==================== sfr_bank
$ cat src/rtl/sfr_bank.sv
// Special-function register bank: SREG, SP and six general SFRs with ALU flag
// merge, stack push/pop adjustment, sticky SP wrap flags and a write-through read port.
module sfr_bank #(
   parameter int                    DATA_WIDTH = 8,
   parameter int                    ADDR_WIDTH = 3,
   parameter logic [DATA_WIDTH-1:0] SP_RESET   = 8'hFF
) (
   input  logic                  clock,
   input  logic                  reset,
   input  logic                  wr_en,
   input  logic [ADDR_WIDTH-1:0] wr_addr,
   input  logic [DATA_WIDTH-1:0] wr_data,
   input  logic [DATA_WIDTH-1:0] flag_we,
   input  logic [DATA_WIDTH-1:0] flag_in,
   input  logic                  sp_push,
   input  logic                  sp_pop,
   input  logic [ADDR_WIDTH-1:0] rd_addr,
   output logic [DATA_WIDTH-1:0] rd_data,
   output logic [DATA_WIDTH-1:0] sreg_out,
   output logic [DATA_WIDTH-1:0] sp_out,
   output logic                  sp_ovf,
   output logic                  sp_unf,
   input  logic                  err_clear
);

   localparam int                    NUM_REGS  = 2 ** ADDR_WIDTH;
   localparam logic [ADDR_WIDTH-1:0] ADDR_SREG = '0;
   localparam logic [ADDR_WIDTH-1:0] ADDR_SP   = ADDR_WIDTH'(1);

   logic [DATA_WIDTH-1:0] bank_q [NUM_REGS];
   logic [DATA_WIDTH-1:0] bank_d [NUM_REGS];
   logic                  ovf_set;
   logic                  unf_set;
   logic                  wr_sreg;
   logic                  wr_sp;

   assign wr_sreg = wr_en && (wr_addr == ADDR_SREG);
   assign wr_sp   = wr_en && (wr_addr == ADDR_SP);

   always_comb begin
      bank_d  = bank_q;
      ovf_set = 1'b0;
      unf_set = 1'b0;

      for (int i = 2; i < NUM_REGS; i++) begin
         if (wr_en && (wr_addr == ADDR_WIDTH'(i)))
            bank_d[i] = wr_data;
      end

      // explicit write replaces the whole SREG, masking out any ALU flag update
      if (wr_sreg)
         bank_d[0] = wr_data;
      else
         bank_d[0] = (bank_q[0] & ~flag_we) | (flag_in & flag_we);

      if (wr_sp) begin
         bank_d[1] = wr_data;
      end else if (sp_push && !sp_pop) begin
         bank_d[1] = bank_q[1] - DATA_WIDTH'(1);
         ovf_set   = (bank_q[1] == '0);
      end else if (sp_pop && !sp_push) begin
         bank_d[1] = bank_q[1] + DATA_WIDTH'(1);
         unf_set   = (bank_q[1] == '1);
      end
   end

   always_ff @(posedge clock or posedge reset) begin
      if (reset) begin
         for (int i = 0; i < NUM_REGS; i++)
            bank_q[i] <= (i == 1) ? SP_RESET : '0;
         rd_data <= '0;
         sp_ovf  <= 1'b0;
         sp_unf  <= 1'b0;
      end else begin
         bank_q  <= bank_d;
         rd_data <= bank_d[rd_addr];
         // a wrap in the same cycle as err_clear keeps the flag set
         sp_ovf  <= ovf_set | (sp_ovf & ~err_clear);
         sp_unf  <= unf_set | (sp_unf & ~err_clear);
      end
   end

   assign sreg_out = bank_q[0];
   assign sp_out   = bank_q[1];

endmodule

$ cat config.mk
export PLATFORM = sky130hd
export DESIGN_NAME = sfr_bank
export DESIGN_NICKNAME = d
export VERILOG_FILES = /design/src/rtl/sfr_bank.sv
export SDC_FILE = /design/constraint.sdc
export NUM_CORES = 1
export LEC_CHECK = 0
export CORE_UTILIZATION = 45
export CTS_BUF_LIST = sky130_fd_sc_hd__clkbuf_4 sky130_fd_sc_hd__clkbuf_8 sky130_fd_sc_hd__clkbuf_16
export CTS_CLUSTER_DIAMETER = 80
export DETAILED_ROUTE_END_ITERATION = 16
export PLACE_DENSITY = 0.7
export SETUP_SLACK_MARGIN = 0.5
export SKIP_CTS_REPAIR_TIMING = 1
export SYNTH_ARGS = -nofsm -noshare
export SYNTH_HDL_FRONTEND = slang
export SYNTH_SLANG_ARGS = --single-unit
$ cat constraint.sdc
create_clock -name clock -period 2.75 [get_ports clock]
set_input_delay 0.275 -clock clock [delete_from_list [all_inputs] [get_ports clock]]
set_output_delay 0.275 -clock clock [all_outputs]
set_load 0.03 [all_outputs]
==================== icc_branch_unit
===== src/rtl/icc_branch_unit.sv =====
`default_nettype none
// ============================================================================
// Module      : icc_branch_unit
// Description : Consumer end of the ALU condition codes. Holds the 4-bit
//               integer condition code register (icc = {N,Z,V,C}). It
//               evaluates SPARC-style Bicc conditions and computes the
//               branch target. It also sequences the delay slot, including
//               annulment, and issues a one-cycle redirect pulse to fetch.
// Ports       : clk, rst_n        - clock, synchronous active-low reset
//               cc_we, Z/N/C/V    - ALU flag write strobe and flags
//               flush             - abort pending branch, no redirect
//               br_valid/br_ready - branch request handshake
//               br_cond, br_annul - Bicc condition field and annul bit
//               br_pc, br_disp    - branch address, signed word displacement
//               slot_done         - delay-slot instruction retired/squashed
//               icc               - condition code register {N,Z,V,C}
//               slot_annul        - squash the delay-slot instruction
//               redirect(_pc)     - one-cycle fetch redirect and its target
// Revision    : 1.0 - initial release
// ============================================================================
module icc_branch_unit #(
  parameter int DISP_W = 22,
  parameter int PC_W   = 32
) (
  input  logic              clk,
  input  logic              rst_n,
  input  logic              cc_we,
  input  logic              Z,
  input  logic              N,
  input  logic              C,
  input  logic              V,
  input  logic              flush,
  input  logic              br_valid,
  output logic              br_ready,
  input  logic [3:0]        br_cond,
  input  logic              br_annul,
  input  logic [PC_W-1:0]   br_pc,
  input  logic [DISP_W-1:0] br_disp,
  input  logic              slot_done,
  output logic [3:0]        icc,
  output logic              slot_annul,
  output logic              redirect,
  output logic [PC_W-1:0]   redirect_pc
);

  localparam int EXT_W = PC_W - DISP_W;
  localparam logic [3:0] COND_BA = 4'b1000;

  typedef enum logic [0:0] {
    ST_IDLE = 1'b0,
    ST_SLOT = 1'b1
  } state_t;

  state_t            state_q, state_d;
  logic [3:0]        icc_q, icc_d;
  logic              taken_q, taken_d;
  logic [PC_W-1:0]   target_q, target_d;
  logic              slot_annul_q, slot_annul_d;
  logic              redirect_q, redirect_d;
  logic [PC_W-1:0]   redirect_pc_q, redirect_pc_d;

  logic [3:0]        flags_eff;
  logic              cond_base;
  logic              cond_taken;
  logic [PC_W-1:0]   disp_ext;
  logic [PC_W-1:0]   target_calc;

  // A branch accepted in the same cycle as a cc-setting op sees the new flags.
  assign flags_eff = cc_we ? {N, Z, V, C} : icc_q;

  // Bicc: the low three bits select a predicate; cond[3] inverts it, which
  // turns "never" into "always" and each test into its complement.
  always_comb begin
    cond_base = 1'b0;
    unique case (br_cond[2:0])
      3'd0: cond_base = 1'b0;
      3'd1: cond_base = flags_eff[2];
      3'd2: cond_base = flags_eff[2] | (flags_eff[3] ^ flags_eff[1]);
      3'd3: cond_base = flags_eff[3] ^ flags_eff[1];
      3'd4: cond_base = flags_eff[0] | flags_eff[2];
      3'd5: cond_base = flags_eff[0];
      3'd6: cond_base = flags_eff[3];
      3'd7: cond_base = flags_eff[1];
      default: cond_base = 1'b0;
    endcase
  end

  assign cond_taken = br_cond[3] ? ~cond_base : cond_base;

  // Word displacement -> byte offset; the add wraps silently at 2^PC_W.
  assign disp_ext    = {{EXT_W{br_disp[DISP_W-1]}}, br_disp} << 2;
  assign target_calc = br_pc + disp_ext;

  assign br_ready = (state_q == ST_IDLE) && !flush;

  always_comb begin
    state_d       = state_q;
    icc_d         = cc_we ? {N, Z, V, C} : icc_q;
    taken_d       = taken_q;
    target_d      = target_q;
    slot_annul_d  = slot_annul_q;
    redirect_d    = 1'b0;
    redirect_pc_d = redirect_pc_q;

    if (flush) begin
      state_d      = ST_IDLE;
      slot_annul_d = 1'b0;
    end else begin
      unique case (state_q)
        ST_IDLE: begin
          if (br_valid) begin
            state_d  = ST_SLOT;
            taken_d  = cond_taken;
            target_d = target_calc;
            // BA,a annuls its slot even though it is taken; every other
            // annulling branch squashes the slot only when it falls through.
            if (!br_annul)
              slot_annul_d = 1'b0;
            else if (br_cond == COND_BA)
              slot_annul_d = 1'b1;
            else
              slot_annul_d = ~cond_taken;
          end
        end
        ST_SLOT: begin
          if (slot_done) begin
            state_d       = ST_IDLE;
            slot_annul_d  = 1'b0;
            redirect_d    = taken_q;
            redirect_pc_d = target_q;
          end
        end
        default: state_d = ST_IDLE;
      endcase
    end
  end

  always_ff @(posedge clk) begin
    if (!rst_n) begin
      state_q       <= ST_IDLE;
      icc_q         <= 4'b0000;
      taken_q       <= 1'b0;
      target_q      <= '0;
      slot_annul_q  <= 1'b0;
      redirect_q    <= 1'b0;
      redirect_pc_q <= '0;
    end else begin
      state_q       <= state_d;
      icc_q         <= icc_d;
      taken_q       <= taken_d;
      target_q      <= target_d;
      slot_annul_q  <= slot_annul_d;
      redirect_q    <= redirect_d;
      redirect_pc_q <= redirect_pc_d;
    end
  end

  assign icc         = icc_q;
  assign slot_annul  = slot_annul_q;
  assign redirect    = redirect_q;
  assign redirect_pc = redirect_pc_q;

endmodule
`default_nettype wire


===== config.mk =====
export PLATFORM = sky130hd
export DESIGN_NAME = icc_branch_unit
export DESIGN_NICKNAME = d
export VERILOG_FILES = /design/src/rtl/icc_branch_unit.sv
export SDC_FILE = /design/constraint.sdc
export NUM_CORES = 1
export LEC_CHECK = 0
export CORE_MARGIN = 3
export CORE_UTILIZATION = 35
export CTS_CLUSTER_SIZE = 8
export DETAILED_ROUTE_END_ITERATION = 7
export PLACE_DENSITY_LB_ADDON = 0.08
export SLEW_MARGIN = 0
export SYNTH_ARGS = -nofsm -noshare
export SYNTH_HDL_FRONTEND = slang
export SYNTH_SLANG_ARGS = --single-unit

===== constraint.sdc =====
create_clock -name clk -period 5.66 [get_ports clk]
set_input_delay 0.566 -clock clk [delete_from_list [all_inputs] [get_ports clk]]
set_output_delay 0.566 -clock clk [all_outputs]
set_load 0.01 [all_outputs]

==================== ram_loader
===== src/rtl/ram_loader.sv =====
// ram_loader: writes a stream of bytes into the 16x8 program RAM through the
// shared bus and the MAR/RAM control lines, holding the CPU while it does so.
//
// Optional build feature:
//   RAM_LOADER_VERIFY_EN - adds a readback (CHECK) cycle after every write and
//                          a sticky load_error flag; when undefined,
//                          load_error is tied low and the loader never
//                          raises ram_ro.
//
// Ports:
//   clk, rst            system clock, synchronous active-high reset
//   load_start          one-cycle pulse, starts a load when idle
//   in_data, in_valid   byte stream in; in_ready high while a byte is wanted
//   cpu_mi/ri/ro        control-unit RAM controls (forwarded only when idle)
//   ram_mi/ri/ro        controls to the RAM/MAR block
//   bus_in              current bus value (readback source)
//   bus_out, bus_oe     value and enable for the external bus driver
//   cpu_hold            halts the CPU while a load is in progress
//   load_done           one-cycle pulse after the final word is written
//   load_error          sticky readback-mismatch flag
module ram_loader #(
  parameter int unsigned DEPTH = 16
) (
  input  logic       clk,
  input  logic       rst,
  input  logic       load_start,
  input  logic [7:0] in_data,
  input  logic       in_valid,
  output logic       in_ready,
  input  logic       cpu_mi,
  input  logic       cpu_ri,
  input  logic       cpu_ro,
  output logic       ram_mi,
  output logic       ram_ri,
  output logic       ram_ro,
  input  logic [7:0] bus_in,
  output logic [7:0] bus_out,
  output logic       bus_oe,
  output logic       cpu_hold,
  output logic       load_done,
  output logic       load_error
);

  localparam int unsigned ADDR_W = 4;
  localparam int unsigned DATA_W = 8;
  localparam logic [ADDR_W-1:0] LAST_ADDR = ADDR_W'(DEPTH - 1);

  typedef enum logic [2:0] {
    S_IDLE  = 3'd0,
    S_WAIT  = 3'd1,
    S_ADDR  = 3'd2,
    S_DATA  = 3'd3,
`ifdef RAM_LOADER_VERIFY_EN
    S_CHECK = 3'd4,
`endif
    S_DONE  = 3'd5
  } state_t;

  state_t              state;
  state_t              state_d;
  logic [ADDR_W-1:0]   addr;
  logic [DATA_W-1:0]   data;

  // Per-cycle control decisions
  logic                addr_clr;
  logic                addr_inc;
  logic                data_ld;
  logic                last_word;

  // Next values of the registered outputs
  logic                in_ready_d;
  logic                hold_d;
  logic                bus_oe_d;
  logic [DATA_W-1:0]   bus_out_d;
  logic                done_d;
  logic                mi_d;
  logic                ri_d;
  logic                ro_d;

  // Loader-owned RAM controls, used only while the CPU is held
  logic                mi_q;
  logic                ri_q;
  logic                ro_q;

  assign last_word = (addr == LAST_ADDR);

  // Next-state decision from the current state, then output decode of the
  // next state so every output lands in a register aligned with its state.
  always_comb begin
    state_d    = state;
    addr_clr   = 1'b0;
    addr_inc   = 1'b0;
    data_ld    = 1'b0;
    in_ready_d = 1'b0;
    hold_d     = 1'b0;
    bus_oe_d   = 1'b0;
    bus_out_d  = '0;
    done_d     = 1'b0;
    mi_d       = 1'b0;
    ri_d       = 1'b0;
    ro_d       = 1'b0;

    case (state)
      S_IDLE: begin
        if (load_start) begin
          state_d  = S_WAIT;
          addr_clr = 1'b1;
        end
      end
      S_WAIT: begin
        if (in_valid && in_ready) begin
          state_d = S_ADDR;
          data_ld = 1'b1;
        end
      end
      S_ADDR: state_d = S_DATA;
`ifdef RAM_LOADER_VERIFY_EN
      S_DATA: state_d = S_CHECK;
      S_CHECK: begin
        if (last_word) begin
          state_d = S_DONE;
        end else begin
          state_d  = S_WAIT;
          addr_inc = 1'b1;
        end
      end
`else
      S_DATA: begin
        if (last_word) begin
          state_d = S_DONE;
        end else begin
          state_d  = S_WAIT;
          addr_inc = 1'b1;
        end
      end
`endif
      S_DONE:  state_d = S_IDLE;
      default: state_d = S_IDLE;
    endcase

    case (state_d)
      S_WAIT: begin
        hold_d     = 1'b1;
        in_ready_d = 1'b1;
      end
      S_ADDR: begin
        // Address is stable from WAIT through the write, so it is safe to use here.
        hold_d    = 1'b1;
        bus_oe_d  = 1'b1;
        bus_out_d = {4'h0, addr};
        mi_d      = 1'b1;
      end
      S_DATA: begin
        hold_d    = 1'b1;
        bus_oe_d  = 1'b1;
        bus_out_d = data;
        ri_d      = 1'b1;
      end
`ifdef RAM_LOADER_VERIFY_EN
      S_CHECK: begin
        hold_d = 1'b1;
        ro_d   = 1'b1;
      end
`endif
      S_DONE: begin
        hold_d = 1'b1;
        done_d = 1'b1;
      end
      default: begin
      end
    endcase
  end

  // State, address/data registers and registered outputs
  always_ff @(posedge clk) begin
    if (rst) begin
      state     <= S_IDLE;
      addr      <= '0;
      data      <= '0;
      in_ready  <= 1'b0;
      cpu_hold  <= 1'b0;
      bus_oe    <= 1'b0;
      bus_out   <= '0;
      load_done <= 1'b0;
      mi_q      <= 1'b0;
      ri_q      <= 1'b0;
      ro_q      <= 1'b0;
    end else begin
      state     <= state_d;
      in_ready  <= in_ready_d;
      cpu_hold  <= hold_d;
      bus_oe    <= bus_oe_d;
      bus_out   <= bus_out_d;
      load_done <= done_d;
      mi_q      <= mi_d;
      ri_q      <= ri_d;
      ro_q      <= ro_d;
      if (addr_clr) begin
        addr <= '0;
      end else if (addr_inc) begin
        addr <= addr + ADDR_W'(1);
      end
      if (data_ld) begin
        data <= in_data;
      end
    end
  end

  // CPU controls pass straight through while idle; the loader owns them otherwise.
  assign ram_mi = cpu_hold ? mi_q : cpu_mi;
  assign ram_ri = cpu_hold ? ri_q : cpu_ri;
  assign ram_ro = cpu_hold ? ro_q : cpu_ro;

`ifdef RAM_LOADER_VERIFY_EN
  logic err_q;

  // Readback compare at the end of each CHECK cycle; cleared only by a new load.
  always_ff @(posedge clk) begin
    if (rst) begin
      err_q <= 1'b0;
    end else if (addr_clr) begin
      err_q <= 1'b0;
    end else if (state == S_CHECK && bus_in != data) begin
      err_q <= 1'b1;
    end
  end

  assign load_error = err_q;
`else
  logic unused_bus_in;

  assign unused_bus_in = ^bus_in;
  assign load_error    = 1'b0;
`endif

endmodule


===== config.mk =====
export PLATFORM = sky130hd
export DESIGN_NAME = ram_loader
export DESIGN_NICKNAME = d
export VERILOG_FILES = /design/src/rtl/ram_loader.sv
export SDC_FILE = /design/constraint.sdc
export NUM_CORES = 1
export LEC_CHECK = 0
export CAP_MARGIN = 30
export CELL_PAD_IN_SITES_DETAIL_PLACEMENT = 2
export CELL_PAD_IN_SITES_GLOBAL_PLACEMENT = 2
export CORE_UTILIZATION = 28
export CTS_CLUSTER_SIZE = 24
export DETAILED_ROUTE_END_ITERATION = 7
export PLACE_DENSITY = 0.87
export REMOVE_ABC_BUFFERS = 1
export SYNTH_ARGS = -nofsm -noshare
export SYNTH_HDL_FRONTEND = slang
export SYNTH_SLANG_ARGS = --single-unit
export TNS_END_PERCENT = 5

===== constraint.sdc =====
create_clock -name clk -period 4.26 [get_ports clk]
set_clock_uncertainty 0.2 [all_clocks]
set_input_delay 0.852 -clock clk [delete_from_list [all_inputs] [get_ports clk]]
set_output_delay 0.852 -clock clk [all_outputs]
set_load 0.05 [all_outputs]

==================== mem_stage
**config.mk**
```make
export PLATFORM = sky130hd
export DESIGN_NAME = mem_stage
export DESIGN_NICKNAME = d
export VERILOG_FILES = /design/src/rtl/mem_stage.sv
export SDC_FILE = /design/constraint.sdc
export NUM_CORES = 1
export LEC_CHECK = 0
export CORE_MARGIN = 2
export CORE_UTILIZATION = 25
export DETAILED_ROUTE_END_ITERATION = 6
export HOLD_SLACK_MARGIN = 0.02
export SKIP_LAST_GASP = 1
export SYNTH_ARGS = -nofsm -noshare
export SYNTH_HDL_FRONTEND = slang
export SYNTH_SLANG_ARGS = --single-unit
```
**constraint.sdc**
```tcl
create_clock -name clk -period 2.1 [get_ports clk]
set_input_delay 0.42 -clock clk [delete_from_list [all_inputs] [get_ports clk]]
set_output_delay 0.42 -clock clk [all_outputs]
set_load 0.02 [all_outputs]
```
**src/rtl/mem_stage.sv**
```systemverilog
// mem_stage: memory-access pipeline stage (req/gnt/rvalid data bus, load alignment, regfile writeback).
// Optional MEM_MISALIGN_TRAP_EN: misaligned half/word accesses are trapped instead of truncated.
module mem_stage #(
    parameter int DATA_WIDTH     = 32,
    parameter int REG_ADDR_WIDTH = 5
) (
    input  logic                      clk,
    input  logic                      rst_n,
    input  logic [REG_ADDR_WIDTH-1:0] m_regfile_waddr_i,
    input  logic [DATA_WIDTH-1:0]     m_regfile_rd_i,
    input  logic                      m_regfile_wr_i,
    input  logic                      m_data_rd_i,
    input  logic                      m_data_wr_i,
    input  logic [DATA_WIDTH-1:0]     m_data_addr_i,
    input  logic [1:0]                m_data_write_transfer_i,
    input  logic                      m_is_load_store_i,
    input  logic [2:0]                m_LOAD_op_i,
    input  logic                      stall_general_i,
    output logic                      data_req_o,
    output logic                      data_we_o,
    output logic [DATA_WIDTH-1:0]     data_addr_o,
    output logic [DATA_WIDTH/8-1:0]   data_be_o,
    output logic [DATA_WIDTH-1:0]     data_wdata_o,
    input  logic                      data_gnt_i,
    input  logic                      data_rvalid_i,
    input  logic [DATA_WIDTH-1:0]     data_rdata_i,
    output logic [REG_ADDR_WIDTH-1:0] w_regfile_waddr_o,
    output logic [DATA_WIDTH-1:0]     w_regfile_wd_o,
    output logic                      w_regfile_wr_o,
    output logic                      stall_mem_o,
    output logic                      misalign_o
);
    localparam int BE_W = DATA_WIDTH / 8;

    typedef enum logic [1:0] {IDLE, REQ, WAIT} state_e;

    state_e                    state_q, state_d;
    logic                      served_q, served_d;
    logic [DATA_WIDTH-1:0]     load_buf_q, load_buf_d;
    logic [REG_ADDR_WIDTH-1:0] w_waddr_q, w_waddr_d;
    logic [DATA_WIDTH-1:0]     w_wd_q, w_wd_d;
    logic                      w_wr_q, w_wr_d;

    logic                      access, misaligned, pending, resp;
    logic [1:0]                size, off;
    logic [BE_W-1:0]           be;
    logic [DATA_WIDTH-1:0]     wdata, src, load_data;
    logic [7:0]                byte_v;
    logic [15:0]               half_v;

    always_comb begin
        access = m_is_load_store_i & (m_data_rd_i | m_data_wr_i);
        size   = m_data_rd_i ? m_LOAD_op_i[1:0] : m_data_write_transfer_i;
        off    = m_data_addr_i[1:0];
`ifdef MEM_MISALIGN_TRAP_EN
        misaligned = access & (((size == 2'd1) & off[0]) | ((size == 2'd2) & (off != 2'b00)));
`else
        misaligned = 1'b0;
`endif
        // served blocks a second issue while the exe registers are frozen by another stall
        pending = access & ~served_q & ~misaligned;
        resp    = (state_q == WAIT) & data_rvalid_i;
    end

    always_comb begin
        state_d = state_q;
        case (state_q)
            IDLE:    if (pending) state_d = data_gnt_i ? WAIT : REQ;
            REQ:     if (data_gnt_i) state_d = WAIT;
            WAIT:    if (data_rvalid_i) state_d = IDLE;
            default: state_d = IDLE;
        endcase
    end

    always_comb begin
        data_req_o   = rst_n & ((state_q == REQ) | ((state_q == IDLE) & pending));
        be           = size == 2'd0 ? BE_W'(1) << off :
                       size == 2'd1 ? BE_W'(3) << {off[1], 1'b0} : '1;
        wdata        = size == 2'd0 ? {(DATA_WIDTH/8){m_regfile_rd_i[7:0]}} :
                       size == 2'd1 ? {(DATA_WIDTH/16){m_regfile_rd_i[15:0]}} : m_regfile_rd_i;
        data_we_o    = data_req_o & m_data_wr_i;
        data_addr_o  = data_req_o ? {m_data_addr_i[DATA_WIDTH-1:2], 2'b00} : '0;
        data_be_o    = data_req_o ? be : '0;
        data_wdata_o = data_req_o ? wdata : '0;
        stall_mem_o  = pending & ~resp;
    end

    always_comb begin
        src       = resp ? data_rdata_i : load_buf_q;
        byte_v    = src[{off, 3'b000} +: 8];
        half_v    = src[{off[1], 4'b0000} +: 16];
        load_data = m_LOAD_op_i == 3'b000 ? {{(DATA_WIDTH-8){byte_v[7]}}, byte_v} :
                    m_LOAD_op_i == 3'b001 ? {{(DATA_WIDTH-16){half_v[15]}}, half_v} :
                    m_LOAD_op_i == 3'b010 ? src :
                    m_LOAD_op_i == 3'b100 ? {{(DATA_WIDTH-8){1'b0}}, byte_v} :
                    m_LOAD_op_i == 3'b101 ? {{(DATA_WIDTH-16){1'b0}}, half_v} : '0;
    end

    always_comb begin
        served_d   = stall_general_i ? (served_q | resp) : 1'b0;
        load_buf_d = resp ? data_rdata_i : load_buf_q;
        w_waddr_d  = stall_general_i ? w_waddr_q : m_regfile_waddr_i;
        w_wd_d     = stall_general_i ? w_wd_q : (m_data_rd_i ? load_data : m_regfile_rd_i);
        w_wr_d     = ~stall_general_i & m_regfile_wr_i & ~misaligned;
    end

    always_ff @(posedge clk) begin
        if (!rst_n) begin
            state_q    <= IDLE;
            served_q   <= 1'b0;
            load_buf_q <= '0;
            w_waddr_q  <= '0;
            w_wd_q     <= '0;
            w_wr_q     <= 1'b0;
        end else begin
            state_q    <= state_d;
            served_q   <= served_d;
            load_buf_q <= load_buf_d;
            w_waddr_q  <= w_waddr_d;
            w_wd_q     <= w_wd_d;
            w_wr_q     <= w_wr_d;
        end
    end

    assign w_regfile_waddr_o = w_waddr_q;
    assign w_regfile_wd_o    = w_wd_q;
    assign w_regfile_wr_o    = w_wr_q;

`ifdef MEM_MISALIGN_TRAP_EN
    logic misalign_q, misalign_d;

    always_comb begin
        misalign_d = ~stall_general_i & misaligned;
    end

    always_ff @(posedge clk) begin
        if (!rst_n) begin
            misalign_q <= 1'b0;
        end else begin
            misalign_q <= misalign_d;
        end
    end

    assign misalign_o = misalign_q;
`else
    assign misalign_o = 1'b0;
`endif
endmodule

```
mem_stage/final_placement.png
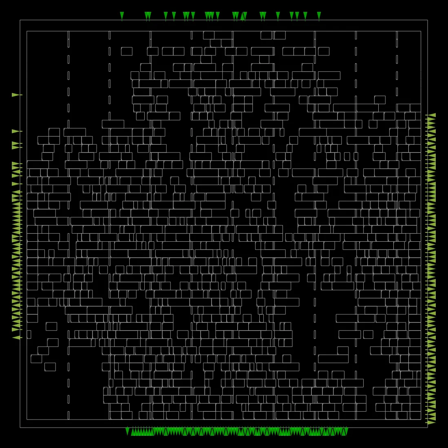
Core Util, Final: 0.509
num tapcells: 225
Filler cells: 1616
Final Non-Filler Cells: 1095

mem_stage/metal_stack.png
(3 px per um) Two of the layers only.
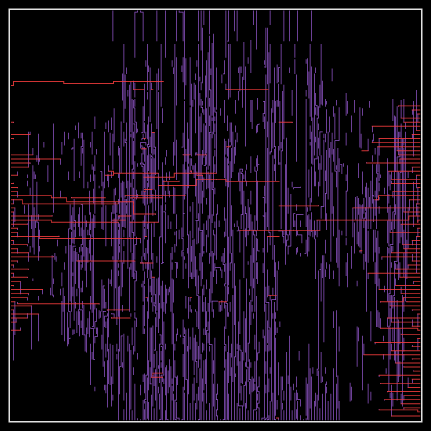
[red] met3 | wire length: 1320 um
[purple] met2 | wire length: 10400 um

==> reports/qor.yml, mem_stage <==
run_status:
  status: "finished with violations"
  violations: "negative setup slack"
final_layout:
  sh_seq_area: 0.166
  nonClkBufAreaFrac: 0.408
sta:
  period_minus_slack_ps: 2430
  hold_viol: 0
  setup_ws_ps: -334
  final-setup-viol-count: 73
global_routing:
  grt.total_usage: 0.215
synthesis:
  synth.avg_cell_area_um2: 8.43
  synth_flops: 73
  postSynthSeqShare: 0.330
floorplanning:
  coreArea_um2: 17300
  dieArea_um2: 18800
route:
  viasPerCell: 4.88
-- mem_stage: final timing paths --
check,start,endpoint,slack [ps],depth (start not counted)
worst max register to register,served_q,served_q,-210,17
worst max-delay path,rst_n,data_wdata_o[22],-330,5
worst min-delay path,w_regfile_wd_o[4],w_regfile_wd_o[4],460,2
worst min register to register,w_regfile_wd_o[4],w_regfile_wd_o[4],460,2
-- mem_stage: worst min-delay path: cells and delay by family, from the launching register on --
family           cells  cell delay [ps]
flip-flops           1              320
AND/OR/NAND/NOR      1               50
AND-OR/OR-AND        1               60
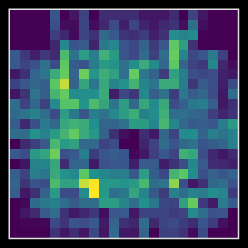
icc_branch_unit/wire_density.png
(2 px per um) 23 x 23 tiles, from dark purple (low) to yellow (high), scaled to the fullest tile. Values are wire area over tile area, all layers added.
densest ninth of the die: middle left
fullest tile: 0.41
tiles over half the peak: 17%

icc_branch_unit/gate_families.png
(3 px per um)
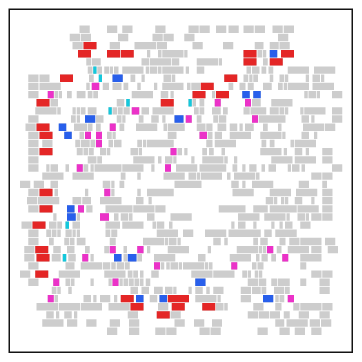
[magenta] AND and OR gates | cells: 29
[blue] AND-OR and OR-AND gates | cells: 16
[red] adder and majority cells | cells: 30 | where: all over the die
[cyan] inverters | cells: 7
Final Non-Filler Cells: 750
Commonest Layout Cell: nand2_1

==> reports/qor.yml, icc_branch_unit <==
run_status:
  status: "completed"
floorplanning:
  die_h_um: 114
  die_x_um: 114
power:
  cellInternalPower_uw: 1030
  p_leak_uw: 0.00208
  p_seq_uw: 537
  comb_power_share: 0.198
  power.group.top: "the clock network"
critical_path:
  crit_fanout: 4
  cp.required_ps: 5860
  crit_end: "target_q[30]"
  path_class: "primary input to register"
  worstPathArrival_ps: 3820
placement:
  place_area_um2: 5250
route:
  met3_length_um: 405
synthesis:
  topCellsByArea: "dfxtp_1 (35%), nand2_1 (10%), ha_1 (8.9%), a21boi_0 (7.6%), o21ai_0 (5.2%)"
  ys_sh_simple: 0.217
  synth.avg_cell_area_um2: 8.05
  fp_nets: 605
  edf_count: 0
  ff_type: "dfxtp_1"
  ys_async_sr_fraction: 0
  top_cell_area_share: 0.354
final_layout:
  most-common-layout-cells: "nand2_1 (112), clkdlybuf4s50_1 (106), dfxtp_1 (72)"
  fin_area_um2: 5560
  n_antenna_cell: 0
clock_network:
  root_buffer: "clkbuf_16"
  htreeDepth: 3
  cts_setup_buffers: 0
  hold_buffers: 0
sta:
  slew_viol_final: 0
global_routing:
  grt_pass1_wl_mm: 16.7
  gr-total-overflow: 0
==> icc_branch_unit: final cells by class <==
class                           instances  area, um^2
Clock buffer                           11         253
Clock inverter                          5        55.1
Fill cell                            1144        5570
Inverter                                7        26.3
Multi-Input combinational cell        406        2530
Sequential cell                        72        1440
Tap cell                              140         175
Timing Repair Buffer                  109        1080
==> icc_branch_unit: worst max-delay path, stage by stage <==
cell	delay (ps)
clkdlybuf4s50_1	410
ha_1	240
fa_1	430
a211oi_1	350
o21ai_0	170
a31oi_1	390
a211oi_1	200
o41ai_2	410
o21ai_2	140
a221oi_2	270
xor2_1	160
o21ai_1	60
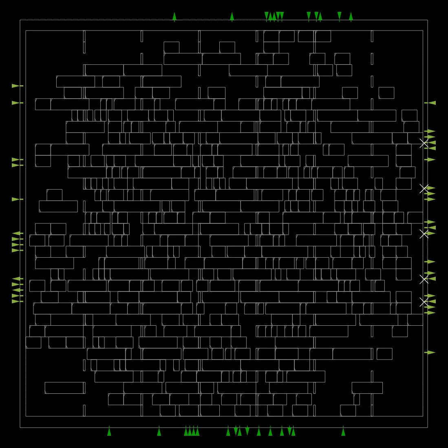
sfr_bank/final_placement.png
core area: 8810 um^2
Filler cells: 745
flip-flops: 74
Seq/total area: 0.365
num tapcells: 108

sfr_bank/wire_density.png
(3 px per um) 20 x 20 tiles, from dark purple (low) to yellow (high), scaled to the fullest tile. Values are wire area over tile area, all layers added.
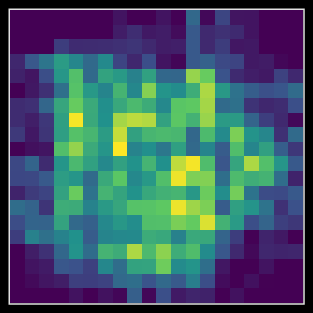
nearly empty tiles: 15%
tiles over half the peak: 33%
densest ninth of the die: centre
gr usage total: 0.224
DRT Wirelength: 10.2 mm
per-cell routed wire length: 18.2 um
Vias: 3264

==> reports/qor.yml, sfr_bank <==
run_status:
  status: "finished with violations"
  violations: "design-rule violations"
route:
  drc_errors: 10
  wl_met2_mm: 4.90
  met3_length_um: 472
final_layout:
  mostFrequentLayoutCell: "dfrtp_1"
  comb_cells: 255
  clkbuf_count: 12
clock_network:
  htreeDepth: 3
  cts_inserted_buffers: 9
power:
  power.group.top: "registers"
  p_seq_uw: 1540
  p_comb_uw: 1260
  comb_power_share: 0.326
  vdd_drop_max_mv: 0.374
floorplanning:
  die_h_um: 97.7
placement:
  dp_hpwl_mm: 7.25
  io_buffers: 61
synthesis:
  synthCells: 389
sfr_bank: flip-flops by register name (all words and copies together), names as in the netlist:
signal    cells
sreg_out      8
rd_data       8
sp_unf        1
sp_ovf        1
bank_q       48
sp_out        8
sfr_bank: cell families (layout without fill, tap and decap cells):
logic type / after synthesis / in the layout
flip-flops: 74 / 74
AND-OR/OR-AND: 70 / 70
multiplexers: 51 / 51
adder cells (fa/ha/maj): 3 / 3
buffers and inverters: 61 / 121
AND/OR/NAND/NOR: 125 / 126
XOR/XNOR: 5 / 5
ram_loader/final_placement.png
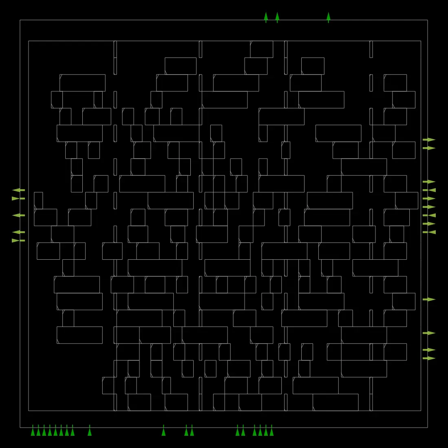
num tapcells: 48
Final Non-Filler Cells: 198

==> reports/qor.yml, ram_loader <==
placement:
  dpl_worst_slack_ps: 947
clock_network:
  postCtsResizedCells: 0
  insertion_delay_ps: 280
  clockBufferDepth: 2
critical_path:
  crit_fanout: 1
  cp_cell_sequence: "clkdlybuf4s50_1 > mux2_2 > clkdlybuf4s50_1"
  cp.required_ps: 3210
  critPathSlowestCell: "clkdlybuf4s50_1"
final_layout:
  n_antenna_cell: 0
  logic_area_um2: 514
  nNonClkBuffers: 29
  nonClkBufAreaFrac: 0.188
route:
  maxUsedRoutingLayer: "met4"
  via_count: 994
  met3_length_um: 124
  wirelength_mm: 3.00
  viasPerCell: 5.02
power:
  finalPower_uw: 567
  vdd_drop_max_mv: 0.154
synthesis:
  synth_flops: 29
global_routing:
  grt_pass1_vias: 1062
  use_met2: 0.277
  grt_pass1_wl_mm: 5.12
run_status:
  status: "completed"
min_path:
  hold_path_end: "bus_out[5]"
  hold_path.class: "register to register"
sta:
  period_minus_slack_ps: 3300
ram_loader: report_power, final:
group          switching (uW)  internal, uW  leakage [uW]
combinational            35.1          26.6      0.000294
sequential               7.94           277      0.000235
clock                    93.0           128     0.0000443
ram_loader: Yosys cell counts (all sizes together):
cell	number
ha	1
nand4b	2
nand3b	1
nand4	1
inv	3
nor2	1
a211o	1
and3b	1
and2	4
o31ai	1
buf	6
and4b	2
nand2	1
nand2b	1
or2	1
and3	2
nand3	15
nor4b	1
nor2b	1
mux2	2
conb	1
nor3	8
dfxtp	29
a21oi	17
clkbuf	1
or3	3
o21ai	14

==================== spram_arbiter
spram_arbiter/gate_families.png
(4 px per um)
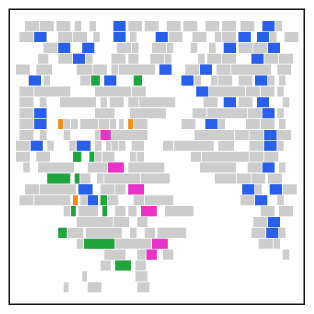

$ cat src/rtl/spram_pkg.sv
// Shared types and constants for the single-port SPRAM (16K x 16) access path.
package spram_pkg;

    localparam int SPRAM_ADDR_W = 14;
    localparam int SPRAM_DATA_W = 16;
    localparam int SPRAM_MASK_W = 4;

    typedef enum logic [1:0] {
        ST_ACTIVE  = 2'd0,
        ST_STANDBY = 2'd1,
        ST_WAKE    = 2'd2
    } spram_state_e;

endpackage

$ cat src/rtl/spram_rr_arbiter.sv
// Round-robin arbiter: combinational one-hot grant, priority pointer advances past the winner.
module spram_rr_arbiter #(
    parameter int NUM_REQ = 2
) (
    input  logic               clk,
    input  logic               rst_n,
    input  logic               en,
    input  logic [NUM_REQ-1:0] req,
    output logic [NUM_REQ-1:0] gnt
);

    localparam int PTR_W = (NUM_REQ > 1) ? $clog2(NUM_REQ) : 1;

    logic [PTR_W-1:0] ptr;
    logic [PTR_W-1:0] win_idx;
    logic [PTR_W-1:0] idx_v;
    logic             found;
    int               idx;

    // Scan starting at the pointer, wrapping once around the requesters.
    always_comb begin
        gnt     = '0;
        win_idx = ptr;
        found   = 1'b0;
        idx     = 0;
        idx_v   = '0;
        for (int k = 0; k < NUM_REQ; k++) begin
            idx = int'(ptr) + k;
            if (idx >= NUM_REQ) idx = idx - NUM_REQ;
            idx_v = PTR_W'(idx);
            if (en && !found && req[idx_v]) begin
                found      = 1'b1;
                gnt[idx_v] = 1'b1;
                win_idx    = idx_v;
            end
        end
    end

    always_ff @(posedge clk or negedge rst_n) begin
        if (!rst_n) begin
            ptr <= '0;
        end else if (found) begin
            ptr <= (win_idx == PTR_W'(NUM_REQ - 1)) ? '0 : win_idx + 1'b1;
        end
    end

endmodule

$ cat src/rtl/spram_arbiter.sv
// Shares one SB_SPRAM256KA1 between NUM_REQ masters with round-robin grants,
// a fixed 1-cycle read return, and idle-driven STANDBY with a timed wake-up.
module spram_arbiter
    import spram_pkg::*;
#(
    parameter int NUM_REQ     = 2,
    parameter int ADDR_W      = SPRAM_ADDR_W,
    parameter int DATA_W      = SPRAM_DATA_W,
    parameter int IDLE_CYCLES = 64,
    parameter int WAKE_CYCLES = 2
) (
    input  logic                             clk,
    input  logic                             rst_n,
    input  logic [NUM_REQ-1:0]               req_i,
    input  logic [NUM_REQ-1:0]               we_i,
    input  logic [NUM_REQ*ADDR_W-1:0]        addr_i,
    input  logic [NUM_REQ*DATA_W-1:0]        wdata_i,
    input  logic [NUM_REQ*SPRAM_MASK_W-1:0]  wmask_i,
    output logic [NUM_REQ-1:0]               gnt_o,
    output logic [NUM_REQ-1:0]               rvalid_o,
    output logic [DATA_W-1:0]                rdata_o,
    output logic                             sleeping_o,
    output logic [ADDR_W-1:0]                spram_addr_o,
    output logic [DATA_W-1:0]                spram_din_o,
    output logic [SPRAM_MASK_W-1:0]          spram_mask_o,
    output logic                             spram_wren_o,
    output logic                             spram_cs_o,
    output logic                             spram_standby_o,
    output logic                             spram_sleep_o,
    output logic                             spram_poweroff_o,
    input  logic [DATA_W-1:0]                spram_dout_i
);

    localparam int IDLE_W = (IDLE_CYCLES > 1) ? $clog2(IDLE_CYCLES) : 1;
    localparam int WAKE_W = (WAKE_CYCLES > 1) ? $clog2(WAKE_CYCLES) : 1;
    localparam logic [IDLE_W-1:0] IDLE_LAST = IDLE_W'(IDLE_CYCLES - 1);
    localparam logic [WAKE_W-1:0] WAKE_LAST = WAKE_W'(WAKE_CYCLES - 1);

    spram_state_e       state;
    logic [IDLE_W-1:0]  idle_cnt;
    logic [WAKE_W-1:0]  wake_cnt;
    logic               any_req;
    logic               active;
    logic [NUM_REQ-1:0] gnt;
    logic [NUM_REQ-1:0] rd_vld_p1;

    assign any_req = |req_i;
    assign active  = (state == ST_ACTIVE);

    spram_rr_arbiter #(.NUM_REQ(NUM_REQ)) u_arb (
        .clk   (clk),
        .rst_n (rst_n),
        .en    (active),
        .req   (req_i),
        .gnt   (gnt)
    );

    assign gnt_o = gnt;

    // One-hot grant lets the request mux be a plain AND-OR.
    always_comb begin
        spram_addr_o = '0;
        spram_din_o  = '0;
        spram_mask_o = '0;
        spram_wren_o = 1'b0;
        for (int i = 0; i < NUM_REQ; i++) begin
            if (gnt[i]) begin
                spram_addr_o |= addr_i[i*ADDR_W +: ADDR_W];
                spram_din_o  |= wdata_i[i*DATA_W +: DATA_W];
                spram_mask_o |= wmask_i[i*SPRAM_MASK_W +: SPRAM_MASK_W];
                spram_wren_o |= we_i[i];
            end
        end
    end

    assign spram_cs_o       = |gnt;
    assign spram_sleep_o    = 1'b0;
    assign spram_poweroff_o = 1'b1;
    assign rdata_o          = spram_dout_i;

    always_ff @(posedge clk or negedge rst_n) begin
        if (!rst_n) begin
            state           <= ST_ACTIVE;
            idle_cnt        <= '0;
            wake_cnt        <= '0;
            spram_standby_o <= 1'b0;
            sleeping_o      <= 1'b0;
        end else begin
            case (state)
                ST_ACTIVE: begin
                    if (any_req) begin
                        idle_cnt <= '0;
                    end else if (IDLE_CYCLES != 0 && idle_cnt == IDLE_LAST) begin
                        state           <= ST_STANDBY;
                        idle_cnt        <= '0;
                        spram_standby_o <= 1'b1;
                        sleeping_o      <= 1'b1;
                    end else if (IDLE_CYCLES != 0) begin
                        idle_cnt <= idle_cnt + 1'b1;
                    end
                end
                ST_STANDBY: begin
                    if (any_req) begin
                        state           <= ST_WAKE;
                        wake_cnt        <= '0;
                        spram_standby_o <= 1'b0;
                    end
                end
                ST_WAKE: begin
                    if (wake_cnt == WAKE_LAST) begin
                        state      <= ST_ACTIVE;
                        idle_cnt   <= '0;
                        sleeping_o <= 1'b0;
                    end else begin
                        wake_cnt <= wake_cnt + 1'b1;
                    end
                end
                default: begin
                    state           <= ST_ACTIVE;
                    spram_standby_o <= 1'b0;
                    sleeping_o      <= 1'b0;
                end
            endcase
        end
    end

    // p0 -> p1: SPRAM returns DATAOUT one cycle after a read is issued.
    always_ff @(posedge clk or negedge rst_n) begin
        if (!rst_n) begin
            rd_vld_p1 <= '0;
        end else begin
            rd_vld_p1 <= gnt & ~we_i;
        end
    end

    assign rvalid_o = rd_vld_p1;

endmodule
$ cat config.mk
export PLATFORM = sky130hd
export DESIGN_NAME = spram_arbiter
export DESIGN_NICKNAME = d
export VERILOG_FILES = /design/src/rtl/spram_pkg.sv /design/src/rtl/spram_rr_arbiter.sv /design/src/rtl/spram_arbiter.sv
export SDC_FILE = /design/constraint.sdc
export NUM_CORES = 1
export LEC_CHECK = 0
export CAP_MARGIN = 20
export CORE_UTILIZATION = 23
export DETAILED_ROUTE_END_ITERATION = 16
export PLACE_DENSITY = 0.77
export SYNTH_ARGS = -nofsm -noshare
export SYNTH_HDL_FRONTEND = slang
export SYNTH_SLANG_ARGS = --single-unit
$ cat constraint.sdc
create_clock -name clk -period 1.5 [get_ports clk]
set_input_delay 0.3 -clock clk [delete_from_list [all_inputs] [get_ports clk]]
set_output_delay 0.3 -clock clk [all_outputs]
set_load 0.005 [all_outputs]
==================== ram2x8_fifo_ctrl
==> src/rtl/ram2x8_fifo_ctrl_pkg.sv <==
// ---------------------------------------------------------------------------
// ram2x8_fifo_ctrl_pkg
//   Shared definitions for the ram2x8 FIFO controller and the RAM it drives:
//   controller state codes and the default data/address widths.
// ---------------------------------------------------------------------------
package ram2x8_fifo_ctrl_pkg;

  // Controller states (kept as plain constants for legacy tool flows)
  localparam logic [1:0] ST_INIT = 2'd0;
  localparam logic [1:0] ST_RUN  = 2'd1;

  // Default geometry of the ram2x8 macro
  localparam int DEF_DATA_W = 8;
  localparam int DEF_ADDR_W = 1;

endpackage : ram2x8_fifo_ctrl_pkg

==> src/rtl/ram2x8_fifo_ctrl.sv <==
// ---------------------------------------------------------------------------
// ram2x8_fifo_ctrl
//   Ready/valid FIFO built around an external single-port RAM (ram2x8).
//   The RAM holds up to 2**ADDR_W words; a one-entry output register holds
//   the FIFO head, so total capacity is 2**ADDR_W + 1. The single RAM address
//   port is shared cycle by cycle between writes (push) and reads (fetch into
//   the output register); fetch has priority.
// Ports
//   clk, rst_n          clock, asynchronous active-low reset
//   flush               synchronous flush, drops all stored data
//   in_valid/in_data    producer side, in_ready when accepted
//   out_valid/out_data  registered FIFO head, taken when out_ready
//   count               occupancy (RAM entries + output register)
//   ram_we/ram_address/ram_din/ram_clear/ram_preset   RAM controls
//   ram_dout            combinational RAM read data
// ---------------------------------------------------------------------------
module ram2x8_fifo_ctrl
  import ram2x8_fifo_ctrl_pkg::*;
#(
  parameter int DATA_W = DEF_DATA_W,
  parameter int ADDR_W = DEF_ADDR_W
) (
  input  logic              clk,
  input  logic              rst_n,
  input  logic              flush,
  input  logic              in_valid,
  input  logic [DATA_W-1:0] in_data,
  output logic              in_ready,
  output logic              out_valid,
  output logic [DATA_W-1:0] out_data,
  input  logic              out_ready,
  output logic [ADDR_W+1:0] count,
  output logic              ram_we,
  output logic [ADDR_W-1:0] ram_address,
  output logic [DATA_W-1:0] ram_din,
  output logic              ram_clear,
  output logic              ram_preset,
  input  logic [DATA_W-1:0] ram_dout
);

  localparam logic [ADDR_W:0] DEPTH_C = (ADDR_W+1)'(2**ADDR_W);

  logic [1:0]        r_state;
  logic [ADDR_W-1:0] r_wr_ptr;
  logic [ADDR_W-1:0] r_rd_ptr;
  logic [ADDR_W:0]   r_ram_cnt;
  logic              r_out_valid;
  logic [DATA_W-1:0] r_out_data;

  logic w_run;
  logic w_fetch;
  logic w_push;
  logic w_pop;

  assign w_run = (r_state == ST_RUN);

  // Refill the output register whenever it is empty or being drained.
  // A flush in the same cycle discards it in the sequential block.
  assign w_fetch = w_run && (r_ram_cnt != '0) && (!r_out_valid || out_ready);

  // Writes only get the RAM port when no fetch needs it.
  assign in_ready = w_run && !flush && (r_ram_cnt < DEPTH_C) && !w_fetch;
  assign w_push   = in_valid && in_ready;
  assign w_pop    = r_out_valid && out_ready && !w_fetch;

  assign ram_we      = w_push;
  assign ram_address = w_push ? r_wr_ptr : r_rd_ptr;
  assign ram_din     = in_data;
  assign ram_clear   = (r_state == ST_INIT);
  assign ram_preset  = 1'b0;

  assign out_valid = r_out_valid;
  assign out_data  = r_out_data;
  assign count     = {1'b0, r_ram_cnt} + {{(ADDR_W+1){1'b0}}, r_out_valid};

  always_ff @(posedge clk or negedge rst_n) begin
    if (!rst_n) begin
      r_state     <= ST_INIT;
      r_wr_ptr    <= '0;
      r_rd_ptr    <= '0;
      r_ram_cnt   <= '0;
      r_out_valid <= 1'b0;
      r_out_data  <= '0;
    end else if (r_state == ST_INIT) begin
      // One cycle with ram_clear asserted wipes the RAM, then run.
      r_state <= ST_RUN;
    end else if (flush) begin
      // out_data keeps its last value; only control state is dropped.
      r_state     <= ST_INIT;
      r_wr_ptr    <= '0;
      r_rd_ptr    <= '0;
      r_ram_cnt   <= '0;
      r_out_valid <= 1'b0;
    end else begin
      // Push and fetch are mutually exclusive, so ram_cnt moves by at most one.
      if (w_push) begin
        r_wr_ptr  <= r_wr_ptr + 1'b1;
        r_ram_cnt <= r_ram_cnt + 1'b1;
      end
      if (w_fetch) begin
        r_out_data  <= ram_dout;
        r_out_valid <= 1'b1;
        r_rd_ptr    <= r_rd_ptr + 1'b1;
        r_ram_cnt   <= r_ram_cnt - 1'b1;
      end else if (w_pop) begin
        r_out_valid <= 1'b0;
      end
    end
  end

endmodule : ram2x8_fifo_ctrl

==> config.mk <==
export PLATFORM = sky130hd
export DESIGN_NAME = ram2x8_fifo_ctrl
export DESIGN_NICKNAME = d
export VERILOG_FILES = /design/src/rtl/ram2x8_fifo_ctrl_pkg.sv /design/src/rtl/ram2x8_fifo_ctrl.sv
export SDC_FILE = /design/constraint.sdc
export NUM_CORES = 1
export LEC_CHECK = 0
export ABC_AREA = 1
export CAP_MARGIN = 20
export CORE_ASPECT_RATIO = 1.5
export CORE_MARGIN = 3
export CORE_UTILIZATION = 39
export CTS_CLUSTER_DIAMETER = 120
export DETAILED_ROUTE_END_ITERATION = 10
export PLACE_DENSITY_LB_ADDON = 0.3
export SLEW_MARGIN = 30
export SYNTH_ARGS = -nofsm -noshare
export SYNTH_HDL_FRONTEND = slang
export SYNTH_SLANG_ARGS = --single-unit
==> constraint.sdc <==
create_clock -name clk -period 2.3 [get_ports clk]
set_input_delay 0.23 -clock clk [delete_from_list [all_inputs] [get_ports clk]]
set_output_delay 0.23 -clock clk [all_outputs]
set_load 0.02 [all_outputs]
==================== screen_nav_control
`config.mk`:
```
export PLATFORM = sky130hd
export DESIGN_NAME = screen_nav_control
export DESIGN_NICKNAME = d
export VERILOG_FILES = /design/src/rtl/screen_nav_control.sv
export SDC_FILE = /design/constraint.sdc
export NUM_CORES = 1
export LEC_CHECK = 0
export CAP_MARGIN = 40
export CORE_MARGIN = 5
export CORE_UTILIZATION = 34
export CTS_CLUSTER_SIZE = 40
export DETAILED_ROUTE_END_ITERATION = 16
export PLACE_DENSITY = 0.8
export SLEW_MARGIN = 5
export SYNTH_ARGS = -nofsm -noshare
export SYNTH_HDL_FRONTEND = slang
export SYNTH_SLANG_ARGS = --single-unit
```
`constraint.sdc`:
```
create_clock -name clk -period 2.05 [get_ports clk]
set_input_delay 0.205 -clock clk [delete_from_list [all_inputs] [get_ports clk]]
set_output_delay 0.205 -clock clk [all_outputs]
set_load 0.01 [all_outputs]
```
`src/rtl/screen_nav_control.sv`:
```
// Screen-navigation controller: decodes edge-detected, rate-limited mouse clicks
// against per-screen nav buttons and a global EXIT button, and muxes the active screen's colour.
module screen_nav_control #(
    parameter int N_SCREENS = 4,
    parameter int SCREEN_W  = 2,
    parameter int COORD_W   = 12,
    parameter int RGB_W     = 12,
    parameter logic [N_SCREENS*COORD_W-1:0]  BTN_X0     = '0,
    parameter logic [N_SCREENS*COORD_W-1:0]  BTN_X1     = '0,
    parameter logic [N_SCREENS*COORD_W-1:0]  BTN_Y0     = '0,
    parameter logic [N_SCREENS*COORD_W-1:0]  BTN_Y1     = '0,
    parameter logic [N_SCREENS*SCREEN_W-1:0] BTN_TARGET = '0,
    parameter logic [COORD_W-1:0] EXIT_X0 = COORD_W'(993),
    parameter logic [COORD_W-1:0] EXIT_X1 = COORD_W'(1013),
    parameter logic [COORD_W-1:0] EXIT_Y0 = COORD_W'(10),
    parameter logic [COORD_W-1:0] EXIT_Y1 = COORD_W'(30),
    parameter int HOLDOFF = 1023
) (
    input  logic                       clk,
    input  logic                       rst,
    input  logic [COORD_W-1:0]         xpos_mouse,
    input  logic [COORD_W-1:0]         ypos_mouse,
    input  logic                       left_button,
    input  logic [N_SCREENS*RGB_W-1:0] rgb_screens,
    output logic [COORD_W-1:0]         xpos_mouse_out,
    output logic [COORD_W-1:0]         ypos_mouse_out,
    output logic [RGB_W-1:0]           rgb,
    output logic [SCREEN_W-1:0]        screen,
    output logic                       screen_changed,
    output logic                       busy
);

    localparam int HW = $clog2(HOLDOFF + 1);
    localparam logic [HW-1:0]       HOLD_LOAD = HW'(HOLDOFF);
    localparam logic [SCREEN_W:0]   N_LIM     = (SCREEN_W + 1)'(N_SCREENS);

    logic                btn_prev;
    logic [HW-1:0]       holdoff_cnt;
    logic [COORD_W-1:0]  cur_x0, cur_x1, cur_y0, cur_y1;
    logic [SCREEN_W-1:0] cur_tgt;
    logic [RGB_W-1:0]    cur_rgb;
    logic                click, nav_hit, exit_hit, transition;
    logic [SCREEN_W-1:0] next_screen;

    // Per-screen table lookup keyed by the registered screen index
    always_comb begin
        cur_x0  = '0;
        cur_x1  = '0;
        cur_y0  = '0;
        cur_y1  = '0;
        cur_tgt = '0;
        cur_rgb = '0;
        for (int i = 0; i < N_SCREENS; i++) begin
            if (screen == SCREEN_W'(i)) begin
                cur_x0  = BTN_X0[i*COORD_W +: COORD_W];
                cur_x1  = BTN_X1[i*COORD_W +: COORD_W];
                cur_y0  = BTN_Y0[i*COORD_W +: COORD_W];
                cur_y1  = BTN_Y1[i*COORD_W +: COORD_W];
                cur_tgt = BTN_TARGET[i*SCREEN_W +: SCREEN_W];
                cur_rgb = rgb_screens[i*RGB_W +: RGB_W];
            end
        end
    end

    assign click    = left_button & ~btn_prev & (holdoff_cnt == '0);
    assign nav_hit  = (xpos_mouse >= cur_x0) && (xpos_mouse <= cur_x1) &&
                      (ypos_mouse >= cur_y0) && (ypos_mouse <= cur_y1);
    assign exit_hit = (xpos_mouse >= EXIT_X0) && (xpos_mouse <= EXIT_X1) &&
                      (ypos_mouse >= EXIT_Y0) && (ypos_mouse <= EXIT_Y1);

    // EXIT wins over an overlapping nav box; bad or self targets leave the screen alone
    always_comb begin
        next_screen = screen;
        if (click) begin
            if (exit_hit && (screen != '0)) begin
                next_screen = '0;
            end else if (nav_hit && ({1'b0, cur_tgt} < N_LIM) && (cur_tgt != screen)) begin
                next_screen = cur_tgt;
            end
        end
    end

    assign transition = (next_screen != screen);
    assign busy       = (holdoff_cnt != '0);

    always_ff @(posedge clk or negedge rst) begin
        if (!rst) begin
            screen         <= '0;
            screen_changed <= 1'b0;
            btn_prev       <= 1'b1;
            holdoff_cnt    <= '0;
            rgb            <= '0;
            xpos_mouse_out <= '0;
            ypos_mouse_out <= '0;
        end else begin
            screen         <= next_screen;
            screen_changed <= transition;
            btn_prev       <= left_button;
            rgb            <= cur_rgb;
            xpos_mouse_out <= xpos_mouse;
            ypos_mouse_out <= ypos_mouse;
            if (transition) begin
                holdoff_cnt <= HOLD_LOAD;
            end else if (holdoff_cnt != '0) begin
                holdoff_cnt <= holdoff_cnt - HW'(1);
            end
        end
    end

endmodule

```
==================== pipe_skid_stage
## src/rtl/pipe_pkg.sv

```systemverilog
// Shared types and defaults for the valid/ready skid pipeline stage.
// Lane-select helper is shared by every stage that applies a vector lane mask.
package pipe_pkg;

    typedef enum logic [1:0] {
        EMPTY = 2'd0,
        ONE   = 2'd1,
        TWO   = 2'd2
    } pipe_state_t;

    localparam int DEF_CTRL_W   = 64;
    localparam int DEF_SCALAR_W = 32;
    localparam int DEF_LANES    = 4;
    localparam int DEF_LANE_W   = 32;
    localparam int DEF_STALL_W  = 16;

    // Widest lane mask the helper can index; LANES must not exceed this.
    localparam int MAX_LANES = 32;

    function automatic logic lane_on(input logic [MAX_LANES-1:0] mask,
                                     input logic [4:0]           lane);
        return |((mask >> lane) & MAX_LANES'(1));
    endfunction

endpackage

```

## src/rtl/pipe_slot.sv

```systemverilog
// One payload register of the skid stage: control, scalars, vectors and lane mask.
// Clear takes priority over load so a flush always leaves the slot zeroed.
module pipe_slot
    import pipe_pkg::*;
#(
    parameter int CTRL_W   = DEF_CTRL_W,
    parameter int SCALAR_W = DEF_SCALAR_W,
    parameter int LANES    = DEF_LANES,
    parameter int LANE_W   = DEF_LANE_W
) (
    input  logic                        clock,
    input  logic                        async_reset,
    input  logic                        clear,
    input  logic                        load,
    input  logic [CTRL_W-1:0]           d_ctrl,
    input  logic [2*SCALAR_W-1:0]       d_scalar,
    input  logic [2*LANES*LANE_W-1:0]   d_vector,
    input  logic [LANES-1:0]            d_mask,
    output logic [CTRL_W-1:0]           q_ctrl,
    output logic [2*SCALAR_W-1:0]       q_scalar,
    output logic [2*LANES*LANE_W-1:0]   q_vector,
    output logic [LANES-1:0]            q_mask
);

    logic [CTRL_W-1:0]         ctrl_q,   ctrl_d;
    logic [2*SCALAR_W-1:0]     scalar_q, scalar_d;
    logic [2*LANES*LANE_W-1:0] vector_q, vector_d;
    logic [LANES-1:0]          mask_q,   mask_d;

    always_comb begin
        ctrl_d   = ctrl_q;
        scalar_d = scalar_q;
        vector_d = vector_q;
        mask_d   = mask_q;
        if (clear) begin
            ctrl_d   = '0;
            scalar_d = '0;
            vector_d = '0;
            mask_d   = '0;
        end else if (load) begin
            ctrl_d   = d_ctrl;
            scalar_d = d_scalar;
            vector_d = d_vector;
            mask_d   = d_mask;
        end
    end

    always_ff @(posedge clock or negedge async_reset) begin
        if (!async_reset) begin
            ctrl_q   <= '0;
            scalar_q <= '0;
            vector_q <= '0;
            mask_q   <= '0;
        end else begin
            ctrl_q   <= ctrl_d;
            scalar_q <= scalar_d;
            vector_q <= vector_d;
            mask_q   <= mask_d;
        end
    end

    assign q_ctrl   = ctrl_q;
    assign q_scalar = scalar_q;
    assign q_vector = vector_q;
    assign q_mask   = mask_q;

endmodule

```

## src/rtl/pipe_skid_stage.sv

```systemverilog
// Valid/ready pipeline register with a 2-entry skid buffer, lane masking,
// synchronous flush and a saturating stall counter.
//
//   state | meaning
//   EMPTY | no entries held, out_valid low, payload reads zero
//   ONE   | main slot holds the entry being offered downstream
//   TWO   | main offered, skid holds the next entry, input blocked
module pipe_skid_stage
    import pipe_pkg::*;
#(
    parameter int CTRL_W   = DEF_CTRL_W,
    parameter int SCALAR_W = DEF_SCALAR_W,
    parameter int LANES    = DEF_LANES,
    parameter int LANE_W   = DEF_LANE_W,
    parameter int STALL_W  = DEF_STALL_W
) (
    input  logic                        clock,
    input  logic                        async_reset,
    input  logic                        sync_reset,
    input  logic                        in_valid,
    output logic                        in_ready,
    input  logic [CTRL_W-1:0]           in_ctrl,
    input  logic [2*SCALAR_W-1:0]       in_scalar,
    input  logic [2*LANES*LANE_W-1:0]   in_vector,
    input  logic [LANES-1:0]            in_lane_mask,
    output logic                        out_valid,
    input  logic                        out_ready,
    output logic [CTRL_W-1:0]           out_ctrl,
    output logic [2*SCALAR_W-1:0]       out_scalar,
    output logic [2*LANES*LANE_W-1:0]   out_vector,
    output logic [LANES-1:0]            out_lane_mask,
    output logic [STALL_W-1:0]          stall_cycles
);

    localparam int VEC_W = 2 * LANES * LANE_W;

    pipe_state_t state_q, state_d;
    logic [STALL_W-1:0] stall_q, stall_d;

    logic accept, send;
    logic main_load, main_clear, main_from_skid;
    logic skid_load, skid_clear;

    logic [VEC_W-1:0]        vec_masked;
    logic [CTRL_W-1:0]       skid_ctrl;
    logic [2*SCALAR_W-1:0]   skid_scalar;
    logic [VEC_W-1:0]        skid_vector;
    logic [LANES-1:0]        skid_mask;
    logic [CTRL_W-1:0]       main_d_ctrl;
    logic [2*SCALAR_W-1:0]   main_d_scalar;
    logic [VEC_W-1:0]        main_d_vector;
    logic [LANES-1:0]        main_d_mask;

    // Masking happens before either slot so both hold already-zeroed lanes.
    for (genvar k = 0; k < 2; k++) begin : g_op
        for (genvar i = 0; i < LANES; i++) begin : g_lane
            assign vec_masked[(k*LANES+i)*LANE_W +: LANE_W] =
                lane_on(MAX_LANES'(in_lane_mask), 5'(i))
                    ? in_vector[(k*LANES+i)*LANE_W +: LANE_W] : '0;
        end
    end

    assign in_ready  = (state_q != TWO);
    assign out_valid = (state_q != EMPTY);
    assign accept    = in_valid & in_ready;
    assign send      = out_valid & out_ready;

    always_comb begin
        state_d        = state_q;
        main_load      = 1'b0;
        main_clear     = 1'b0;
        main_from_skid = 1'b0;
        skid_load      = 1'b0;
        skid_clear     = 1'b0;
        case (state_q)
            EMPTY: begin
                if (accept) begin
                    main_load = 1'b1;
                    state_d   = ONE;
                end
            end
            ONE: begin
                if (accept && send) begin
                    main_load = 1'b1;
                end else if (accept) begin
                    skid_load = 1'b1;
                    state_d   = TWO;
                end else if (send) begin
                    main_clear = 1'b1;
                    state_d    = EMPTY;
                end
            end
            TWO: begin
                if (send) begin
                    main_load      = 1'b1;
                    main_from_skid = 1'b1;
                    skid_clear     = 1'b1;
                    state_d        = ONE;
                end
            end
            default: state_d = EMPTY;
        endcase
        // A flush squashes any simultaneous capture; a simultaneous send has already been seen downstream.
        if (sync_reset) begin
            state_d    = EMPTY;
            main_load  = 1'b0;
            skid_load  = 1'b0;
            main_clear = 1'b1;
            skid_clear = 1'b1;
        end
    end

    always_comb begin
        stall_d = stall_q;
        if (sync_reset) begin
            stall_d = '0;
        end else if (out_valid && !out_ready && (stall_q != '1)) begin
            stall_d = stall_q + STALL_W'(1);
        end
    end

    always_ff @(posedge clock or negedge async_reset) begin
        if (!async_reset) begin
            state_q <= EMPTY;
            stall_q <= '0;
        end else begin
            state_q <= state_d;
            stall_q <= stall_d;
        end
    end

    always_comb begin
        main_d_ctrl   = in_ctrl;
        main_d_scalar = in_scalar;
        main_d_vector = vec_masked;
        main_d_mask   = in_lane_mask;
        if (main_from_skid) begin
            main_d_ctrl   = skid_ctrl;
            main_d_scalar = skid_scalar;
            main_d_vector = skid_vector;
            main_d_mask   = skid_mask;
        end
    end

    pipe_slot #(
        .CTRL_W   (CTRL_W),
        .SCALAR_W (SCALAR_W),
        .LANES    (LANES),
        .LANE_W   (LANE_W)
    ) u_main_slot (
        .clock       (clock),
        .async_reset (async_reset),
        .clear       (main_clear),
        .load        (main_load),
        .d_ctrl      (main_d_ctrl),
        .d_scalar    (main_d_scalar),
        .d_vector    (main_d_vector),
        .d_mask      (main_d_mask),
        .q_ctrl      (out_ctrl),
        .q_scalar    (out_scalar),
        .q_vector    (out_vector),
        .q_mask      (out_lane_mask)
    );

    pipe_slot #(
        .CTRL_W   (CTRL_W),
        .SCALAR_W (SCALAR_W),
        .LANES    (LANES),
        .LANE_W   (LANE_W)
    ) u_skid_slot (
        .clock       (clock),
        .async_reset (async_reset),
        .clear       (skid_clear),
        .load        (skid_load),
        .d_ctrl      (in_ctrl),
        .d_scalar    (in_scalar),
        .d_vector    (vec_masked),
        .d_mask      (in_lane_mask),
        .q_ctrl      (skid_ctrl),
        .q_scalar    (skid_scalar),
        .q_vector    (skid_vector),
        .q_mask      (skid_mask)
    );

    assign stall_cycles = stall_q;

endmodule
```

## config.mk

```make
export PLATFORM = sky130hd
export DESIGN_NAME = pipe_skid_stage
export DESIGN_NICKNAME = d
export VERILOG_FILES = /design/src/rtl/pipe_pkg.sv /design/src/rtl/pipe_slot.sv /design/src/rtl/pipe_skid_stage.sv
export SDC_FILE = /design/constraint.sdc
export NUM_CORES = 1
export LEC_CHECK = 0
export CORE_AREA = 5 5 306 308
export DETAILED_ROUTE_END_ITERATION = 8
export DIE_AREA = 0 0 311 313
export PLACE_DENSITY = 0.58
export SLEW_MARGIN = 20
export SYNTH_ARGS = -nofsm -noshare
export SYNTH_HDL_FRONTEND = slang
export SYNTH_SLANG_ARGS = --single-unit
```

## constraint.sdc

```tcl
create_clock -name clock -period 2.3 [get_ports clock]
set_clock_uncertainty 0.2 [all_clocks]
set_input_delay 0.23 -clock clock [delete_from_list [all_inputs] [get_ports clock]]
set_output_delay 0.23 -clock clock [all_outputs]
set_load 0.02 [all_outputs]
```

screen_nav_control/final_placement.png
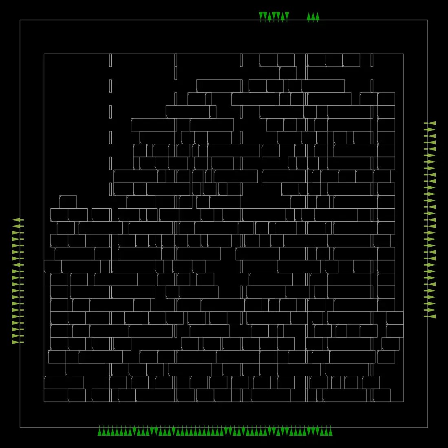
Seq/total area: 0.354
FP Rows: 27
flip-flops: 50
Filler cells: 432
num tapcells: 72

screen_nav_control/zoom.png
Window x 28 to 58, y 28 to 58 um. Cells in grey, sequential cells in the stronger grey; small squares are vias.
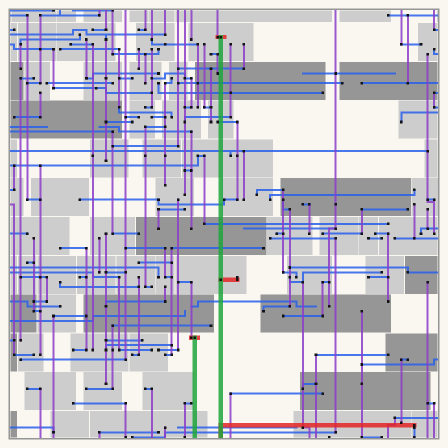
[purple] met2
[blue] met1
[red] met3
[green] met4
cells with their middle in the window: 51
sequential cells in the window: 8
most frequent: buf_4 (9), dfrtp_1 (8)
netlist names of flops here include: `holdoff_cnt` (4), `screen` (2)

==> reports/qor.yml, screen_nav_control <==
sta:
  fin_hold_ws_ps: -2.07
  slew_viol_final: 0
  final-setup-viol-count: 12
  worst_slew_pin_slew_ps: 606
  hold_viol: 4
  slew_headroom: 0.596
  setup_ws_ps: -228
synthesis:
  yosysTopAreaCell: "dfrtp_1"
  synthMostInstantiatedCell: "dfrtp_1"
  ff_type: "dfrtp_1"
  ys_async_sr_fraction: 1.00
power:
  p_switching_uw: 421
  vdd_drop_max_mv: 0.298
  clkPwrFrac: 0.337
floorplanning:
  dieArea_um2: 7400
global_routing:
  met1_usage: 0.157
  grt_pass1_vias: 1815
  use_met3: 0.0403
critical_path:
  rr_startpoint: "holdoff_cnt[0]"
  rr_endpoint: "holdoff_cnt[0]"
  cp_top_family: "simple AND/OR/NAND/NOR gates"
  critPathSlowestCell: "or4_4"
run_status:
  status: "finished with violations"
  violations: "negative hold slack, negative setup slack"
clock_network:
  cts_inserted_buffers: 5
  htreeDepth: 2
  cts.sinks: 50
  postCtsResizedCells: 9
placement:
  dp_hpwl_mm: 4.23
  place_area_um2: 3360
  placed_cells: 335
route:
  drt_first_pass_iters: 4
  via_count: 1642
final_layout:
  n_antenna_cell: 0
## screen_nav_control: layout by cell type (no fill, tap or decap), types with 2 or more instances in the layout
master           synthesis  final
o31ai_1                  2      2
dfrtp_1                 49     49
a211oi_2                 1      2
buf_6                    0      2
buf_4                    0     24
clkdlybuf4s50_1          0    112
inv_2                    1      3
nor4_1                   5      5
nor2_1                  11     10
o21ai_0                  3      3
xnor2_1                  2      2
a21oi_1                  2      2
and2_4                   0      2
mux4_2                  12     12
o211ai_1                 2      2
nand3_1                  5      3
inv_1                    5      2
nand4_1                  2      2
a22oi_1                  3      2
or4_1                    3      3
clkbuf_8                 0      5
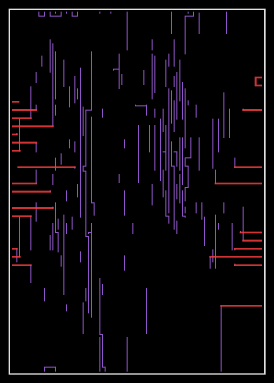
ram2x8_fifo_ctrl/metal_stack.png
(6 px per um) Two of the layers only.
[red] met3 | wire length: 103 um
[purple] met2 | wire length: 642 um

ram2x8_fifo_ctrl/gate_families.png
(6 px per um)
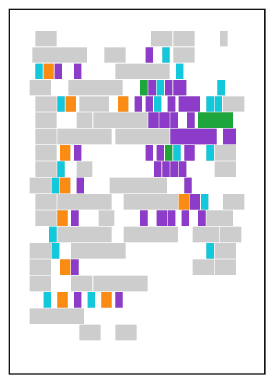
[green] NOR gates | cells: 3
[cyan] inverters | cells: 19
[purple] NAND gates | cells: 36
[orange] inverting AOI/OAI gates | cells: 10

==> reports/qor.yml, ram2x8_fifo_ctrl <==
final_layout:
  most-common-layout-cells: "clkdlybuf4s50_1 (28), nand2_1 (27), inv_1 (18)"
  nNonClkBuffers: 28
  comb_cells: 52
  num-fill-cells: 183
  flop_area_um2: 352
global_routing:
  use_met2: 0.192
  gr-total-overflow: 0
power:
  clkPwrFrac: 0.143
  p_comb_uw: 592
  finalPower_uw: 1170
clock_network:
  cts.sinks: 14
  hold_buffers: 0
synthesis:
  logic_family: "simple AND/OR/NAND/NOR gates"
  synthAoiAreaFrac: 0.0647
  synthMuxAreaShare: 0
  synth_adder_area_share: 0.0324
  fp_nets: 118
sta:
  setup_ws_ps: 167
  rsz0062_at_grt: "no"
run_status:
  status: "completed"
critical_path:
  worstPathArrival_ps: 1900
  rrSetupSlack_ps: 1070
placement:
  placed_cells: 134
ram2x8_fifo_ctrl: Yosys cell counts, drive strengths merged:
library cell   n  area [um^2]
nand2         28          108
inv           19         71.3
dfrtp         14          350
buf           10         78.8
o21ai          9         45.0
nand3          6         35.0
ha             2         25.0
nand4          2         27.5
nor2           2         7.51
a21oi          1         5.00
conb           1         3.75
nor3           1         16.3
ram2x8_fifo_ctrl: timing repair:
action | in CTS | in global routing
setup endpoints to repair | 0 | 1
resized | 0 | 1
setup buffers | 0 | 0
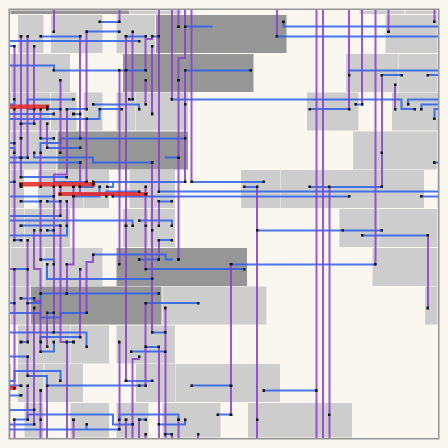
spram_arbiter/zoom.png
Window x 22 to 52, y 22 to 52 um. Cells in grey, sequential cells in the stronger grey; small squares are vias.
[purple] met2
[red] met3
[blue] met1
cells with their middle in the window: 48
most frequent: buf_4 (6), o21ai_0 (5), dfrtp_1 (5)
sequential cells in the window: 5
netlist names of flops here include: `idle_cnt` (4), `rvalid_o` (1)

About spram_arbiter/gate_families.png:
[blue] AND-OR and OR-AND gates | cells: 38
[orange] inverters | cells: 3
[green] NOR gates | cells: 12
[magenta] AND and OR gates | cells: 6
Final Non-Filler Cells: 321
combinational share of cell area: 0.262
Commonest Layout Cell: clkdlybuf4s50_1

==> reports/qor.yml, spram_arbiter <==
route:
  drc_errors: 0
  met3_length_um: 477
job:
  cap_viol_max_count: 0
sta:
  final-setup-viol-count: 39
  setup_ws_ps: -452
synthesis:
  ys_sh_xor: 0.00747
  synth_adder_area_share: 0.0107
  yosys.stat.chipArea_um2: 1170
placement:
  io_buffers: 115
  placed_cells: 300
global_routing:
  gr-total-overflow: 0
run_status:
  status: "finished with violations"
  violations: "negative setup slack"
power:
  cellPowerDensity_nw_per_um2: 551
clock_network:
  clockBufferDepth: 2
spram_arbiter: critical path, stage by stage, from the launching register on:
cell and delay [ps]:
dfrtp_1 370, or2b_1 210, and3_4 200, buf_12 150, buf_12 130, a22o_1 210
buf_2 130
spram_arbiter: layout make-up:
| class | instances | area, um^2 |
|---|---|---|
| flip-flops and latches | 14 | 350 |
| inverters | 3 | 11.3 |
| fillers | 453 | 2220 |
| multi-input cells | 88 | 681 |
| repair buffers | 146 | 1430 |
| clock buffers | 3 | 41.3 |
| well taps | 67 | 83.8 |
pipe_skid_stage/final_placement.png
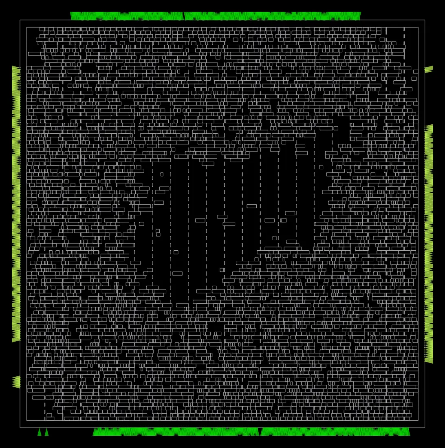
Filler cells: 7942
FP Rows: 111
num tapcells: 1186
core area: 90800 um^2
flip-flops: 794

==> reports/qor.yml, pipe_skid_stage <==
run_status:
  status: "completed"
power:
  cellPowerDensity_nw_per_um2: 718
  vdd_drop_max_mv: 0.567
  p_switching_uw: 9150
  switching_share: 0.262
  power.group.top: "registers"
synthesis:
  syn_area_um2: 33300
  ys_warn_count: 0
  synth_stat.cells: 2861
final_layout:
  finish.utilization: 0.535
  fin_area_um2: 48600
  n_antenna_cell: 11
sta:
  rsz0062_at_grt: "no"
global_routing:
  grt-busiest-layer: "met2"
placement:
  place_congestion: 0.843
clock_network:
  cts_tree: "done"
  root_buffer: "clkbuf_16"
floorplanning:
  fp_util: 0.367
critical_path:
  cp_top_family: "buffers and inverters"
  cp_slowest_stage_delay_ps: 700
[pipe_skid_stage: state kept, by name (all words and copies together), names as in the netlist]
name and count:
stall_cycles 16, u_skid_slot.q_ctrl 64, u_skid_slot.q_scalar 64, u_main_slot.q_scalar 64, u_skid_slot.q_vector 256, state_q 2
u_skid_slot.q_mask 4, u_main_slot.q_vector 256, u_main_slot.q_ctrl 64, u_main_slot.q_mask 4
[pipe_skid_stage: kinds of logic after synthesis]
kind of cell / synth area share
compound gates: 0.233
flops: 0.596
simple gates: 0.0860
buf+inv: 0.0415
mux: 0.0399
xor+xnor: 0.00368
fa+ha+maj: 0.000375

## Gallery

Signal metal coverage by tile.
Plate I
(1 px per um) 31 x 31 tiles, from dark purple (low) to yellow (high), scaled to the fullest tile. Values are wire area over tile area, all layers added.
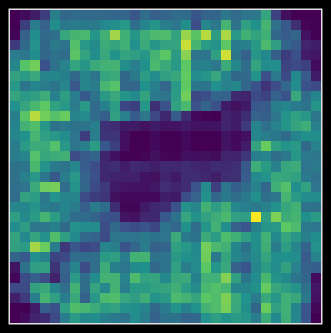
Plate II
(4 px per um) 15 x 15 tiles, from dark purple (low) to yellow (high), scaled to the fullest tile. Values are wire area over tile area, all layers added.
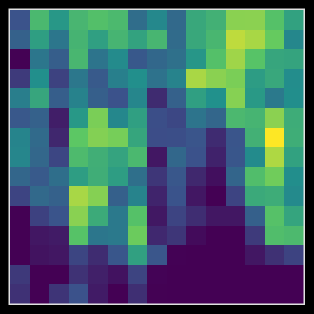
Plate III
(3 px per um) 17 x 17 tiles, from dark purple (low) to yellow (high), scaled to the fullest tile. Values are wire area over tile area, all layers added.
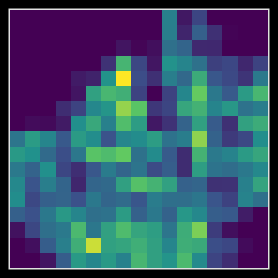
Plate IV
(4 px per um) 8 x 12 tiles, from dark purple (low) to yellow (high), scaled to the fullest tile. Values are wire area over tile area, all layers added.
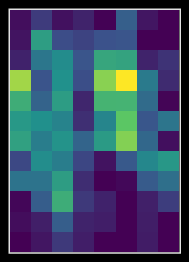
The one with the largest die is Plate I.
The one with the smallest die is Plate IV.
Plate I comes from pipe_skid_stage.
Plate II comes from spram_arbiter.
Plate IV comes from ram2x8_fifo_ctrl.
Plate III comes from screen_nav_control.

Key to Plate I:
fullest tile: 0.53
nearly empty tiles: 3.7%
mean over tiles: 0.21


==================== life_sequencer
**src/rtl/life_sequencer_pkg.sv**
```systemverilog
// Shared definitions for the life torus, seed loader and generation sequencer.
package life_sequencer_pkg;

  typedef enum logic [1:0] {
    ST_IDLE = 2'd0,
    ST_SEED = 2'd1,
    ST_PACE = 2'd2
  } state_t;

  localparam int GEN_W = 16;

endpackage

```
**src/rtl/life_sequencer_frame_pacer.sv**
```systemverilog
// Vsync falling-edge detector plus frame pacing; gen_tick marks the cycle a generation is due.
module life_sequencer_frame_pacer #(
  parameter int SPEED_W = 4
) (
  input  logic               clk,
  input  logic               reset,
  input  logic               active,
  input  logic               vsync,
  input  logic               run,
  input  logic               step_req,
  input  logic [SPEED_W-1:0] speed,
  output logic               gen_tick
);

  logic               vsync_q;
  logic [SPEED_W-1:0] frame_cnt;
  logic               pending;
  logic               frame_tick;

  assign frame_tick = vsync_q & ~vsync;

  // The >= compare lets a speed lowered below the running count fire on the next tick.
  always_comb begin
    gen_tick = 1'b0;
    if (active && frame_tick) begin
      gen_tick = run ? (frame_cnt >= speed) : pending;
    end
  end

  always_ff @(posedge clk) begin
    if (reset) begin
      vsync_q   <= 1'b1;
      frame_cnt <= '0;
      pending   <= 1'b0;
    end else begin
      vsync_q <= vsync;
      if (!active) begin
        frame_cnt <= '0;
        pending   <= 1'b0;
      end else if (run) begin
        pending <= 1'b0;
        if (frame_tick) begin
          if (frame_cnt >= speed) frame_cnt <= '0;
          else                    frame_cnt <= frame_cnt + 1'b1;
        end
      end else begin
        frame_cnt <= '0;
        // Any number of requests before a tick collapse into one step.
        pending   <= (pending & ~frame_tick) | step_req;
      end
    end
  end

endmodule

```
**src/rtl/life_sequencer.sv**
```systemverilog
// Generation sequencer: loads the torus from a bit source, then paces life steps off vsync.
module life_sequencer
  import life_sequencer_pkg::*;
#(
  parameter int TORUS_WIDTH  = 32,
  parameter int TORUS_HEIGHT = 32,
  parameter int SPEED_W      = 4
) (
  input  logic               clk,
  input  logic               reset,
  input  logic               vsync,
  input  logic               run,
  input  logic               step_req,
  input  logic [SPEED_W-1:0] speed,
  input  logic               seed_req,
  input  logic               seed_src_bit,
  output logic               seed_src_rd,
  output logic               seed,
  output logic               seed_ena,
  output logic               life_step,
  output logic               busy,
  output logic [GEN_W-1:0]   gen_count,
  output state_t             state
);

  localparam int N     = TORUS_WIDTH * TORUS_HEIGHT;
  localparam int CNT_W = $clog2(N + 1);
  localparam logic [CNT_W-1:0] LAST_CELL = CNT_W'(N - 1);

  logic [CNT_W-1:0] cell_cnt;
  logic             pacer_active;
  logic             gen_tick;

  // A pending seed_req blocks the pacer so a coincident tick never becomes a step.
  assign pacer_active = (state == ST_PACE) && !seed_req;

  life_sequencer_frame_pacer #(
    .SPEED_W (SPEED_W)
  ) u_frame_pacer (
    .clk      (clk),
    .reset    (reset),
    .active   (pacer_active),
    .vsync    (vsync),
    .run      (run),
    .step_req (step_req),
    .speed    (speed),
    .gen_tick (gen_tick)
  );

  // Seed source handshake: seed_src_bit is taken in every cycle seed_src_rd is high,
  // and reappears on seed one cycle later qualified by seed_ena.
  always_ff @(posedge clk) begin
    if (reset) begin
      state       <= ST_IDLE;
      cell_cnt    <= '0;
      seed_src_rd <= 1'b0;
      seed        <= 1'b0;
      seed_ena    <= 1'b0;
      life_step   <= 1'b0;
      busy        <= 1'b0;
      gen_count   <= '0;
    end else begin
      seed      <= seed_src_rd & seed_src_bit;
      seed_ena  <= seed_src_rd;
      life_step <= 1'b0;
      if (life_step) gen_count <= gen_count + 1'b1;

      case (state)
        ST_IDLE: begin
          if (seed_req) begin
            state       <= ST_SEED;
            cell_cnt    <= '0;
            seed_src_rd <= 1'b1;
            busy        <= 1'b1;
            gen_count   <= '0;
          end
        end
        ST_SEED: begin
          if (cell_cnt == LAST_CELL) begin
            state       <= ST_PACE;
            seed_src_rd <= 1'b0;
            busy        <= 1'b0;
          end else begin
            cell_cnt <= cell_cnt + 1'b1;
          end
        end
        ST_PACE: begin
          if (seed_req) begin
            state       <= ST_SEED;
            cell_cnt    <= '0;
            seed_src_rd <= 1'b1;
            busy        <= 1'b1;
            gen_count   <= '0;
          end else begin
            life_step <= gen_tick;
          end
        end
        default: begin
          state       <= ST_IDLE;
          seed_src_rd <= 1'b0;
          busy        <= 1'b0;
        end
      endcase
    end
  end

endmodule

```
**config.mk**
```make
export PLATFORM = sky130hd
export DESIGN_NAME = life_sequencer
export DESIGN_NICKNAME = d
export VERILOG_FILES = /design/src/rtl/life_sequencer_pkg.sv /design/src/rtl/life_sequencer_frame_pacer.sv /design/src/rtl/life_sequencer.sv
export SDC_FILE = /design/constraint.sdc
export NUM_CORES = 1
export LEC_CHECK = 0
export ABC_CLOCK_PERIOD_IN_PS = 3300
export CAP_MARGIN = 20
export CORE_ASPECT_RATIO = 1.4
export CORE_UTILIZATION = 58
export DETAILED_ROUTE_END_ITERATION = 7
export DONT_BUFFER_PORTS = 1
export HOLD_SLACK_MARGIN = 0.08
export PLACE_DENSITY = 0.74
export SYNTH_ARGS = -nofsm -noshare
export SYNTH_HDL_FRONTEND = slang
export SYNTH_HIERARCHICAL = 1
export SYNTH_SLANG_ARGS = --single-unit
```
**constraint.sdc**
```tcl
create_clock -name clk -period 3.3 [get_ports clk]
set_input_delay 0.66 -clock clk [delete_from_list [all_inputs] [get_ports clk]]
set_output_delay 0.66 -clock clk [all_outputs]
set_load 0.03 [all_outputs]
```
==================== axil_arbiter_rr_rd
===== config.mk =====
export PLATFORM = sky130hd
export DESIGN_NAME = axil_arbiter_rr_rd
export DESIGN_NICKNAME = d
export VERILOG_FILES = /design/src/rtl/axil_arbiter_rr_rd.sv
export SDC_FILE = /design/constraint.sdc
export NUM_CORES = 1
export LEC_CHECK = 0
export CAP_MARGIN = 20
export CORE_UTILIZATION = 37
export DETAILED_ROUTE_END_ITERATION = 10
export SLEW_MARGIN = 25
export SYNTH_ARGS = -nofsm -noshare
export SYNTH_HDL_FRONTEND = slang
export SYNTH_SLANG_ARGS = --single-unit
export TNS_END_PERCENT = 20

===== constraint.sdc =====
create_clock -name aclk -period 3.4 [get_ports aclk]
set_clock_uncertainty 0.2 [all_clocks]
set_input_delay 0.34 -clock aclk [delete_from_list [all_inputs] [get_ports aclk]]
set_output_delay 0.34 -clock aclk [all_outputs]
set_load 0.05 [all_outputs]

===== src/rtl/axil_arbiter_rr_rd.sv =====
// AXI-Lite read-path arbiter: grants one master at a time across AR and R phases.
// Fixed-priority or round-robin selection, with a per-phase watchdog.
module axil_arbiter_rr_rd #(
  parameter int NUMBER_MASTER  = 4,
  parameter int ARB_MODE       = 1,
  parameter int TIMEOUT_CYCLES = 256,
  localparam int W = $clog2(NUMBER_MASTER)
) (
  input  logic                     aclk,
  input  logic                     aresetn,
  input  logic [NUMBER_MASTER-1:0] request_rd,
  input  logic [NUMBER_MASTER-1:0] m_axil_arvalid,
  input  logic                     s_axil_arready,
  input  logic                     s_axil_rvalid,
  input  logic [NUMBER_MASTER-1:0] m_axil_rready,
  output logic [NUMBER_MASTER-1:0] grant_rd,
  output logic [W-1:0]             grant_idx,
  output logic                     grant_valid,
  output logic                     timeout_err,
  output logic [W-1:0]             timeout_idx
);

  typedef enum logic [1:0] {
    IDLE,
    ADDR,
    DATA
  } state_t;

  localparam bit WD_EN = (TIMEOUT_CYCLES != 0);
  localparam logic [15:0] TO_LIM =
    WD_EN ? 16'(TIMEOUT_CYCLES - 1) : 16'd0;

  state_t       state;
  logic [W-1:0] last_idx;
  logic [W-1:0] win_idx;
  logic [15:0]  wd_cnt;
  logic         ar_hs;
  logic         r_hs;
  logic         wd_exp;

  // Later loop iterations overwrite earlier ones, so the last hit is the
  // highest-priority candidate in both modes.
  always_comb begin
    int j;
    j       = 0;
    win_idx = '0;
    if (ARB_MODE == 0) begin
      for (int i = NUMBER_MASTER - 1; i >= 0; i--) begin
        if (request_rd[i]) win_idx = W'(i);
      end
    end else begin
      for (int k = NUMBER_MASTER; k >= 1; k--) begin
        j = (int'(last_idx) + k) % NUMBER_MASTER;
        if (request_rd[j[W-1:0]]) win_idx = j[W-1:0];
      end
    end
  end

  assign ar_hs  = m_axil_arvalid[grant_idx] && s_axil_arready;
  assign r_hs   = s_axil_rvalid && m_axil_rready[grant_idx];
  assign wd_exp = WD_EN && (wd_cnt >= TO_LIM);

  always_ff @(posedge aclk) begin
    if (!aresetn) begin
      state       <= IDLE;
      grant_rd    <= '0;
      grant_idx   <= '0;
      grant_valid <= 1'b0;
      timeout_err <= 1'b0;
      timeout_idx <= '0;
      wd_cnt      <= '0;
      last_idx    <= W'(NUMBER_MASTER - 1);
    end else begin
      timeout_err <= 1'b0;
      case (state)
        IDLE: begin
          if (|request_rd) begin
            grant_rd    <= NUMBER_MASTER'(1) << win_idx;
            grant_idx   <= win_idx;
            grant_valid <= 1'b1;
            last_idx    <= win_idx;
            wd_cnt      <= '0;
            state       <= ADDR;
          end
        end
        ADDR, DATA: begin
          if ((state == ADDR) && ar_hs) begin
            wd_cnt <= '0;
            state  <= DATA;
          end else if ((state == DATA) && r_hs) begin
            grant_rd    <= '0;
            grant_idx   <= '0;
            grant_valid <= 1'b0;
            wd_cnt      <= '0;
            state       <= IDLE;
          end else if (wd_exp) begin
            // last_idx keeps the stalled master so it drops to lowest priority
            timeout_err <= 1'b1;
            timeout_idx <= grant_idx;
            grant_rd    <= '0;
            grant_idx   <= '0;
            grant_valid <= 1'b0;
            wd_cnt      <= '0;
            state       <= IDLE;
          end else if (wd_cnt != 16'hFFFF) begin
            wd_cnt <= wd_cnt + 16'd1;
          end
        end
        default: state <= IDLE;
      endcase
    end
  end

endmodule


==================== bp_update_queue
`src/rtl/bp_pkg.sv`:
```
// Shared branch-prediction types: one in-flight prediction record as captured at fetch.
package bp_pkg;

   localparam int BP_IDX_W = 10;

   typedef struct packed {
      logic [BP_IDX_W-1:0] idx;
      logic                pred;
      logic                global_pred;
      logic                local_pred;
      logic [BP_IDX_W-1:0] global_idx;
      logic [BP_IDX_W-1:0] local_idx;
   } bp_entry_t;

endpackage

```
`src/rtl/bp_update_queue.sv`:
```
// In-order queue of prediction metadata from fetch to execute; drives predictor write-back on resolve.
// Latency: resolve -> write 1 cycle; backpressure: full stalls fetch, pushes while full (and not retiring) are dropped.
module bp_update_queue
   import bp_pkg::*;
#(
   parameter int DEPTH = 4,
   parameter int IDX_W = BP_IDX_W
) (
   input  logic                       clk,
   input  logic                       rst,
   input  logic                       push,
   input  logic [IDX_W-1:0]           push_idx,
   input  logic                       push_pred,
   input  logic                       push_global_pred,
   input  logic                       push_local_pred,
   input  logic [IDX_W-1:0]           push_global_idx,
   input  logic [IDX_W-1:0]           push_local_idx,
   output logic                       full,
   output logic                       empty,
   output logic [$clog2(DEPTH):0]     count,
   input  logic                       resolve,
   input  logic                       resolve_taken,
   input  logic                       flush,
   output logic                       mispredict,
   output logic                       write,
   output logic                       actual_outcome,
   output logic [IDX_W-1:0]           actual_outcome_idx,
   output logic                       global_predicted_outcome_in,
   output logic                       local_predicted_outcome_in,
   output logic [IDX_W-1:0]           global_actual_idx_in,
   output logic [IDX_W-1:0]           local_actual_idx_in
);

   localparam int PTR_W = $clog2(DEPTH);
   localparam int CNT_W = PTR_W + 1;

   bp_entry_t        mem [DEPTH];
   logic [PTR_W-1:0] head, tail, head_inc;
   bp_entry_t        head_e, push_e;
   logic             do_resolve, do_mis, do_push;

   assign full   = (count == CNT_W'(DEPTH));
   assign empty  = (count == '0);
   assign head_e = mem[head];
   assign head_inc = head + PTR_W'(1);

   assign push_e = '{idx:         push_idx,
                     pred:        push_pred,
                     global_pred: push_global_pred,
                     local_pred:  push_local_pred,
                     global_idx:  push_global_idx,
                     local_idx:   push_local_idx};

   assign do_resolve = resolve && !empty;
   assign do_mis     = do_resolve && (resolve_taken != head_e.pred);
   // A correct retirement frees the head slot, so a push is accepted even when full.
   assign do_push    = push && !flush && !do_mis && (!full || do_resolve);

   always_ff @(posedge clk) begin
      if (do_push) mem[tail] <= push_e;
   end

   always_ff @(posedge clk) begin
      if (rst) begin
         head                        <= '0;
         tail                        <= '0;
         count                       <= '0;
         write                       <= 1'b0;
         mispredict                  <= 1'b0;
         actual_outcome              <= 1'b0;
         actual_outcome_idx          <= '0;
         global_predicted_outcome_in <= 1'b0;
         local_predicted_outcome_in  <= 1'b0;
         global_actual_idx_in        <= '0;
         local_actual_idx_in         <= '0;
      end else begin
         write      <= do_resolve;
         mispredict <= do_mis;
         if (do_resolve) begin
            actual_outcome              <= resolve_taken;
            actual_outcome_idx          <= head_e.idx;
            global_predicted_outcome_in <= head_e.global_pred;
            local_predicted_outcome_in  <= head_e.local_pred;
            global_actual_idx_in        <= head_e.global_idx;
            local_actual_idx_in         <= head_e.local_idx;
         end
         if (flush || do_mis) begin
            // Resolving entry retires first, then everything younger is dropped.
            head  <= do_resolve ? head_inc : head;
            tail  <= do_resolve ? head_inc : head;
            count <= '0;
         end else begin
            if (do_resolve) head <= head_inc;
            if (do_push)    tail <= tail + PTR_W'(1);
            count <= count + CNT_W'(do_push) - CNT_W'(do_resolve);
         end
      end
   end

endmodule

```
`config.mk`:
```
export PLATFORM = sky130hd
export DESIGN_NAME = bp_update_queue
export DESIGN_NICKNAME = d
export VERILOG_FILES = /design/src/rtl/bp_pkg.sv /design/src/rtl/bp_update_queue.sv
export SDC_FILE = /design/constraint.sdc
export NUM_CORES = 1
export LEC_CHECK = 0
export ABC_AREA = 1
export CAP_MARGIN = 20
export CORE_ASPECT_RATIO = 2
export CORE_MARGIN = 4
export CORE_UTILIZATION = 45
export CTS_CLUSTER_DIAMETER = 50
export DETAILED_ROUTE_END_ITERATION = 8
export PLACE_DENSITY = 0.68
export SYNTH_ARGS = -nofsm -noshare
export SYNTH_HDL_FRONTEND = slang
export SYNTH_SLANG_ARGS = --single-unit
```
`constraint.sdc`:
```
create_clock -name clk -period 3.43 [get_ports clk]
set_input_delay 1.029 -clock clk [delete_from_list [all_inputs] [get_ports clk]]
set_output_delay 1.029 -clock clk [all_outputs]
set_load 0.05 [all_outputs]
```
bp_update_queue/zoom.png
Window x 32 to 62, y 74 to 104 um. Cells in grey, sequential cells in the stronger grey; small squares are vias.
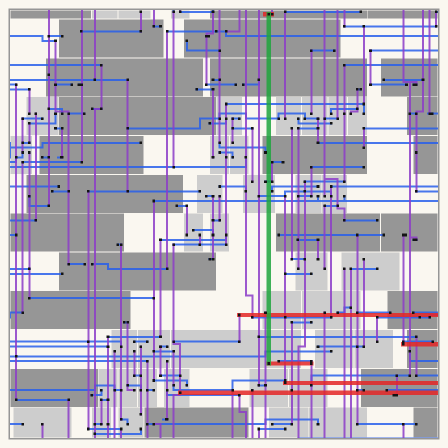
[purple] met2
[red] met3
[green] met4
[blue] met1
most frequent: nor2_1 (10), o21ai_0 (10), edfxtp_1 (9)
netlist names of flops here include: `mem` (9), `actual_outcome_idx` (3), `local_actual_idx_in` (2)
sequential cells in the window: 14
cells with their middle in the window: 49

==> reports/qor.yml, bp_update_queue <==
run_status:
  status: "completed"
critical_path:
  critPathLaunchType: "register"
  cpMostUsedCell: "inv_1"
sta:
  worst_slew_pin_slew_ps: 627
  hold_viol: 0
  finalClockPeriodUsage: 0.859
global_routing:
  gr-total-overflow: 0
  grt-busiest-layer: "met2"
synthesis:
  yosysTopAreaCell: "edfxtp_1"
  synth.avg_cell_area_um2: 12.0
  synthMuxAreaShare: 0
floorplanning:
  die_h_um: 179
  row_count: 62
final_layout:
  regMostFlops: "mem"
clock_network:
  cts_tree: "done"
  hold_buffers: 0
power:
  vdd_drop_max_mv: 0.361
min_path:
  hold_path.class: "register to register"
route:
  viasPerCell: 5.17
[bp_update_queue: cell type report]
| cell class | count | area (um^2) |
|---|---|---|
| clock buffer | 19 | 443 |
| clock inverter | 13 | 156 |
| fill | 1179 | 6170 |
| inverter | 23 | 86.3 |
| multi-input combinational | 316 | 1550 |
| sequential | 174 | 4810 |
| tap | 192 | 240 |
| timing repair buffer | 92 | 898 |
[bp_update_queue: worst register-to-register path, delay by kind of cell (launching register included)]
kind                       cells  cell delay (ps)
adders and majority gates      2              550
and+or+nand+nor                9              800
buffers and inverters          1              200
DFF                            1              490
xor gates and xnor gates       2              350
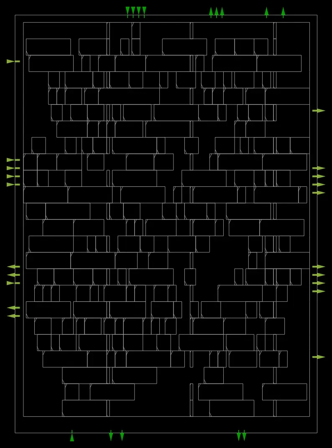
life_sequencer/final_placement.png
Final Non-Filler Cells: 244
Filler cells: 276
Seq/total area: 0.396

==> reports/qor.yml, life_sequencer <==
run_status:
  status: "completed"
critical_path:
  crit_path_end_kind: "register"
  worstSetupStartpoint: "u_frame_pacer/frame_cnt[0]"
  crit_end: "life_step"
  rr_startpoint: "u_frame_pacer/frame_cnt[0]"
  path_class: "register to register"
route:
  drt_first_pass_iters: 4
  via_count: 1425
global_routing:
  grt-busiest-layer: "met2"
  grt_pass1_vias: 1322
synthesis:
  synthMostInstantiatedCell: "dfxtp_1"
  synthMuxAreaShare: 0.00535
  synth.distinct_cells: 49
  yosys.stat.chipArea_um2: 1870
floorplanning:
  taps: 39
  dieArea_um2: 3460
final_layout:
  mostFrequentLayoutCell: "dfxtp_1"
power:
  p_comb_uw: 37.9
  vdd_drop_max_mv: 0.553
  finalPower_uw: 846
  p_leak_uw: 0.000765
  pg_clk_uw: 318
placement:
  dp_hpwl_mm: 2.46
-- life_sequencer: flip-flops by register name (all words and copies together) (netlist names) --
name	cells
gen_count	16
u_frame_pacer/frame_cnt	4
life_step	1
cell_cnt	11
u_frame_pacer/pending	1
busy	1
seed_ena	1
state	2
u_frame_pacer/vsync_q	1
seed	1
-- life_sequencer: worst max-delay path, cell delays in order (launching register included) --
cell	delay (ps)
dfxtp_1	380
inv_1	80
ha_1	280
nand2b_4	150
a2111oi_4	480
o21ai_1	130
o2111a_1	130
and3b_1	150
axil_arbiter_rr_rd/zoom.png
Window x 17 to 47, y 17 to 47 um. Cells in grey, sequential cells in the stronger grey; small squares are vias.
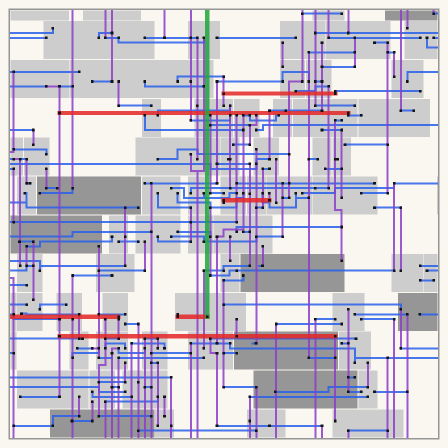
[green] met4
[blue] met1
[red] met3
[purple] met2
cells with their middle in the window: 60
most frequent: inv_1 (6), dfxtp_1 (6)
sequential cells in the window: 6
netlist names of flops here include: `wd_cnt` (4), `state` (2)

==> reports/qor.yml, axil_arbiter_rr_rd <==
min_path:
  hold_path.class: "register to register"
critical_path:
  worstPathArrival_ps: 2390
  rr_endpoint: "timeout_idx[0]"
run_status:
  status: "completed"
sta:
  worst_slew_pin_slew_ps: 623
  slew_headroom: 0.585
  fmax_mhz: 421
  final-setup-viol-count: 0
clock_network:
  cts_tree: "done"
  htreeDepth: 2
  cts_inserted_buffers: 5
  postCtsResizedCells: 0
final_layout:
  final_layout_size_suffix_gt1_frac: 0.115
  finish.utilization: 0.501
  synthToLayoutAreaGrowth_pct: 27.9
  comb_cells: 115
  n_antenna_cell: 0
  final_nets: 210
  n_all_inverters: 12
  area_dominant_class: "multi-input combinational cells"
route:
  wirelength_mm: 3.19
  drt_first_pass_iters: 4
  drc_errors: 0
  via_count: 1269
  wire_per_inst_um: 13.3
job:
  cap_viol_max_count: 0
  warning_count: 28
global_routing:
  gr-total-overflow: 0
  grt_max_degree: 11
placement:
  dp_hpwl_mm: 2.40
synthesis:
  topCellsByArea: "dfxtp_1 (41%), a21oi_1 (4.1%), nor2_1 (4.1%), nand3_1 (3.8%), ha_1 (3.4%)"
  synth.distinct_cells: 45
power:
  finalPower_uw: 1080
floorplanning:
  fp_util: 0.392
  dieArea_um2: 4220
[axil_arbiter_rr_rd: critical path: stages]
cell and delay (ps):
clkdlybuf4s50_1 490, nor4_2 600, a21oi_1 350, nor2_1 410, a21oi_1 70, o21ai_1 120
[axil_arbiter_rr_rd: metal layers]
layer / part of all wire / vias to the layer above
li1: - / 648
met3: 0.049 / 2
met4: 0.0094 / 0
met5: 0 / -
met1: 0.46 / 595
met2: 0.48 / 24

==================== sprite_fetch_flat
sprite_fetch_flat/gate_families.png
(2 px per um)
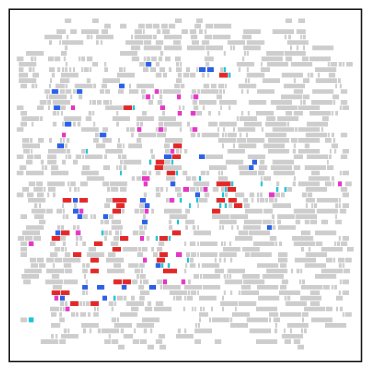

[src/rtl/sprite_fetch_if.sv]
// Request, sprite-memory and pixel-stream bundle of sprite_fetch; flip_x exists only with SPRITE_FETCH_MIRROR_EN.
// master = the fetcher itself, slave = requester / sprite memory / compositor side.
interface sprite_fetch_if #(
    parameter int ADDR_W = 20,
    parameter int PIX_W  = 4,
    parameter int DIM_W  = 10
);
    logic              start;
    logic [ADDR_W-1:0] base_addr;
    logic [DIM_W-1:0]  width;
    logic [DIM_W-1:0]  height;
    logic              busy;
    logic              done;
    logic [ADDR_W-1:0] mem_addr;
    logic              mem_rd;
    logic [PIX_W-1:0]  mem_data;
    logic              pix_valid;
    logic              pix_ready;
    logic [PIX_W-1:0]  pix_data;
    logic [DIM_W-1:0]  pix_x;
    logic [DIM_W-1:0]  pix_y;
    logic              pix_last;
`ifdef SPRITE_FETCH_MIRROR_EN
    logic              flip_x;

    modport master (
        input  start, base_addr, width, height, flip_x, mem_data, pix_ready,
        output busy, done, mem_addr, mem_rd, pix_valid, pix_data, pix_x, pix_y, pix_last
    );
    modport slave (
        output start, base_addr, width, height, flip_x, mem_data, pix_ready,
        input  busy, done, mem_addr, mem_rd, pix_valid, pix_data, pix_x, pix_y, pix_last
    );
`else
    modport master (
        input  start, base_addr, width, height, mem_data, pix_ready,
        output busy, done, mem_addr, mem_rd, pix_valid, pix_data, pix_x, pix_y, pix_last
    );
    modport slave (
        output start, base_addr, width, height, mem_data, pix_ready,
        input  busy, done, mem_addr, mem_rd, pix_valid, pix_data, pix_x, pix_y, pix_last
    );
`endif
endinterface

[src/rtl/sprite_fetch.sv]
// Row-major sprite walker: start -> first mem_rd +1 cycle -> first pix_valid +3 cycles, 1 pixel/cycle when unstalled.
// Fetches are credit-gated against buffer space so pix_ready backpressure never overflows; mirror via SPRITE_FETCH_MIRROR_EN.
module sprite_fetch #(
    parameter int ADDR_W    = 20,
    parameter int PIX_W     = 4,
    parameter int DIM_W     = 10,
    parameter int BUF_DEPTH = 2
) (
    input  logic           clk_i,
    input  logic           rst_i,
    sprite_fetch_if.master bus
);
    // A fetch is outstanding for two cycles (address register, then RAM output) before it lands,
    // so storage holds BUF_DEPTH+1 entries and the credit counts both stages.
    localparam int FIFO_D = BUF_DEPTH + 1;
    localparam int PTR_W  = $clog2(FIFO_D);
    localparam int CNT_W  = $clog2(FIFO_D + 1);
    localparam int OUT_W  = CNT_W + 2;

    typedef enum logic [1:0] {S_IDLE, S_FETCH, S_DRAIN, S_DONE} state_e;

    typedef struct packed {
        logic [PIX_W-1:0] dat;
        logic [DIM_W-1:0] x;
        logic [DIM_W-1:0] y;
        logic             last;
    } pix_t;

    state_e            state_q, state_d;
    logic [ADDR_W-1:0] row_base_q, row_base_d;
    logic [DIM_W-1:0]  col_q, col_d;
    logic [DIM_W-1:0]  row_q, row_d;
    logic [DIM_W-1:0]  width_q, width_d;
    logic [DIM_W-1:0]  height_q, height_d;
    logic [ADDR_W-1:0] mem_addr_q, mem_addr_d;
    logic              mem_rd_q, mem_rd_d;

    logic [DIM_W-1:0]  rd_x_q, rd_y_q;
    logic              rd_last_q;
    logic              dat_vld_q;
    logic [DIM_W-1:0]  dat_x_q, dat_y_q;
    logic              dat_last_q;

    pix_t              fifo_q [FIFO_D];
    logic [PTR_W-1:0]  wr_ptr_q, rd_ptr_q;
    logic [CNT_W-1:0]  cnt_q;

    logic [DIM_W-1:0]  col_off;
    logic [OUT_W-1:0]  outstanding;
    logic              credit, last_col, last_row, push, pop, pix_vld;
    pix_t              head;

`ifdef SPRITE_FETCH_MIRROR_EN
    logic flip_q, flip_d;
    assign col_off = flip_q ? (width_q - DIM_W'(1) - col_q) : col_q;
`else
    assign col_off = col_q;
`endif

    assign head        = fifo_q[rd_ptr_q];
    assign pix_vld     = (cnt_q != '0);
    assign pop         = pix_vld && bus.pix_ready;
    assign push        = dat_vld_q;
    assign last_col    = (col_q == width_q - DIM_W'(1));
    assign last_row    = (row_q == height_q - DIM_W'(1));
    assign outstanding = OUT_W'(cnt_q) + OUT_W'(mem_rd_q) + OUT_W'(dat_vld_q) - OUT_W'(pop);
    assign credit      = (outstanding < OUT_W'(FIFO_D));

    function automatic logic [PTR_W-1:0] ptr_inc(input logic [PTR_W-1:0] p);
        return (p == PTR_W'(FIFO_D - 1)) ? '0 : p + PTR_W'(1);
    endfunction

    always_comb begin
        state_d    = state_q;
        row_base_d = row_base_q;
        col_d      = col_q;
        row_d      = row_q;
        width_d    = width_q;
        height_d   = height_q;
        mem_addr_d = mem_addr_q;
        mem_rd_d   = 1'b0;
`ifdef SPRITE_FETCH_MIRROR_EN
        flip_d     = flip_q;
`endif
        case (state_q)
            S_IDLE: begin
                if (bus.start) begin
                    row_base_d = bus.base_addr;
                    width_d    = bus.width;
                    height_d   = bus.height;
                    col_d      = '0;
                    row_d      = '0;
`ifdef SPRITE_FETCH_MIRROR_EN
                    flip_d     = bus.flip_x;
`endif
                    state_d    = (bus.width == '0 || bus.height == '0) ? S_DONE : S_FETCH;
                end
            end
            S_FETCH: begin
                if (credit) begin
                    mem_rd_d   = 1'b1;
                    mem_addr_d = row_base_q + ADDR_W'(col_off);
                    if (last_col) begin
                        // Row stride accumulates by addition, so no multiplier is needed.
                        col_d      = '0;
                        row_base_d = row_base_q + ADDR_W'(width_q);
                        row_d      = row_q + DIM_W'(1);
                        if (last_row) begin
                            state_d = S_DRAIN;
                        end
                    end else begin
                        col_d = col_q + DIM_W'(1);
                    end
                end
            end
            S_DRAIN: begin
                if (pop && head.last) begin
                    state_d = S_DONE;
                end
            end
            S_DONE:  state_d = S_IDLE;
            default: state_d = S_IDLE;
        endcase
    end

    always_ff @(posedge clk_i or posedge rst_i) begin
        if (rst_i) begin
            state_q    <= S_IDLE;
            row_base_q <= '0;
            col_q      <= '0;
            row_q      <= '0;
            width_q    <= '0;
            height_q   <= '0;
            mem_addr_q <= '0;
            mem_rd_q   <= 1'b0;
            rd_x_q     <= '0;
            rd_y_q     <= '0;
            rd_last_q  <= 1'b0;
            dat_vld_q  <= 1'b0;
            dat_x_q    <= '0;
            dat_y_q    <= '0;
            dat_last_q <= 1'b0;
            wr_ptr_q   <= '0;
            rd_ptr_q   <= '0;
            cnt_q      <= '0;
`ifdef SPRITE_FETCH_MIRROR_EN
            flip_q     <= 1'b0;
`endif
        end else begin
            state_q    <= state_d;
            row_base_q <= row_base_d;
            col_q      <= col_d;
            row_q      <= row_d;
            width_q    <= width_d;
            height_q   <= height_d;
            mem_addr_q <= mem_addr_d;
            mem_rd_q   <= mem_rd_d;
`ifdef SPRITE_FETCH_MIRROR_EN
            flip_q     <= flip_d;
`endif
            if (mem_rd_d) begin
                rd_x_q    <= col_q;
                rd_y_q    <= row_q;
                rd_last_q <= last_col && last_row;
            end
            // Tags follow the fetch through the RAM stage so they meet mem_data.
            dat_vld_q  <= mem_rd_q;
            dat_x_q    <= rd_x_q;
            dat_y_q    <= rd_y_q;
            dat_last_q <= rd_last_q;
            if (push) begin
                wr_ptr_q <= ptr_inc(wr_ptr_q);
            end
            if (pop) begin
                rd_ptr_q <= ptr_inc(rd_ptr_q);
            end
            cnt_q <= cnt_q + CNT_W'(push) - CNT_W'(pop);
        end
    end

    always_ff @(posedge clk_i) begin
        if (push) begin
            fifo_q[wr_ptr_q] <= '{dat: bus.mem_data, x: dat_x_q, y: dat_y_q, last: dat_last_q};
        end
    end

    assign bus.busy      = (state_q != S_IDLE);
    assign bus.done      = (state_q == S_DONE);
    assign bus.mem_addr  = mem_addr_q;
    assign bus.mem_rd    = mem_rd_q;
    assign bus.pix_valid = pix_vld;
    assign bus.pix_data  = pix_vld ? head.dat  : '0;
    assign bus.pix_x     = pix_vld ? head.x    : '0;
    assign bus.pix_y     = pix_vld ? head.y    : '0;
    assign bus.pix_last  = pix_vld ? head.last : 1'b0;
endmodule

[src/flat_wrapper.sv]
// flat-port wrapper written by rule: the top's interface ports become plain ports
module sprite_fetch_flat 
#(
    parameter int ADDR_W    = 20,
    parameter int PIX_W     = 4,
    parameter int DIM_W     = 10,
    parameter int BUF_DEPTH = 2
)
  (clk_i, rst_i, bus_start, bus_base_addr, bus_width, bus_height, bus_mem_data, bus_pix_ready, bus_busy, bus_done, bus_mem_addr, bus_mem_rd, bus_pix_valid, bus_pix_data, bus_pix_x, bus_pix_y, bus_pix_last);
  sprite_fetch_if #(.ADDR_W(ADDR_W), .PIX_W(PIX_W), .DIM_W(DIM_W)) bus_i ();
  input  logic clk_i;
  input  logic rst_i;
  input wire logic [$bits(bus_i.start)-1:0] bus_start;
  input wire logic [$bits(bus_i.base_addr)-1:0] bus_base_addr;
  input wire logic [$bits(bus_i.width)-1:0] bus_width;
  input wire logic [$bits(bus_i.height)-1:0] bus_height;
  input wire logic [$bits(bus_i.mem_data)-1:0] bus_mem_data;
  input wire logic [$bits(bus_i.pix_ready)-1:0] bus_pix_ready;
  output wire logic [$bits(bus_i.busy)-1:0] bus_busy;
  output wire logic [$bits(bus_i.done)-1:0] bus_done;
  output wire logic [$bits(bus_i.mem_addr)-1:0] bus_mem_addr;
  output wire logic [$bits(bus_i.mem_rd)-1:0] bus_mem_rd;
  output wire logic [$bits(bus_i.pix_valid)-1:0] bus_pix_valid;
  output wire logic [$bits(bus_i.pix_data)-1:0] bus_pix_data;
  output wire logic [$bits(bus_i.pix_x)-1:0] bus_pix_x;
  output wire logic [$bits(bus_i.pix_y)-1:0] bus_pix_y;
  output wire logic [$bits(bus_i.pix_last)-1:0] bus_pix_last;
  assign bus_i.start = bus_start;
  assign bus_i.base_addr = bus_base_addr;
  assign bus_i.width = bus_width;
  assign bus_i.height = bus_height;
  assign bus_i.mem_data = bus_mem_data;
  assign bus_i.pix_ready = bus_pix_ready;
  assign bus_busy = bus_i.busy;
  assign bus_done = bus_i.done;
  assign bus_mem_addr = bus_i.mem_addr;
  assign bus_mem_rd = bus_i.mem_rd;
  assign bus_pix_valid = bus_i.pix_valid;
  assign bus_pix_data = bus_i.pix_data;
  assign bus_pix_x = bus_i.pix_x;
  assign bus_pix_y = bus_i.pix_y;
  assign bus_pix_last = bus_i.pix_last;
  sprite_fetch #(.ADDR_W(ADDR_W), .PIX_W(PIX_W), .DIM_W(DIM_W), .BUF_DEPTH(BUF_DEPTH)) u_core (.clk_i(clk_i), .rst_i(rst_i), .bus(bus_i));
endmodule
[config.mk]
export PLATFORM = sky130hd
export DESIGN_NAME = sprite_fetch_flat
export DESIGN_NICKNAME = d
export VERILOG_FILES = /design/src/rtl/sprite_fetch_if.sv /design/src/rtl/sprite_fetch.sv /design/src/flat_wrapper.sv
export SDC_FILE = /design/constraint.sdc
export NUM_CORES = 1
export LEC_CHECK = 0
export ABC_CLOCK_PERIOD_IN_PS = 4100
export CELL_PAD_IN_SITES_DETAIL_PLACEMENT = 0
export CELL_PAD_IN_SITES_GLOBAL_PLACEMENT = 2
export CORE_MARGIN = 3
export CORE_UTILIZATION = 35
export CTS_BUF_LIST = sky130_fd_sc_hd__clkbuf_8
export DETAILED_ROUTE_END_ITERATION = 8
export PLACE_DENSITY_LB_ADDON = 0.1
export SETUP_SLACK_MARGIN = 0.02
export SLEW_MARGIN = 15
export SYNTH_ARGS = -nofsm -noshare
export SYNTH_HDL_FRONTEND = slang
export SYNTH_SLANG_ARGS = --single-unit
[constraint.sdc]
create_clock -name clk_i -period 4.1 [get_ports clk_i]
set_clock_uncertainty 0.05 [all_clocks]
set_input_delay 0.82 -clock clk_i [delete_from_list [all_inputs] [get_ports clk_i]]
set_output_delay 0.82 -clock clk_i [all_outputs]
set_load 0.02 [all_outputs]
==================== spi_sample_rx
==> src/rtl/spi_sample_rx.sv <==
// SPI mode-0 slave receiver: deserializes bytes from asynchronous SCLK/MOSI/CS_n
// and writes them zero-extended into a DEPTH-word frame buffer with ready/ack handoff.
module spi_sample_rx #(
  parameter  int unsigned DEPTH = 32,
  localparam int unsigned AW    = (DEPTH > 1) ? $clog2(DEPTH) : 1
) (
  input  logic          CLK,
  input  logic          RST,
  input  logic          i_SPI_Clk,
  input  logic          i_SPI_MOSI,
  input  logic          i_SPI_CS_n,
  input  logic          i_Frame_Ack,
  output logic [7:0]    o_RX_Byte,
  output logic          o_RX_DV,
  output logic          o_WE,
  output logic [AW-1:0] o_WADDR,
  output logic [15:0]   o_WDATA,
  output logic          o_Frame_Ready,
  output logic          o_Overrun
);

  typedef enum logic [1:0] {
    S_IDLE,
    S_SHIFT,
    S_FULL
  } state_t;

  logic          sclk_meta_q, sclk_sync_q, sclk_prev_q;
  logic          cs_meta_q, cs_sync_q;
  logic          mosi_meta_q, mosi_sync_q;
  logic [1:0]    flush_q;
  logic          armed_q;
  state_t        state_q;
  logic [7:0]    shift_q;
  logic [2:0]    bit_cnt_q;
  logic [AW-1:0] addr_q;
  logic [7:0]    rx_byte_q;
  logic          rx_dv_q;
  logic          we_q;
  logic [15:0]   wdata_q;
  logic          ready_q;
  logic          ovr_q;

  logic          sclk_rise_d;
  logic [7:0]    byte_d;
  logic          byte_done_d;
  logic          last_addr_d;

  always_ff @(posedge CLK) begin
    if (RST) begin
      sclk_meta_q <= 1'b0;
      sclk_sync_q <= 1'b0;
      sclk_prev_q <= 1'b0;
      cs_meta_q   <= 1'b1;
      cs_sync_q   <= 1'b1;
      mosi_meta_q <= 1'b0;
      mosi_sync_q <= 1'b0;
      flush_q     <= '0;
    end else begin
      sclk_meta_q <= i_SPI_Clk;
      sclk_sync_q <= sclk_meta_q;
      sclk_prev_q <= sclk_sync_q;
      cs_meta_q   <= i_SPI_CS_n;
      cs_sync_q   <= cs_meta_q;
      mosi_meta_q <= i_SPI_MOSI;
      mosi_sync_q <= mosi_meta_q;
      flush_q     <= {flush_q[0], 1'b1};
    end
  end

  always_comb begin
    sclk_rise_d = sclk_sync_q & ~sclk_prev_q;
    byte_d      = {shift_q[6:0], mosi_sync_q};
    byte_done_d = sclk_rise_d & ~cs_sync_q & (state_q != S_IDLE) & (bit_cnt_q == 3'd7);
    last_addr_d = (addr_q == AW'(DEPTH - 1));
  end

  // CS_n low at reset release must not open a window: the select is only armed
  // once a genuine high level has passed through the flushed synchronizer.
  always_ff @(posedge CLK) begin
    if (RST) begin
      armed_q   <= 1'b0;
      state_q   <= S_IDLE;
      shift_q   <= '0;
      bit_cnt_q <= '0;
      addr_q    <= '0;
      rx_byte_q <= '0;
      rx_dv_q   <= 1'b0;
      we_q      <= 1'b0;
      wdata_q   <= '0;
      ready_q   <= 1'b0;
      ovr_q     <= 1'b0;
    end else begin
      rx_dv_q <= 1'b0;
      we_q    <= 1'b0;

      if (flush_q[1] && cs_sync_q) armed_q <= 1'b1;

      if (cs_sync_q || state_q == S_IDLE) begin
        bit_cnt_q <= '0;
      end else if (sclk_rise_d) begin
        shift_q   <= byte_d;
        bit_cnt_q <= bit_cnt_q + 3'd1;
      end

      if (byte_done_d) begin
        rx_byte_q <= byte_d;
        rx_dv_q   <= 1'b1;
      end

      if (we_q) addr_q <= addr_q + 1'b1;

      case (state_q)
        S_IDLE: begin
          if (armed_q && !cs_sync_q) state_q <= S_SHIFT;
        end
        S_SHIFT: begin
          if (we_q && last_addr_d) begin
            state_q <= S_FULL;
            ready_q <= 1'b1;
          end else if (cs_sync_q) begin
            state_q <= S_IDLE;
          end else if (byte_done_d) begin
            we_q    <= 1'b1;
            wdata_q <= {8'h00, byte_d};
          end
        end
        S_FULL: begin
          // The address has already wrapped to 0, so an ack coinciding with a
          // byte lets that byte land at address 0 as the first of a new frame.
          if (i_Frame_Ack) begin
            ready_q <= 1'b0;
            ovr_q   <= 1'b0;
            addr_q  <= '0;
            state_q <= cs_sync_q ? S_IDLE : S_SHIFT;
            if (byte_done_d) begin
              we_q    <= 1'b1;
              wdata_q <= {8'h00, byte_d};
            end
          end else if (byte_done_d) begin
            ovr_q <= 1'b1;
          end
        end
        default: state_q <= S_IDLE;
      endcase
    end
  end

  assign o_RX_Byte     = rx_byte_q;
  assign o_RX_DV       = rx_dv_q;
  assign o_WE          = we_q;
  assign o_WADDR       = addr_q;
  assign o_WDATA       = wdata_q;
  assign o_Frame_Ready = ready_q;
  assign o_Overrun     = ovr_q;

endmodule

==> config.mk <==
export PLATFORM = sky130hd
export DESIGN_NAME = spi_sample_rx
export DESIGN_NICKNAME = d
export VERILOG_FILES = /design/src/rtl/spi_sample_rx.sv
export SDC_FILE = /design/constraint.sdc
export NUM_CORES = 1
export LEC_CHECK = 0
export CORE_MARGIN = 4
export CORE_UTILIZATION = 45
export DETAILED_ROUTE_END_ITERATION = 8
export PLACE_DENSITY = 0.76
export SLEW_MARGIN = 20
export SYNTH_ARGS = -nofsm -noshare
export SYNTH_HDL_FRONTEND = slang
export SYNTH_SLANG_ARGS = --single-unit
==> constraint.sdc <==
create_clock -name CLK -period 2.21 [get_ports CLK]
set_clock_uncertainty 0.05 [all_clocks]
set_input_delay 0.442 -clock CLK [delete_from_list [all_inputs] [get_ports CLK]]
set_output_delay 0.442 -clock CLK [all_outputs]
set_load 0.1 [all_outputs]
sprite_fetch_flat/zoom.png
Window x 73 to 103, y 73 to 103 um. Cells in grey, sequential cells in the stronger grey; small squares are vias.
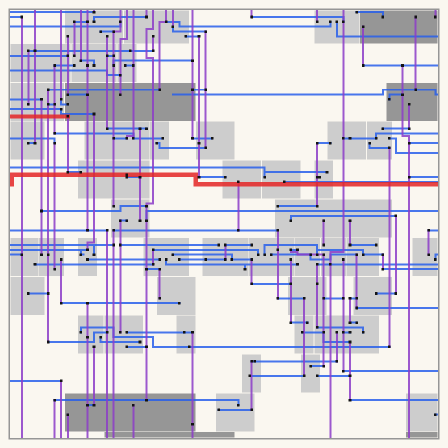
[purple] met2
[red] met3
[blue] met1
most frequent: buf_4 (9), inv_1 (6), ha_1 (4)
cells with their middle in the window: 44
sequential cells in the window: 3

Notes on sprite_fetch_flat/gate_families.png above:
[red] adder and majority cells | cells: 37
[blue] AND-OR and OR-AND gates | cells: 32
[cyan] inverters | cells: 29 | where: centre
[magenta] AND and OR gates | cells: 31
Commonest Layout Cell: dfrtp_1
Final Non-Filler Cells: 1470

==> reports/qor.yml, sprite_fetch_flat <==
synthesis:
  fp_nets: 1009
  synth_flops: 207
  ff_type: "dfrtp_1"
  postSynthSeqShare: 0.553
  synthCells: 924
  yosys.stat.chipArea_um2: 10000
floorplanning:
  io-pin-count: 97
power:
  seqPwrFrac: 0.503
  cellInternalPower_uw: 3320
  switching_share: 0.219
  p_leak_uw: 0.00525
global_routing:
  grt_pass1_vias: 7533
  grt_pass1_wl_mm: 40.5
  use_met3: 0.0339
placement:
  place_congestion: 0.792
  place_area_um2: 11600
  io_buffers: 96
final_layout:
  final_layout_size_suffix_gt1_frac: 0.129
  num-fill-cells: 2757
  n_antenna_cell: 0
clock_network:
  postCtsResizedCells: 0
  path_clk_slew_ps: 60
  insertion_delay_ps: 530
route:
  wirelength_mm: 24.5
  maxUsedRoutingLayer: "met4"
  drc_errors: 0
min_path:
  hold_path_end: "u_core.dat_x_q[7]"
critical_path:
  r2r_cells: 19
run_status:
  status: "completed"
sta:
  setup_ws_ps: 310
-- sprite_fetch_flat: worst max-delay path by stage --
stage | start | endpoint | slack [ps] | cells after the start
after floorplan | u_core.cnt_q[1] | u_core.row_q[6] | 210 | 17
after global placement | bus_pix_ready | u_core.row_base_q[6] | -220 | 16
after detailed placement | bus_pix_ready | u_core.row_base_q[5] | -300 | 16
after CTS | bus_pix_ready | u_core.row_base_q[7] | 260 | 16
after global routing | u_core.cnt_q[1] | u_core.row_q[6] | 30 | 18
final | u_core.cnt_q[1] | u_core.row_base_q[8] | 310 | 19
spi_sample_rx/zoom.png
Window x 21 to 51, y 21 to 51 um. Cells in grey, sequential cells in the stronger grey; small squares are vias.
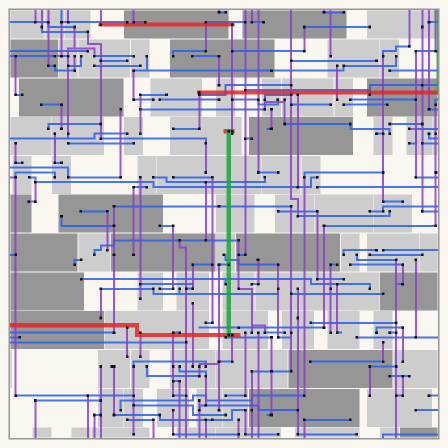
[purple] met2
[red] met3
[green] met4
[blue] met1
netlist names of flops here include: `shift_q` (5), `bit_cnt_q` (2), `flush_q` (2)
most frequent: dfxtp_1 (14), nand2_1 (10), mux2i_1 (9)
sequential cells in the window: 15
cells with their middle in the window: 69

==> reports/qor.yml, spi_sample_rx <==
floorplanning:
  fp_util: 0.468
  io-pin-count: 39
  coreArea_um2: 4000
synthesis:
  postSynthSeqShare: 0.503
  synth.distinct_cells: 33
  logic_family: "simple AND/OR/NAND/NOR gates"
critical_path:
  worstPathArrival_ps: 2180
  rr_endpoint: "o_WDATA[6]"
  cp_top_family: "AND-OR/OR-AND gates"
  cp_cell_sequence: "ha_1 > and3_1 > ha_1 > a21boi_2 > nand2_1 > a211oi_4 > buf_12 > mux2i_1"
  crit_buf_inv: 1
clock_network:
  cts_inserted_buffers: 5
  hold_buffers: 0
global_routing:
  grt_pass1_wl_mm: 5.11
  use_met2: 0.187
final_layout:
  sh_seq_area: 0.422
  n_all_inverters: 4
placement:
  io_buffers: 30
job:
  cap_viol_max_count: 0
run_status:
  status: "completed"
power:
  p_comb_uw: 154
  power.group.top: "registers"
  cellPowerDensity_nw_per_um2: 666
min_path:
  hold_path.class: "register to register"
route:
  wire_per_inst_um: 10.8
  viasPerCell: 4.64
sta:
  rsz0062_at_grt: "no"
  fmax_mhz: 498
spi_sample_rx: worst min-delay path by stage:
stage               slack, ps        end
finish                    360  cs_sync_q
global route              390  cs_sync_q
CTS                       370  cs_sync_q
detailed placement        340  cs_sync_q
global placement          340  cs_sync_q
floorplan                 340  cs_sync_q
spi_sample_rx: placed cells by master, fill, tap and decap left out, types with 7 or more instances in the layout:
master   synthesis  final
a21oi_1         12     12
buf_4           10     29
conb_1           1      8
dfxtp_1         47     41
ha_1             8      8
mux2i_1         19     19
nand2_1         37     37
nor2_1          19     19
nor2b_1          7      7


==> layout pictures side by side <==
Signal metal coverage by tile.
picture 1
(4 px per um) 10 x 14 tiles, from dark purple (low) to yellow (high), scaled to the fullest tile. Values are wire area over tile area, all layers added.
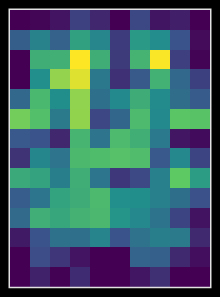
picture 2
(2 px per um) 19 x 36 tiles, from dark purple (low) to yellow (high), scaled to the fullest tile. Values are wire area over tile area, all layers added.
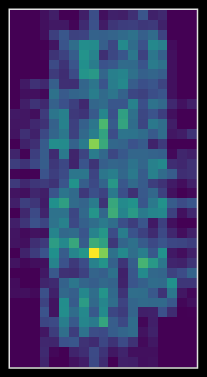
picture 3
(1.5 px per um) 35 x 35 tiles, from dark purple (low) to yellow (high), scaled to the fullest tile. Values are wire area over tile area, all layers added.
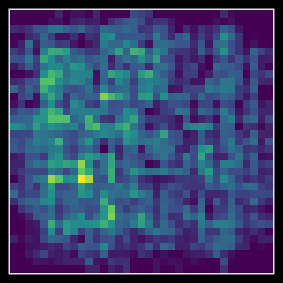
picture 4
(4 px per um) 14 x 14 tiles, from dark purple (low) to yellow (high), scaled to the fullest tile. Values are wire area over tile area, all layers added.
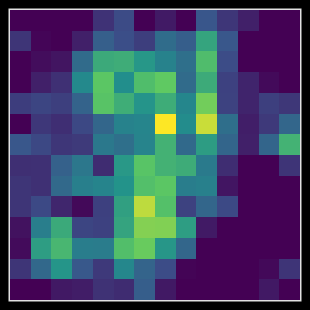
picture 5
(2 px per um) 27 x 27 tiles, from dark purple (low) to yellow (high), scaled to the fullest tile. Values are wire area over tile area, all layers added.
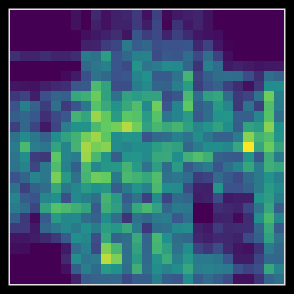
picture 6
(4 px per um) 13 x 13 tiles, from dark purple (low) to yellow (high), scaled to the fullest tile. Values are wire area over tile area, all layers added.
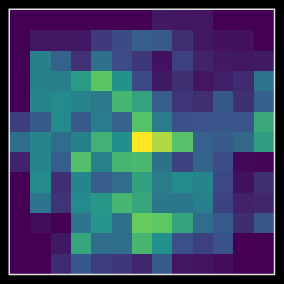
For life_sequencer, see picture 1.
For ram_loader, see picture 6.
For bp_update_queue, see picture 2.
For spi_sample_rx, see picture 4.
For mem_stage, see picture 5.
For sprite_fetch_flat, see picture 3.


==> layout pictures side by side <==
A small window of the routed layout.
shot_01.png
Window x 18 to 48, y 18 to 48 um. Cells in grey, sequential cells in the stronger grey; small squares are vias.
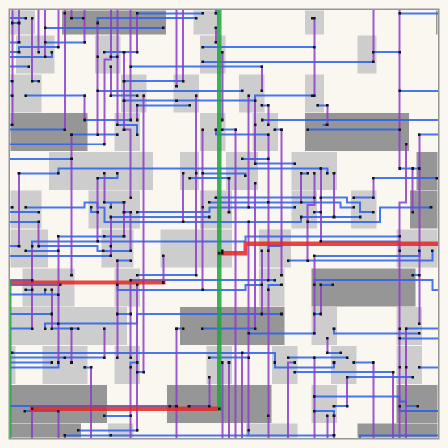
shot_02.png
Window x 42 to 72, y 42 to 72 um. Cells in grey, sequential cells in the stronger grey; small squares are vias.
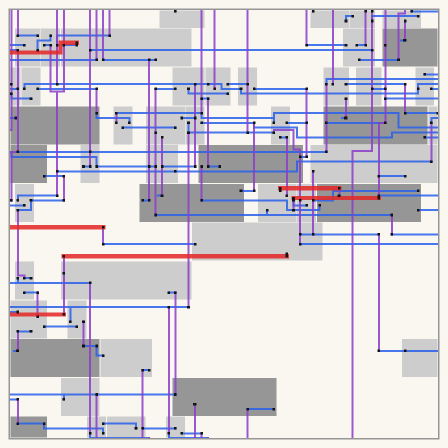
shot_03.png
Window x 34 to 64, y 34 to 64 um. Cells in grey, sequential cells in the stronger grey; small squares are vias.
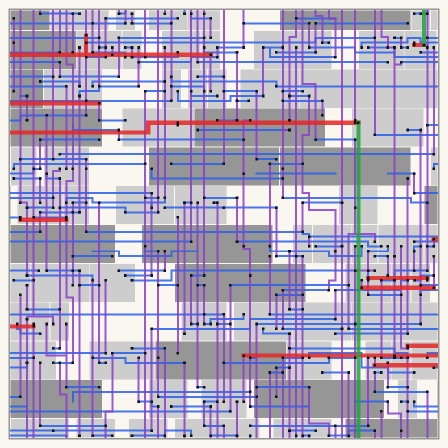
shot_04.png
Window x 10 to 40, y 20 to 50 um. Cells in grey, sequential cells in the stronger grey; small squares are vias.
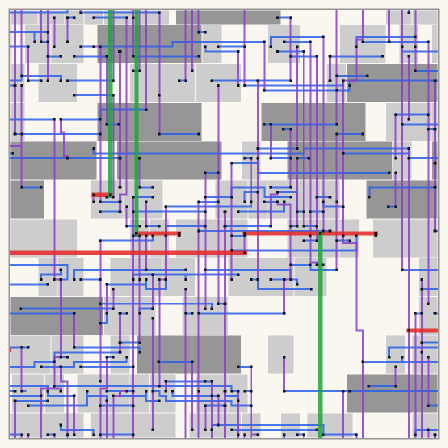
shot_05.png
Window x 54 to 84, y 54 to 84 um. Cells in grey, sequential cells in the stronger grey; small squares are vias.
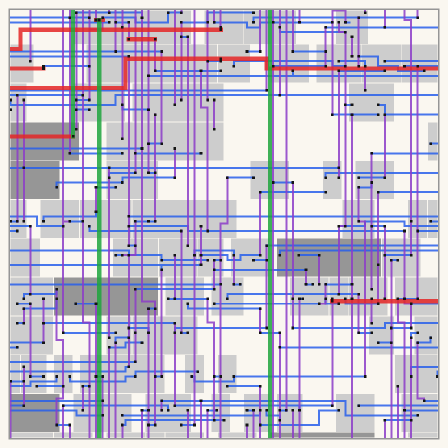
- shot_01.png = ram_loader
- shot_03.png = sfr_bank
- shot_02.png = icc_branch_unit
- shot_05.png = mem_stage
- shot_04.png = life_sequencer

Key to shot_05.png:
[green] met4
[blue] met1
[purple] met2
[red] met3
sequential cells in the window: 3
most frequent: buf_4 (12), mux2i_1 (4), nor2_1 (4)
cells with their middle in the window: 55
netlist names of flops here include: `w_regfile_wd_o` (2), `load_buf_q` (1)

Power figures rest on the tool's default switching activity, not on a simulated workload.
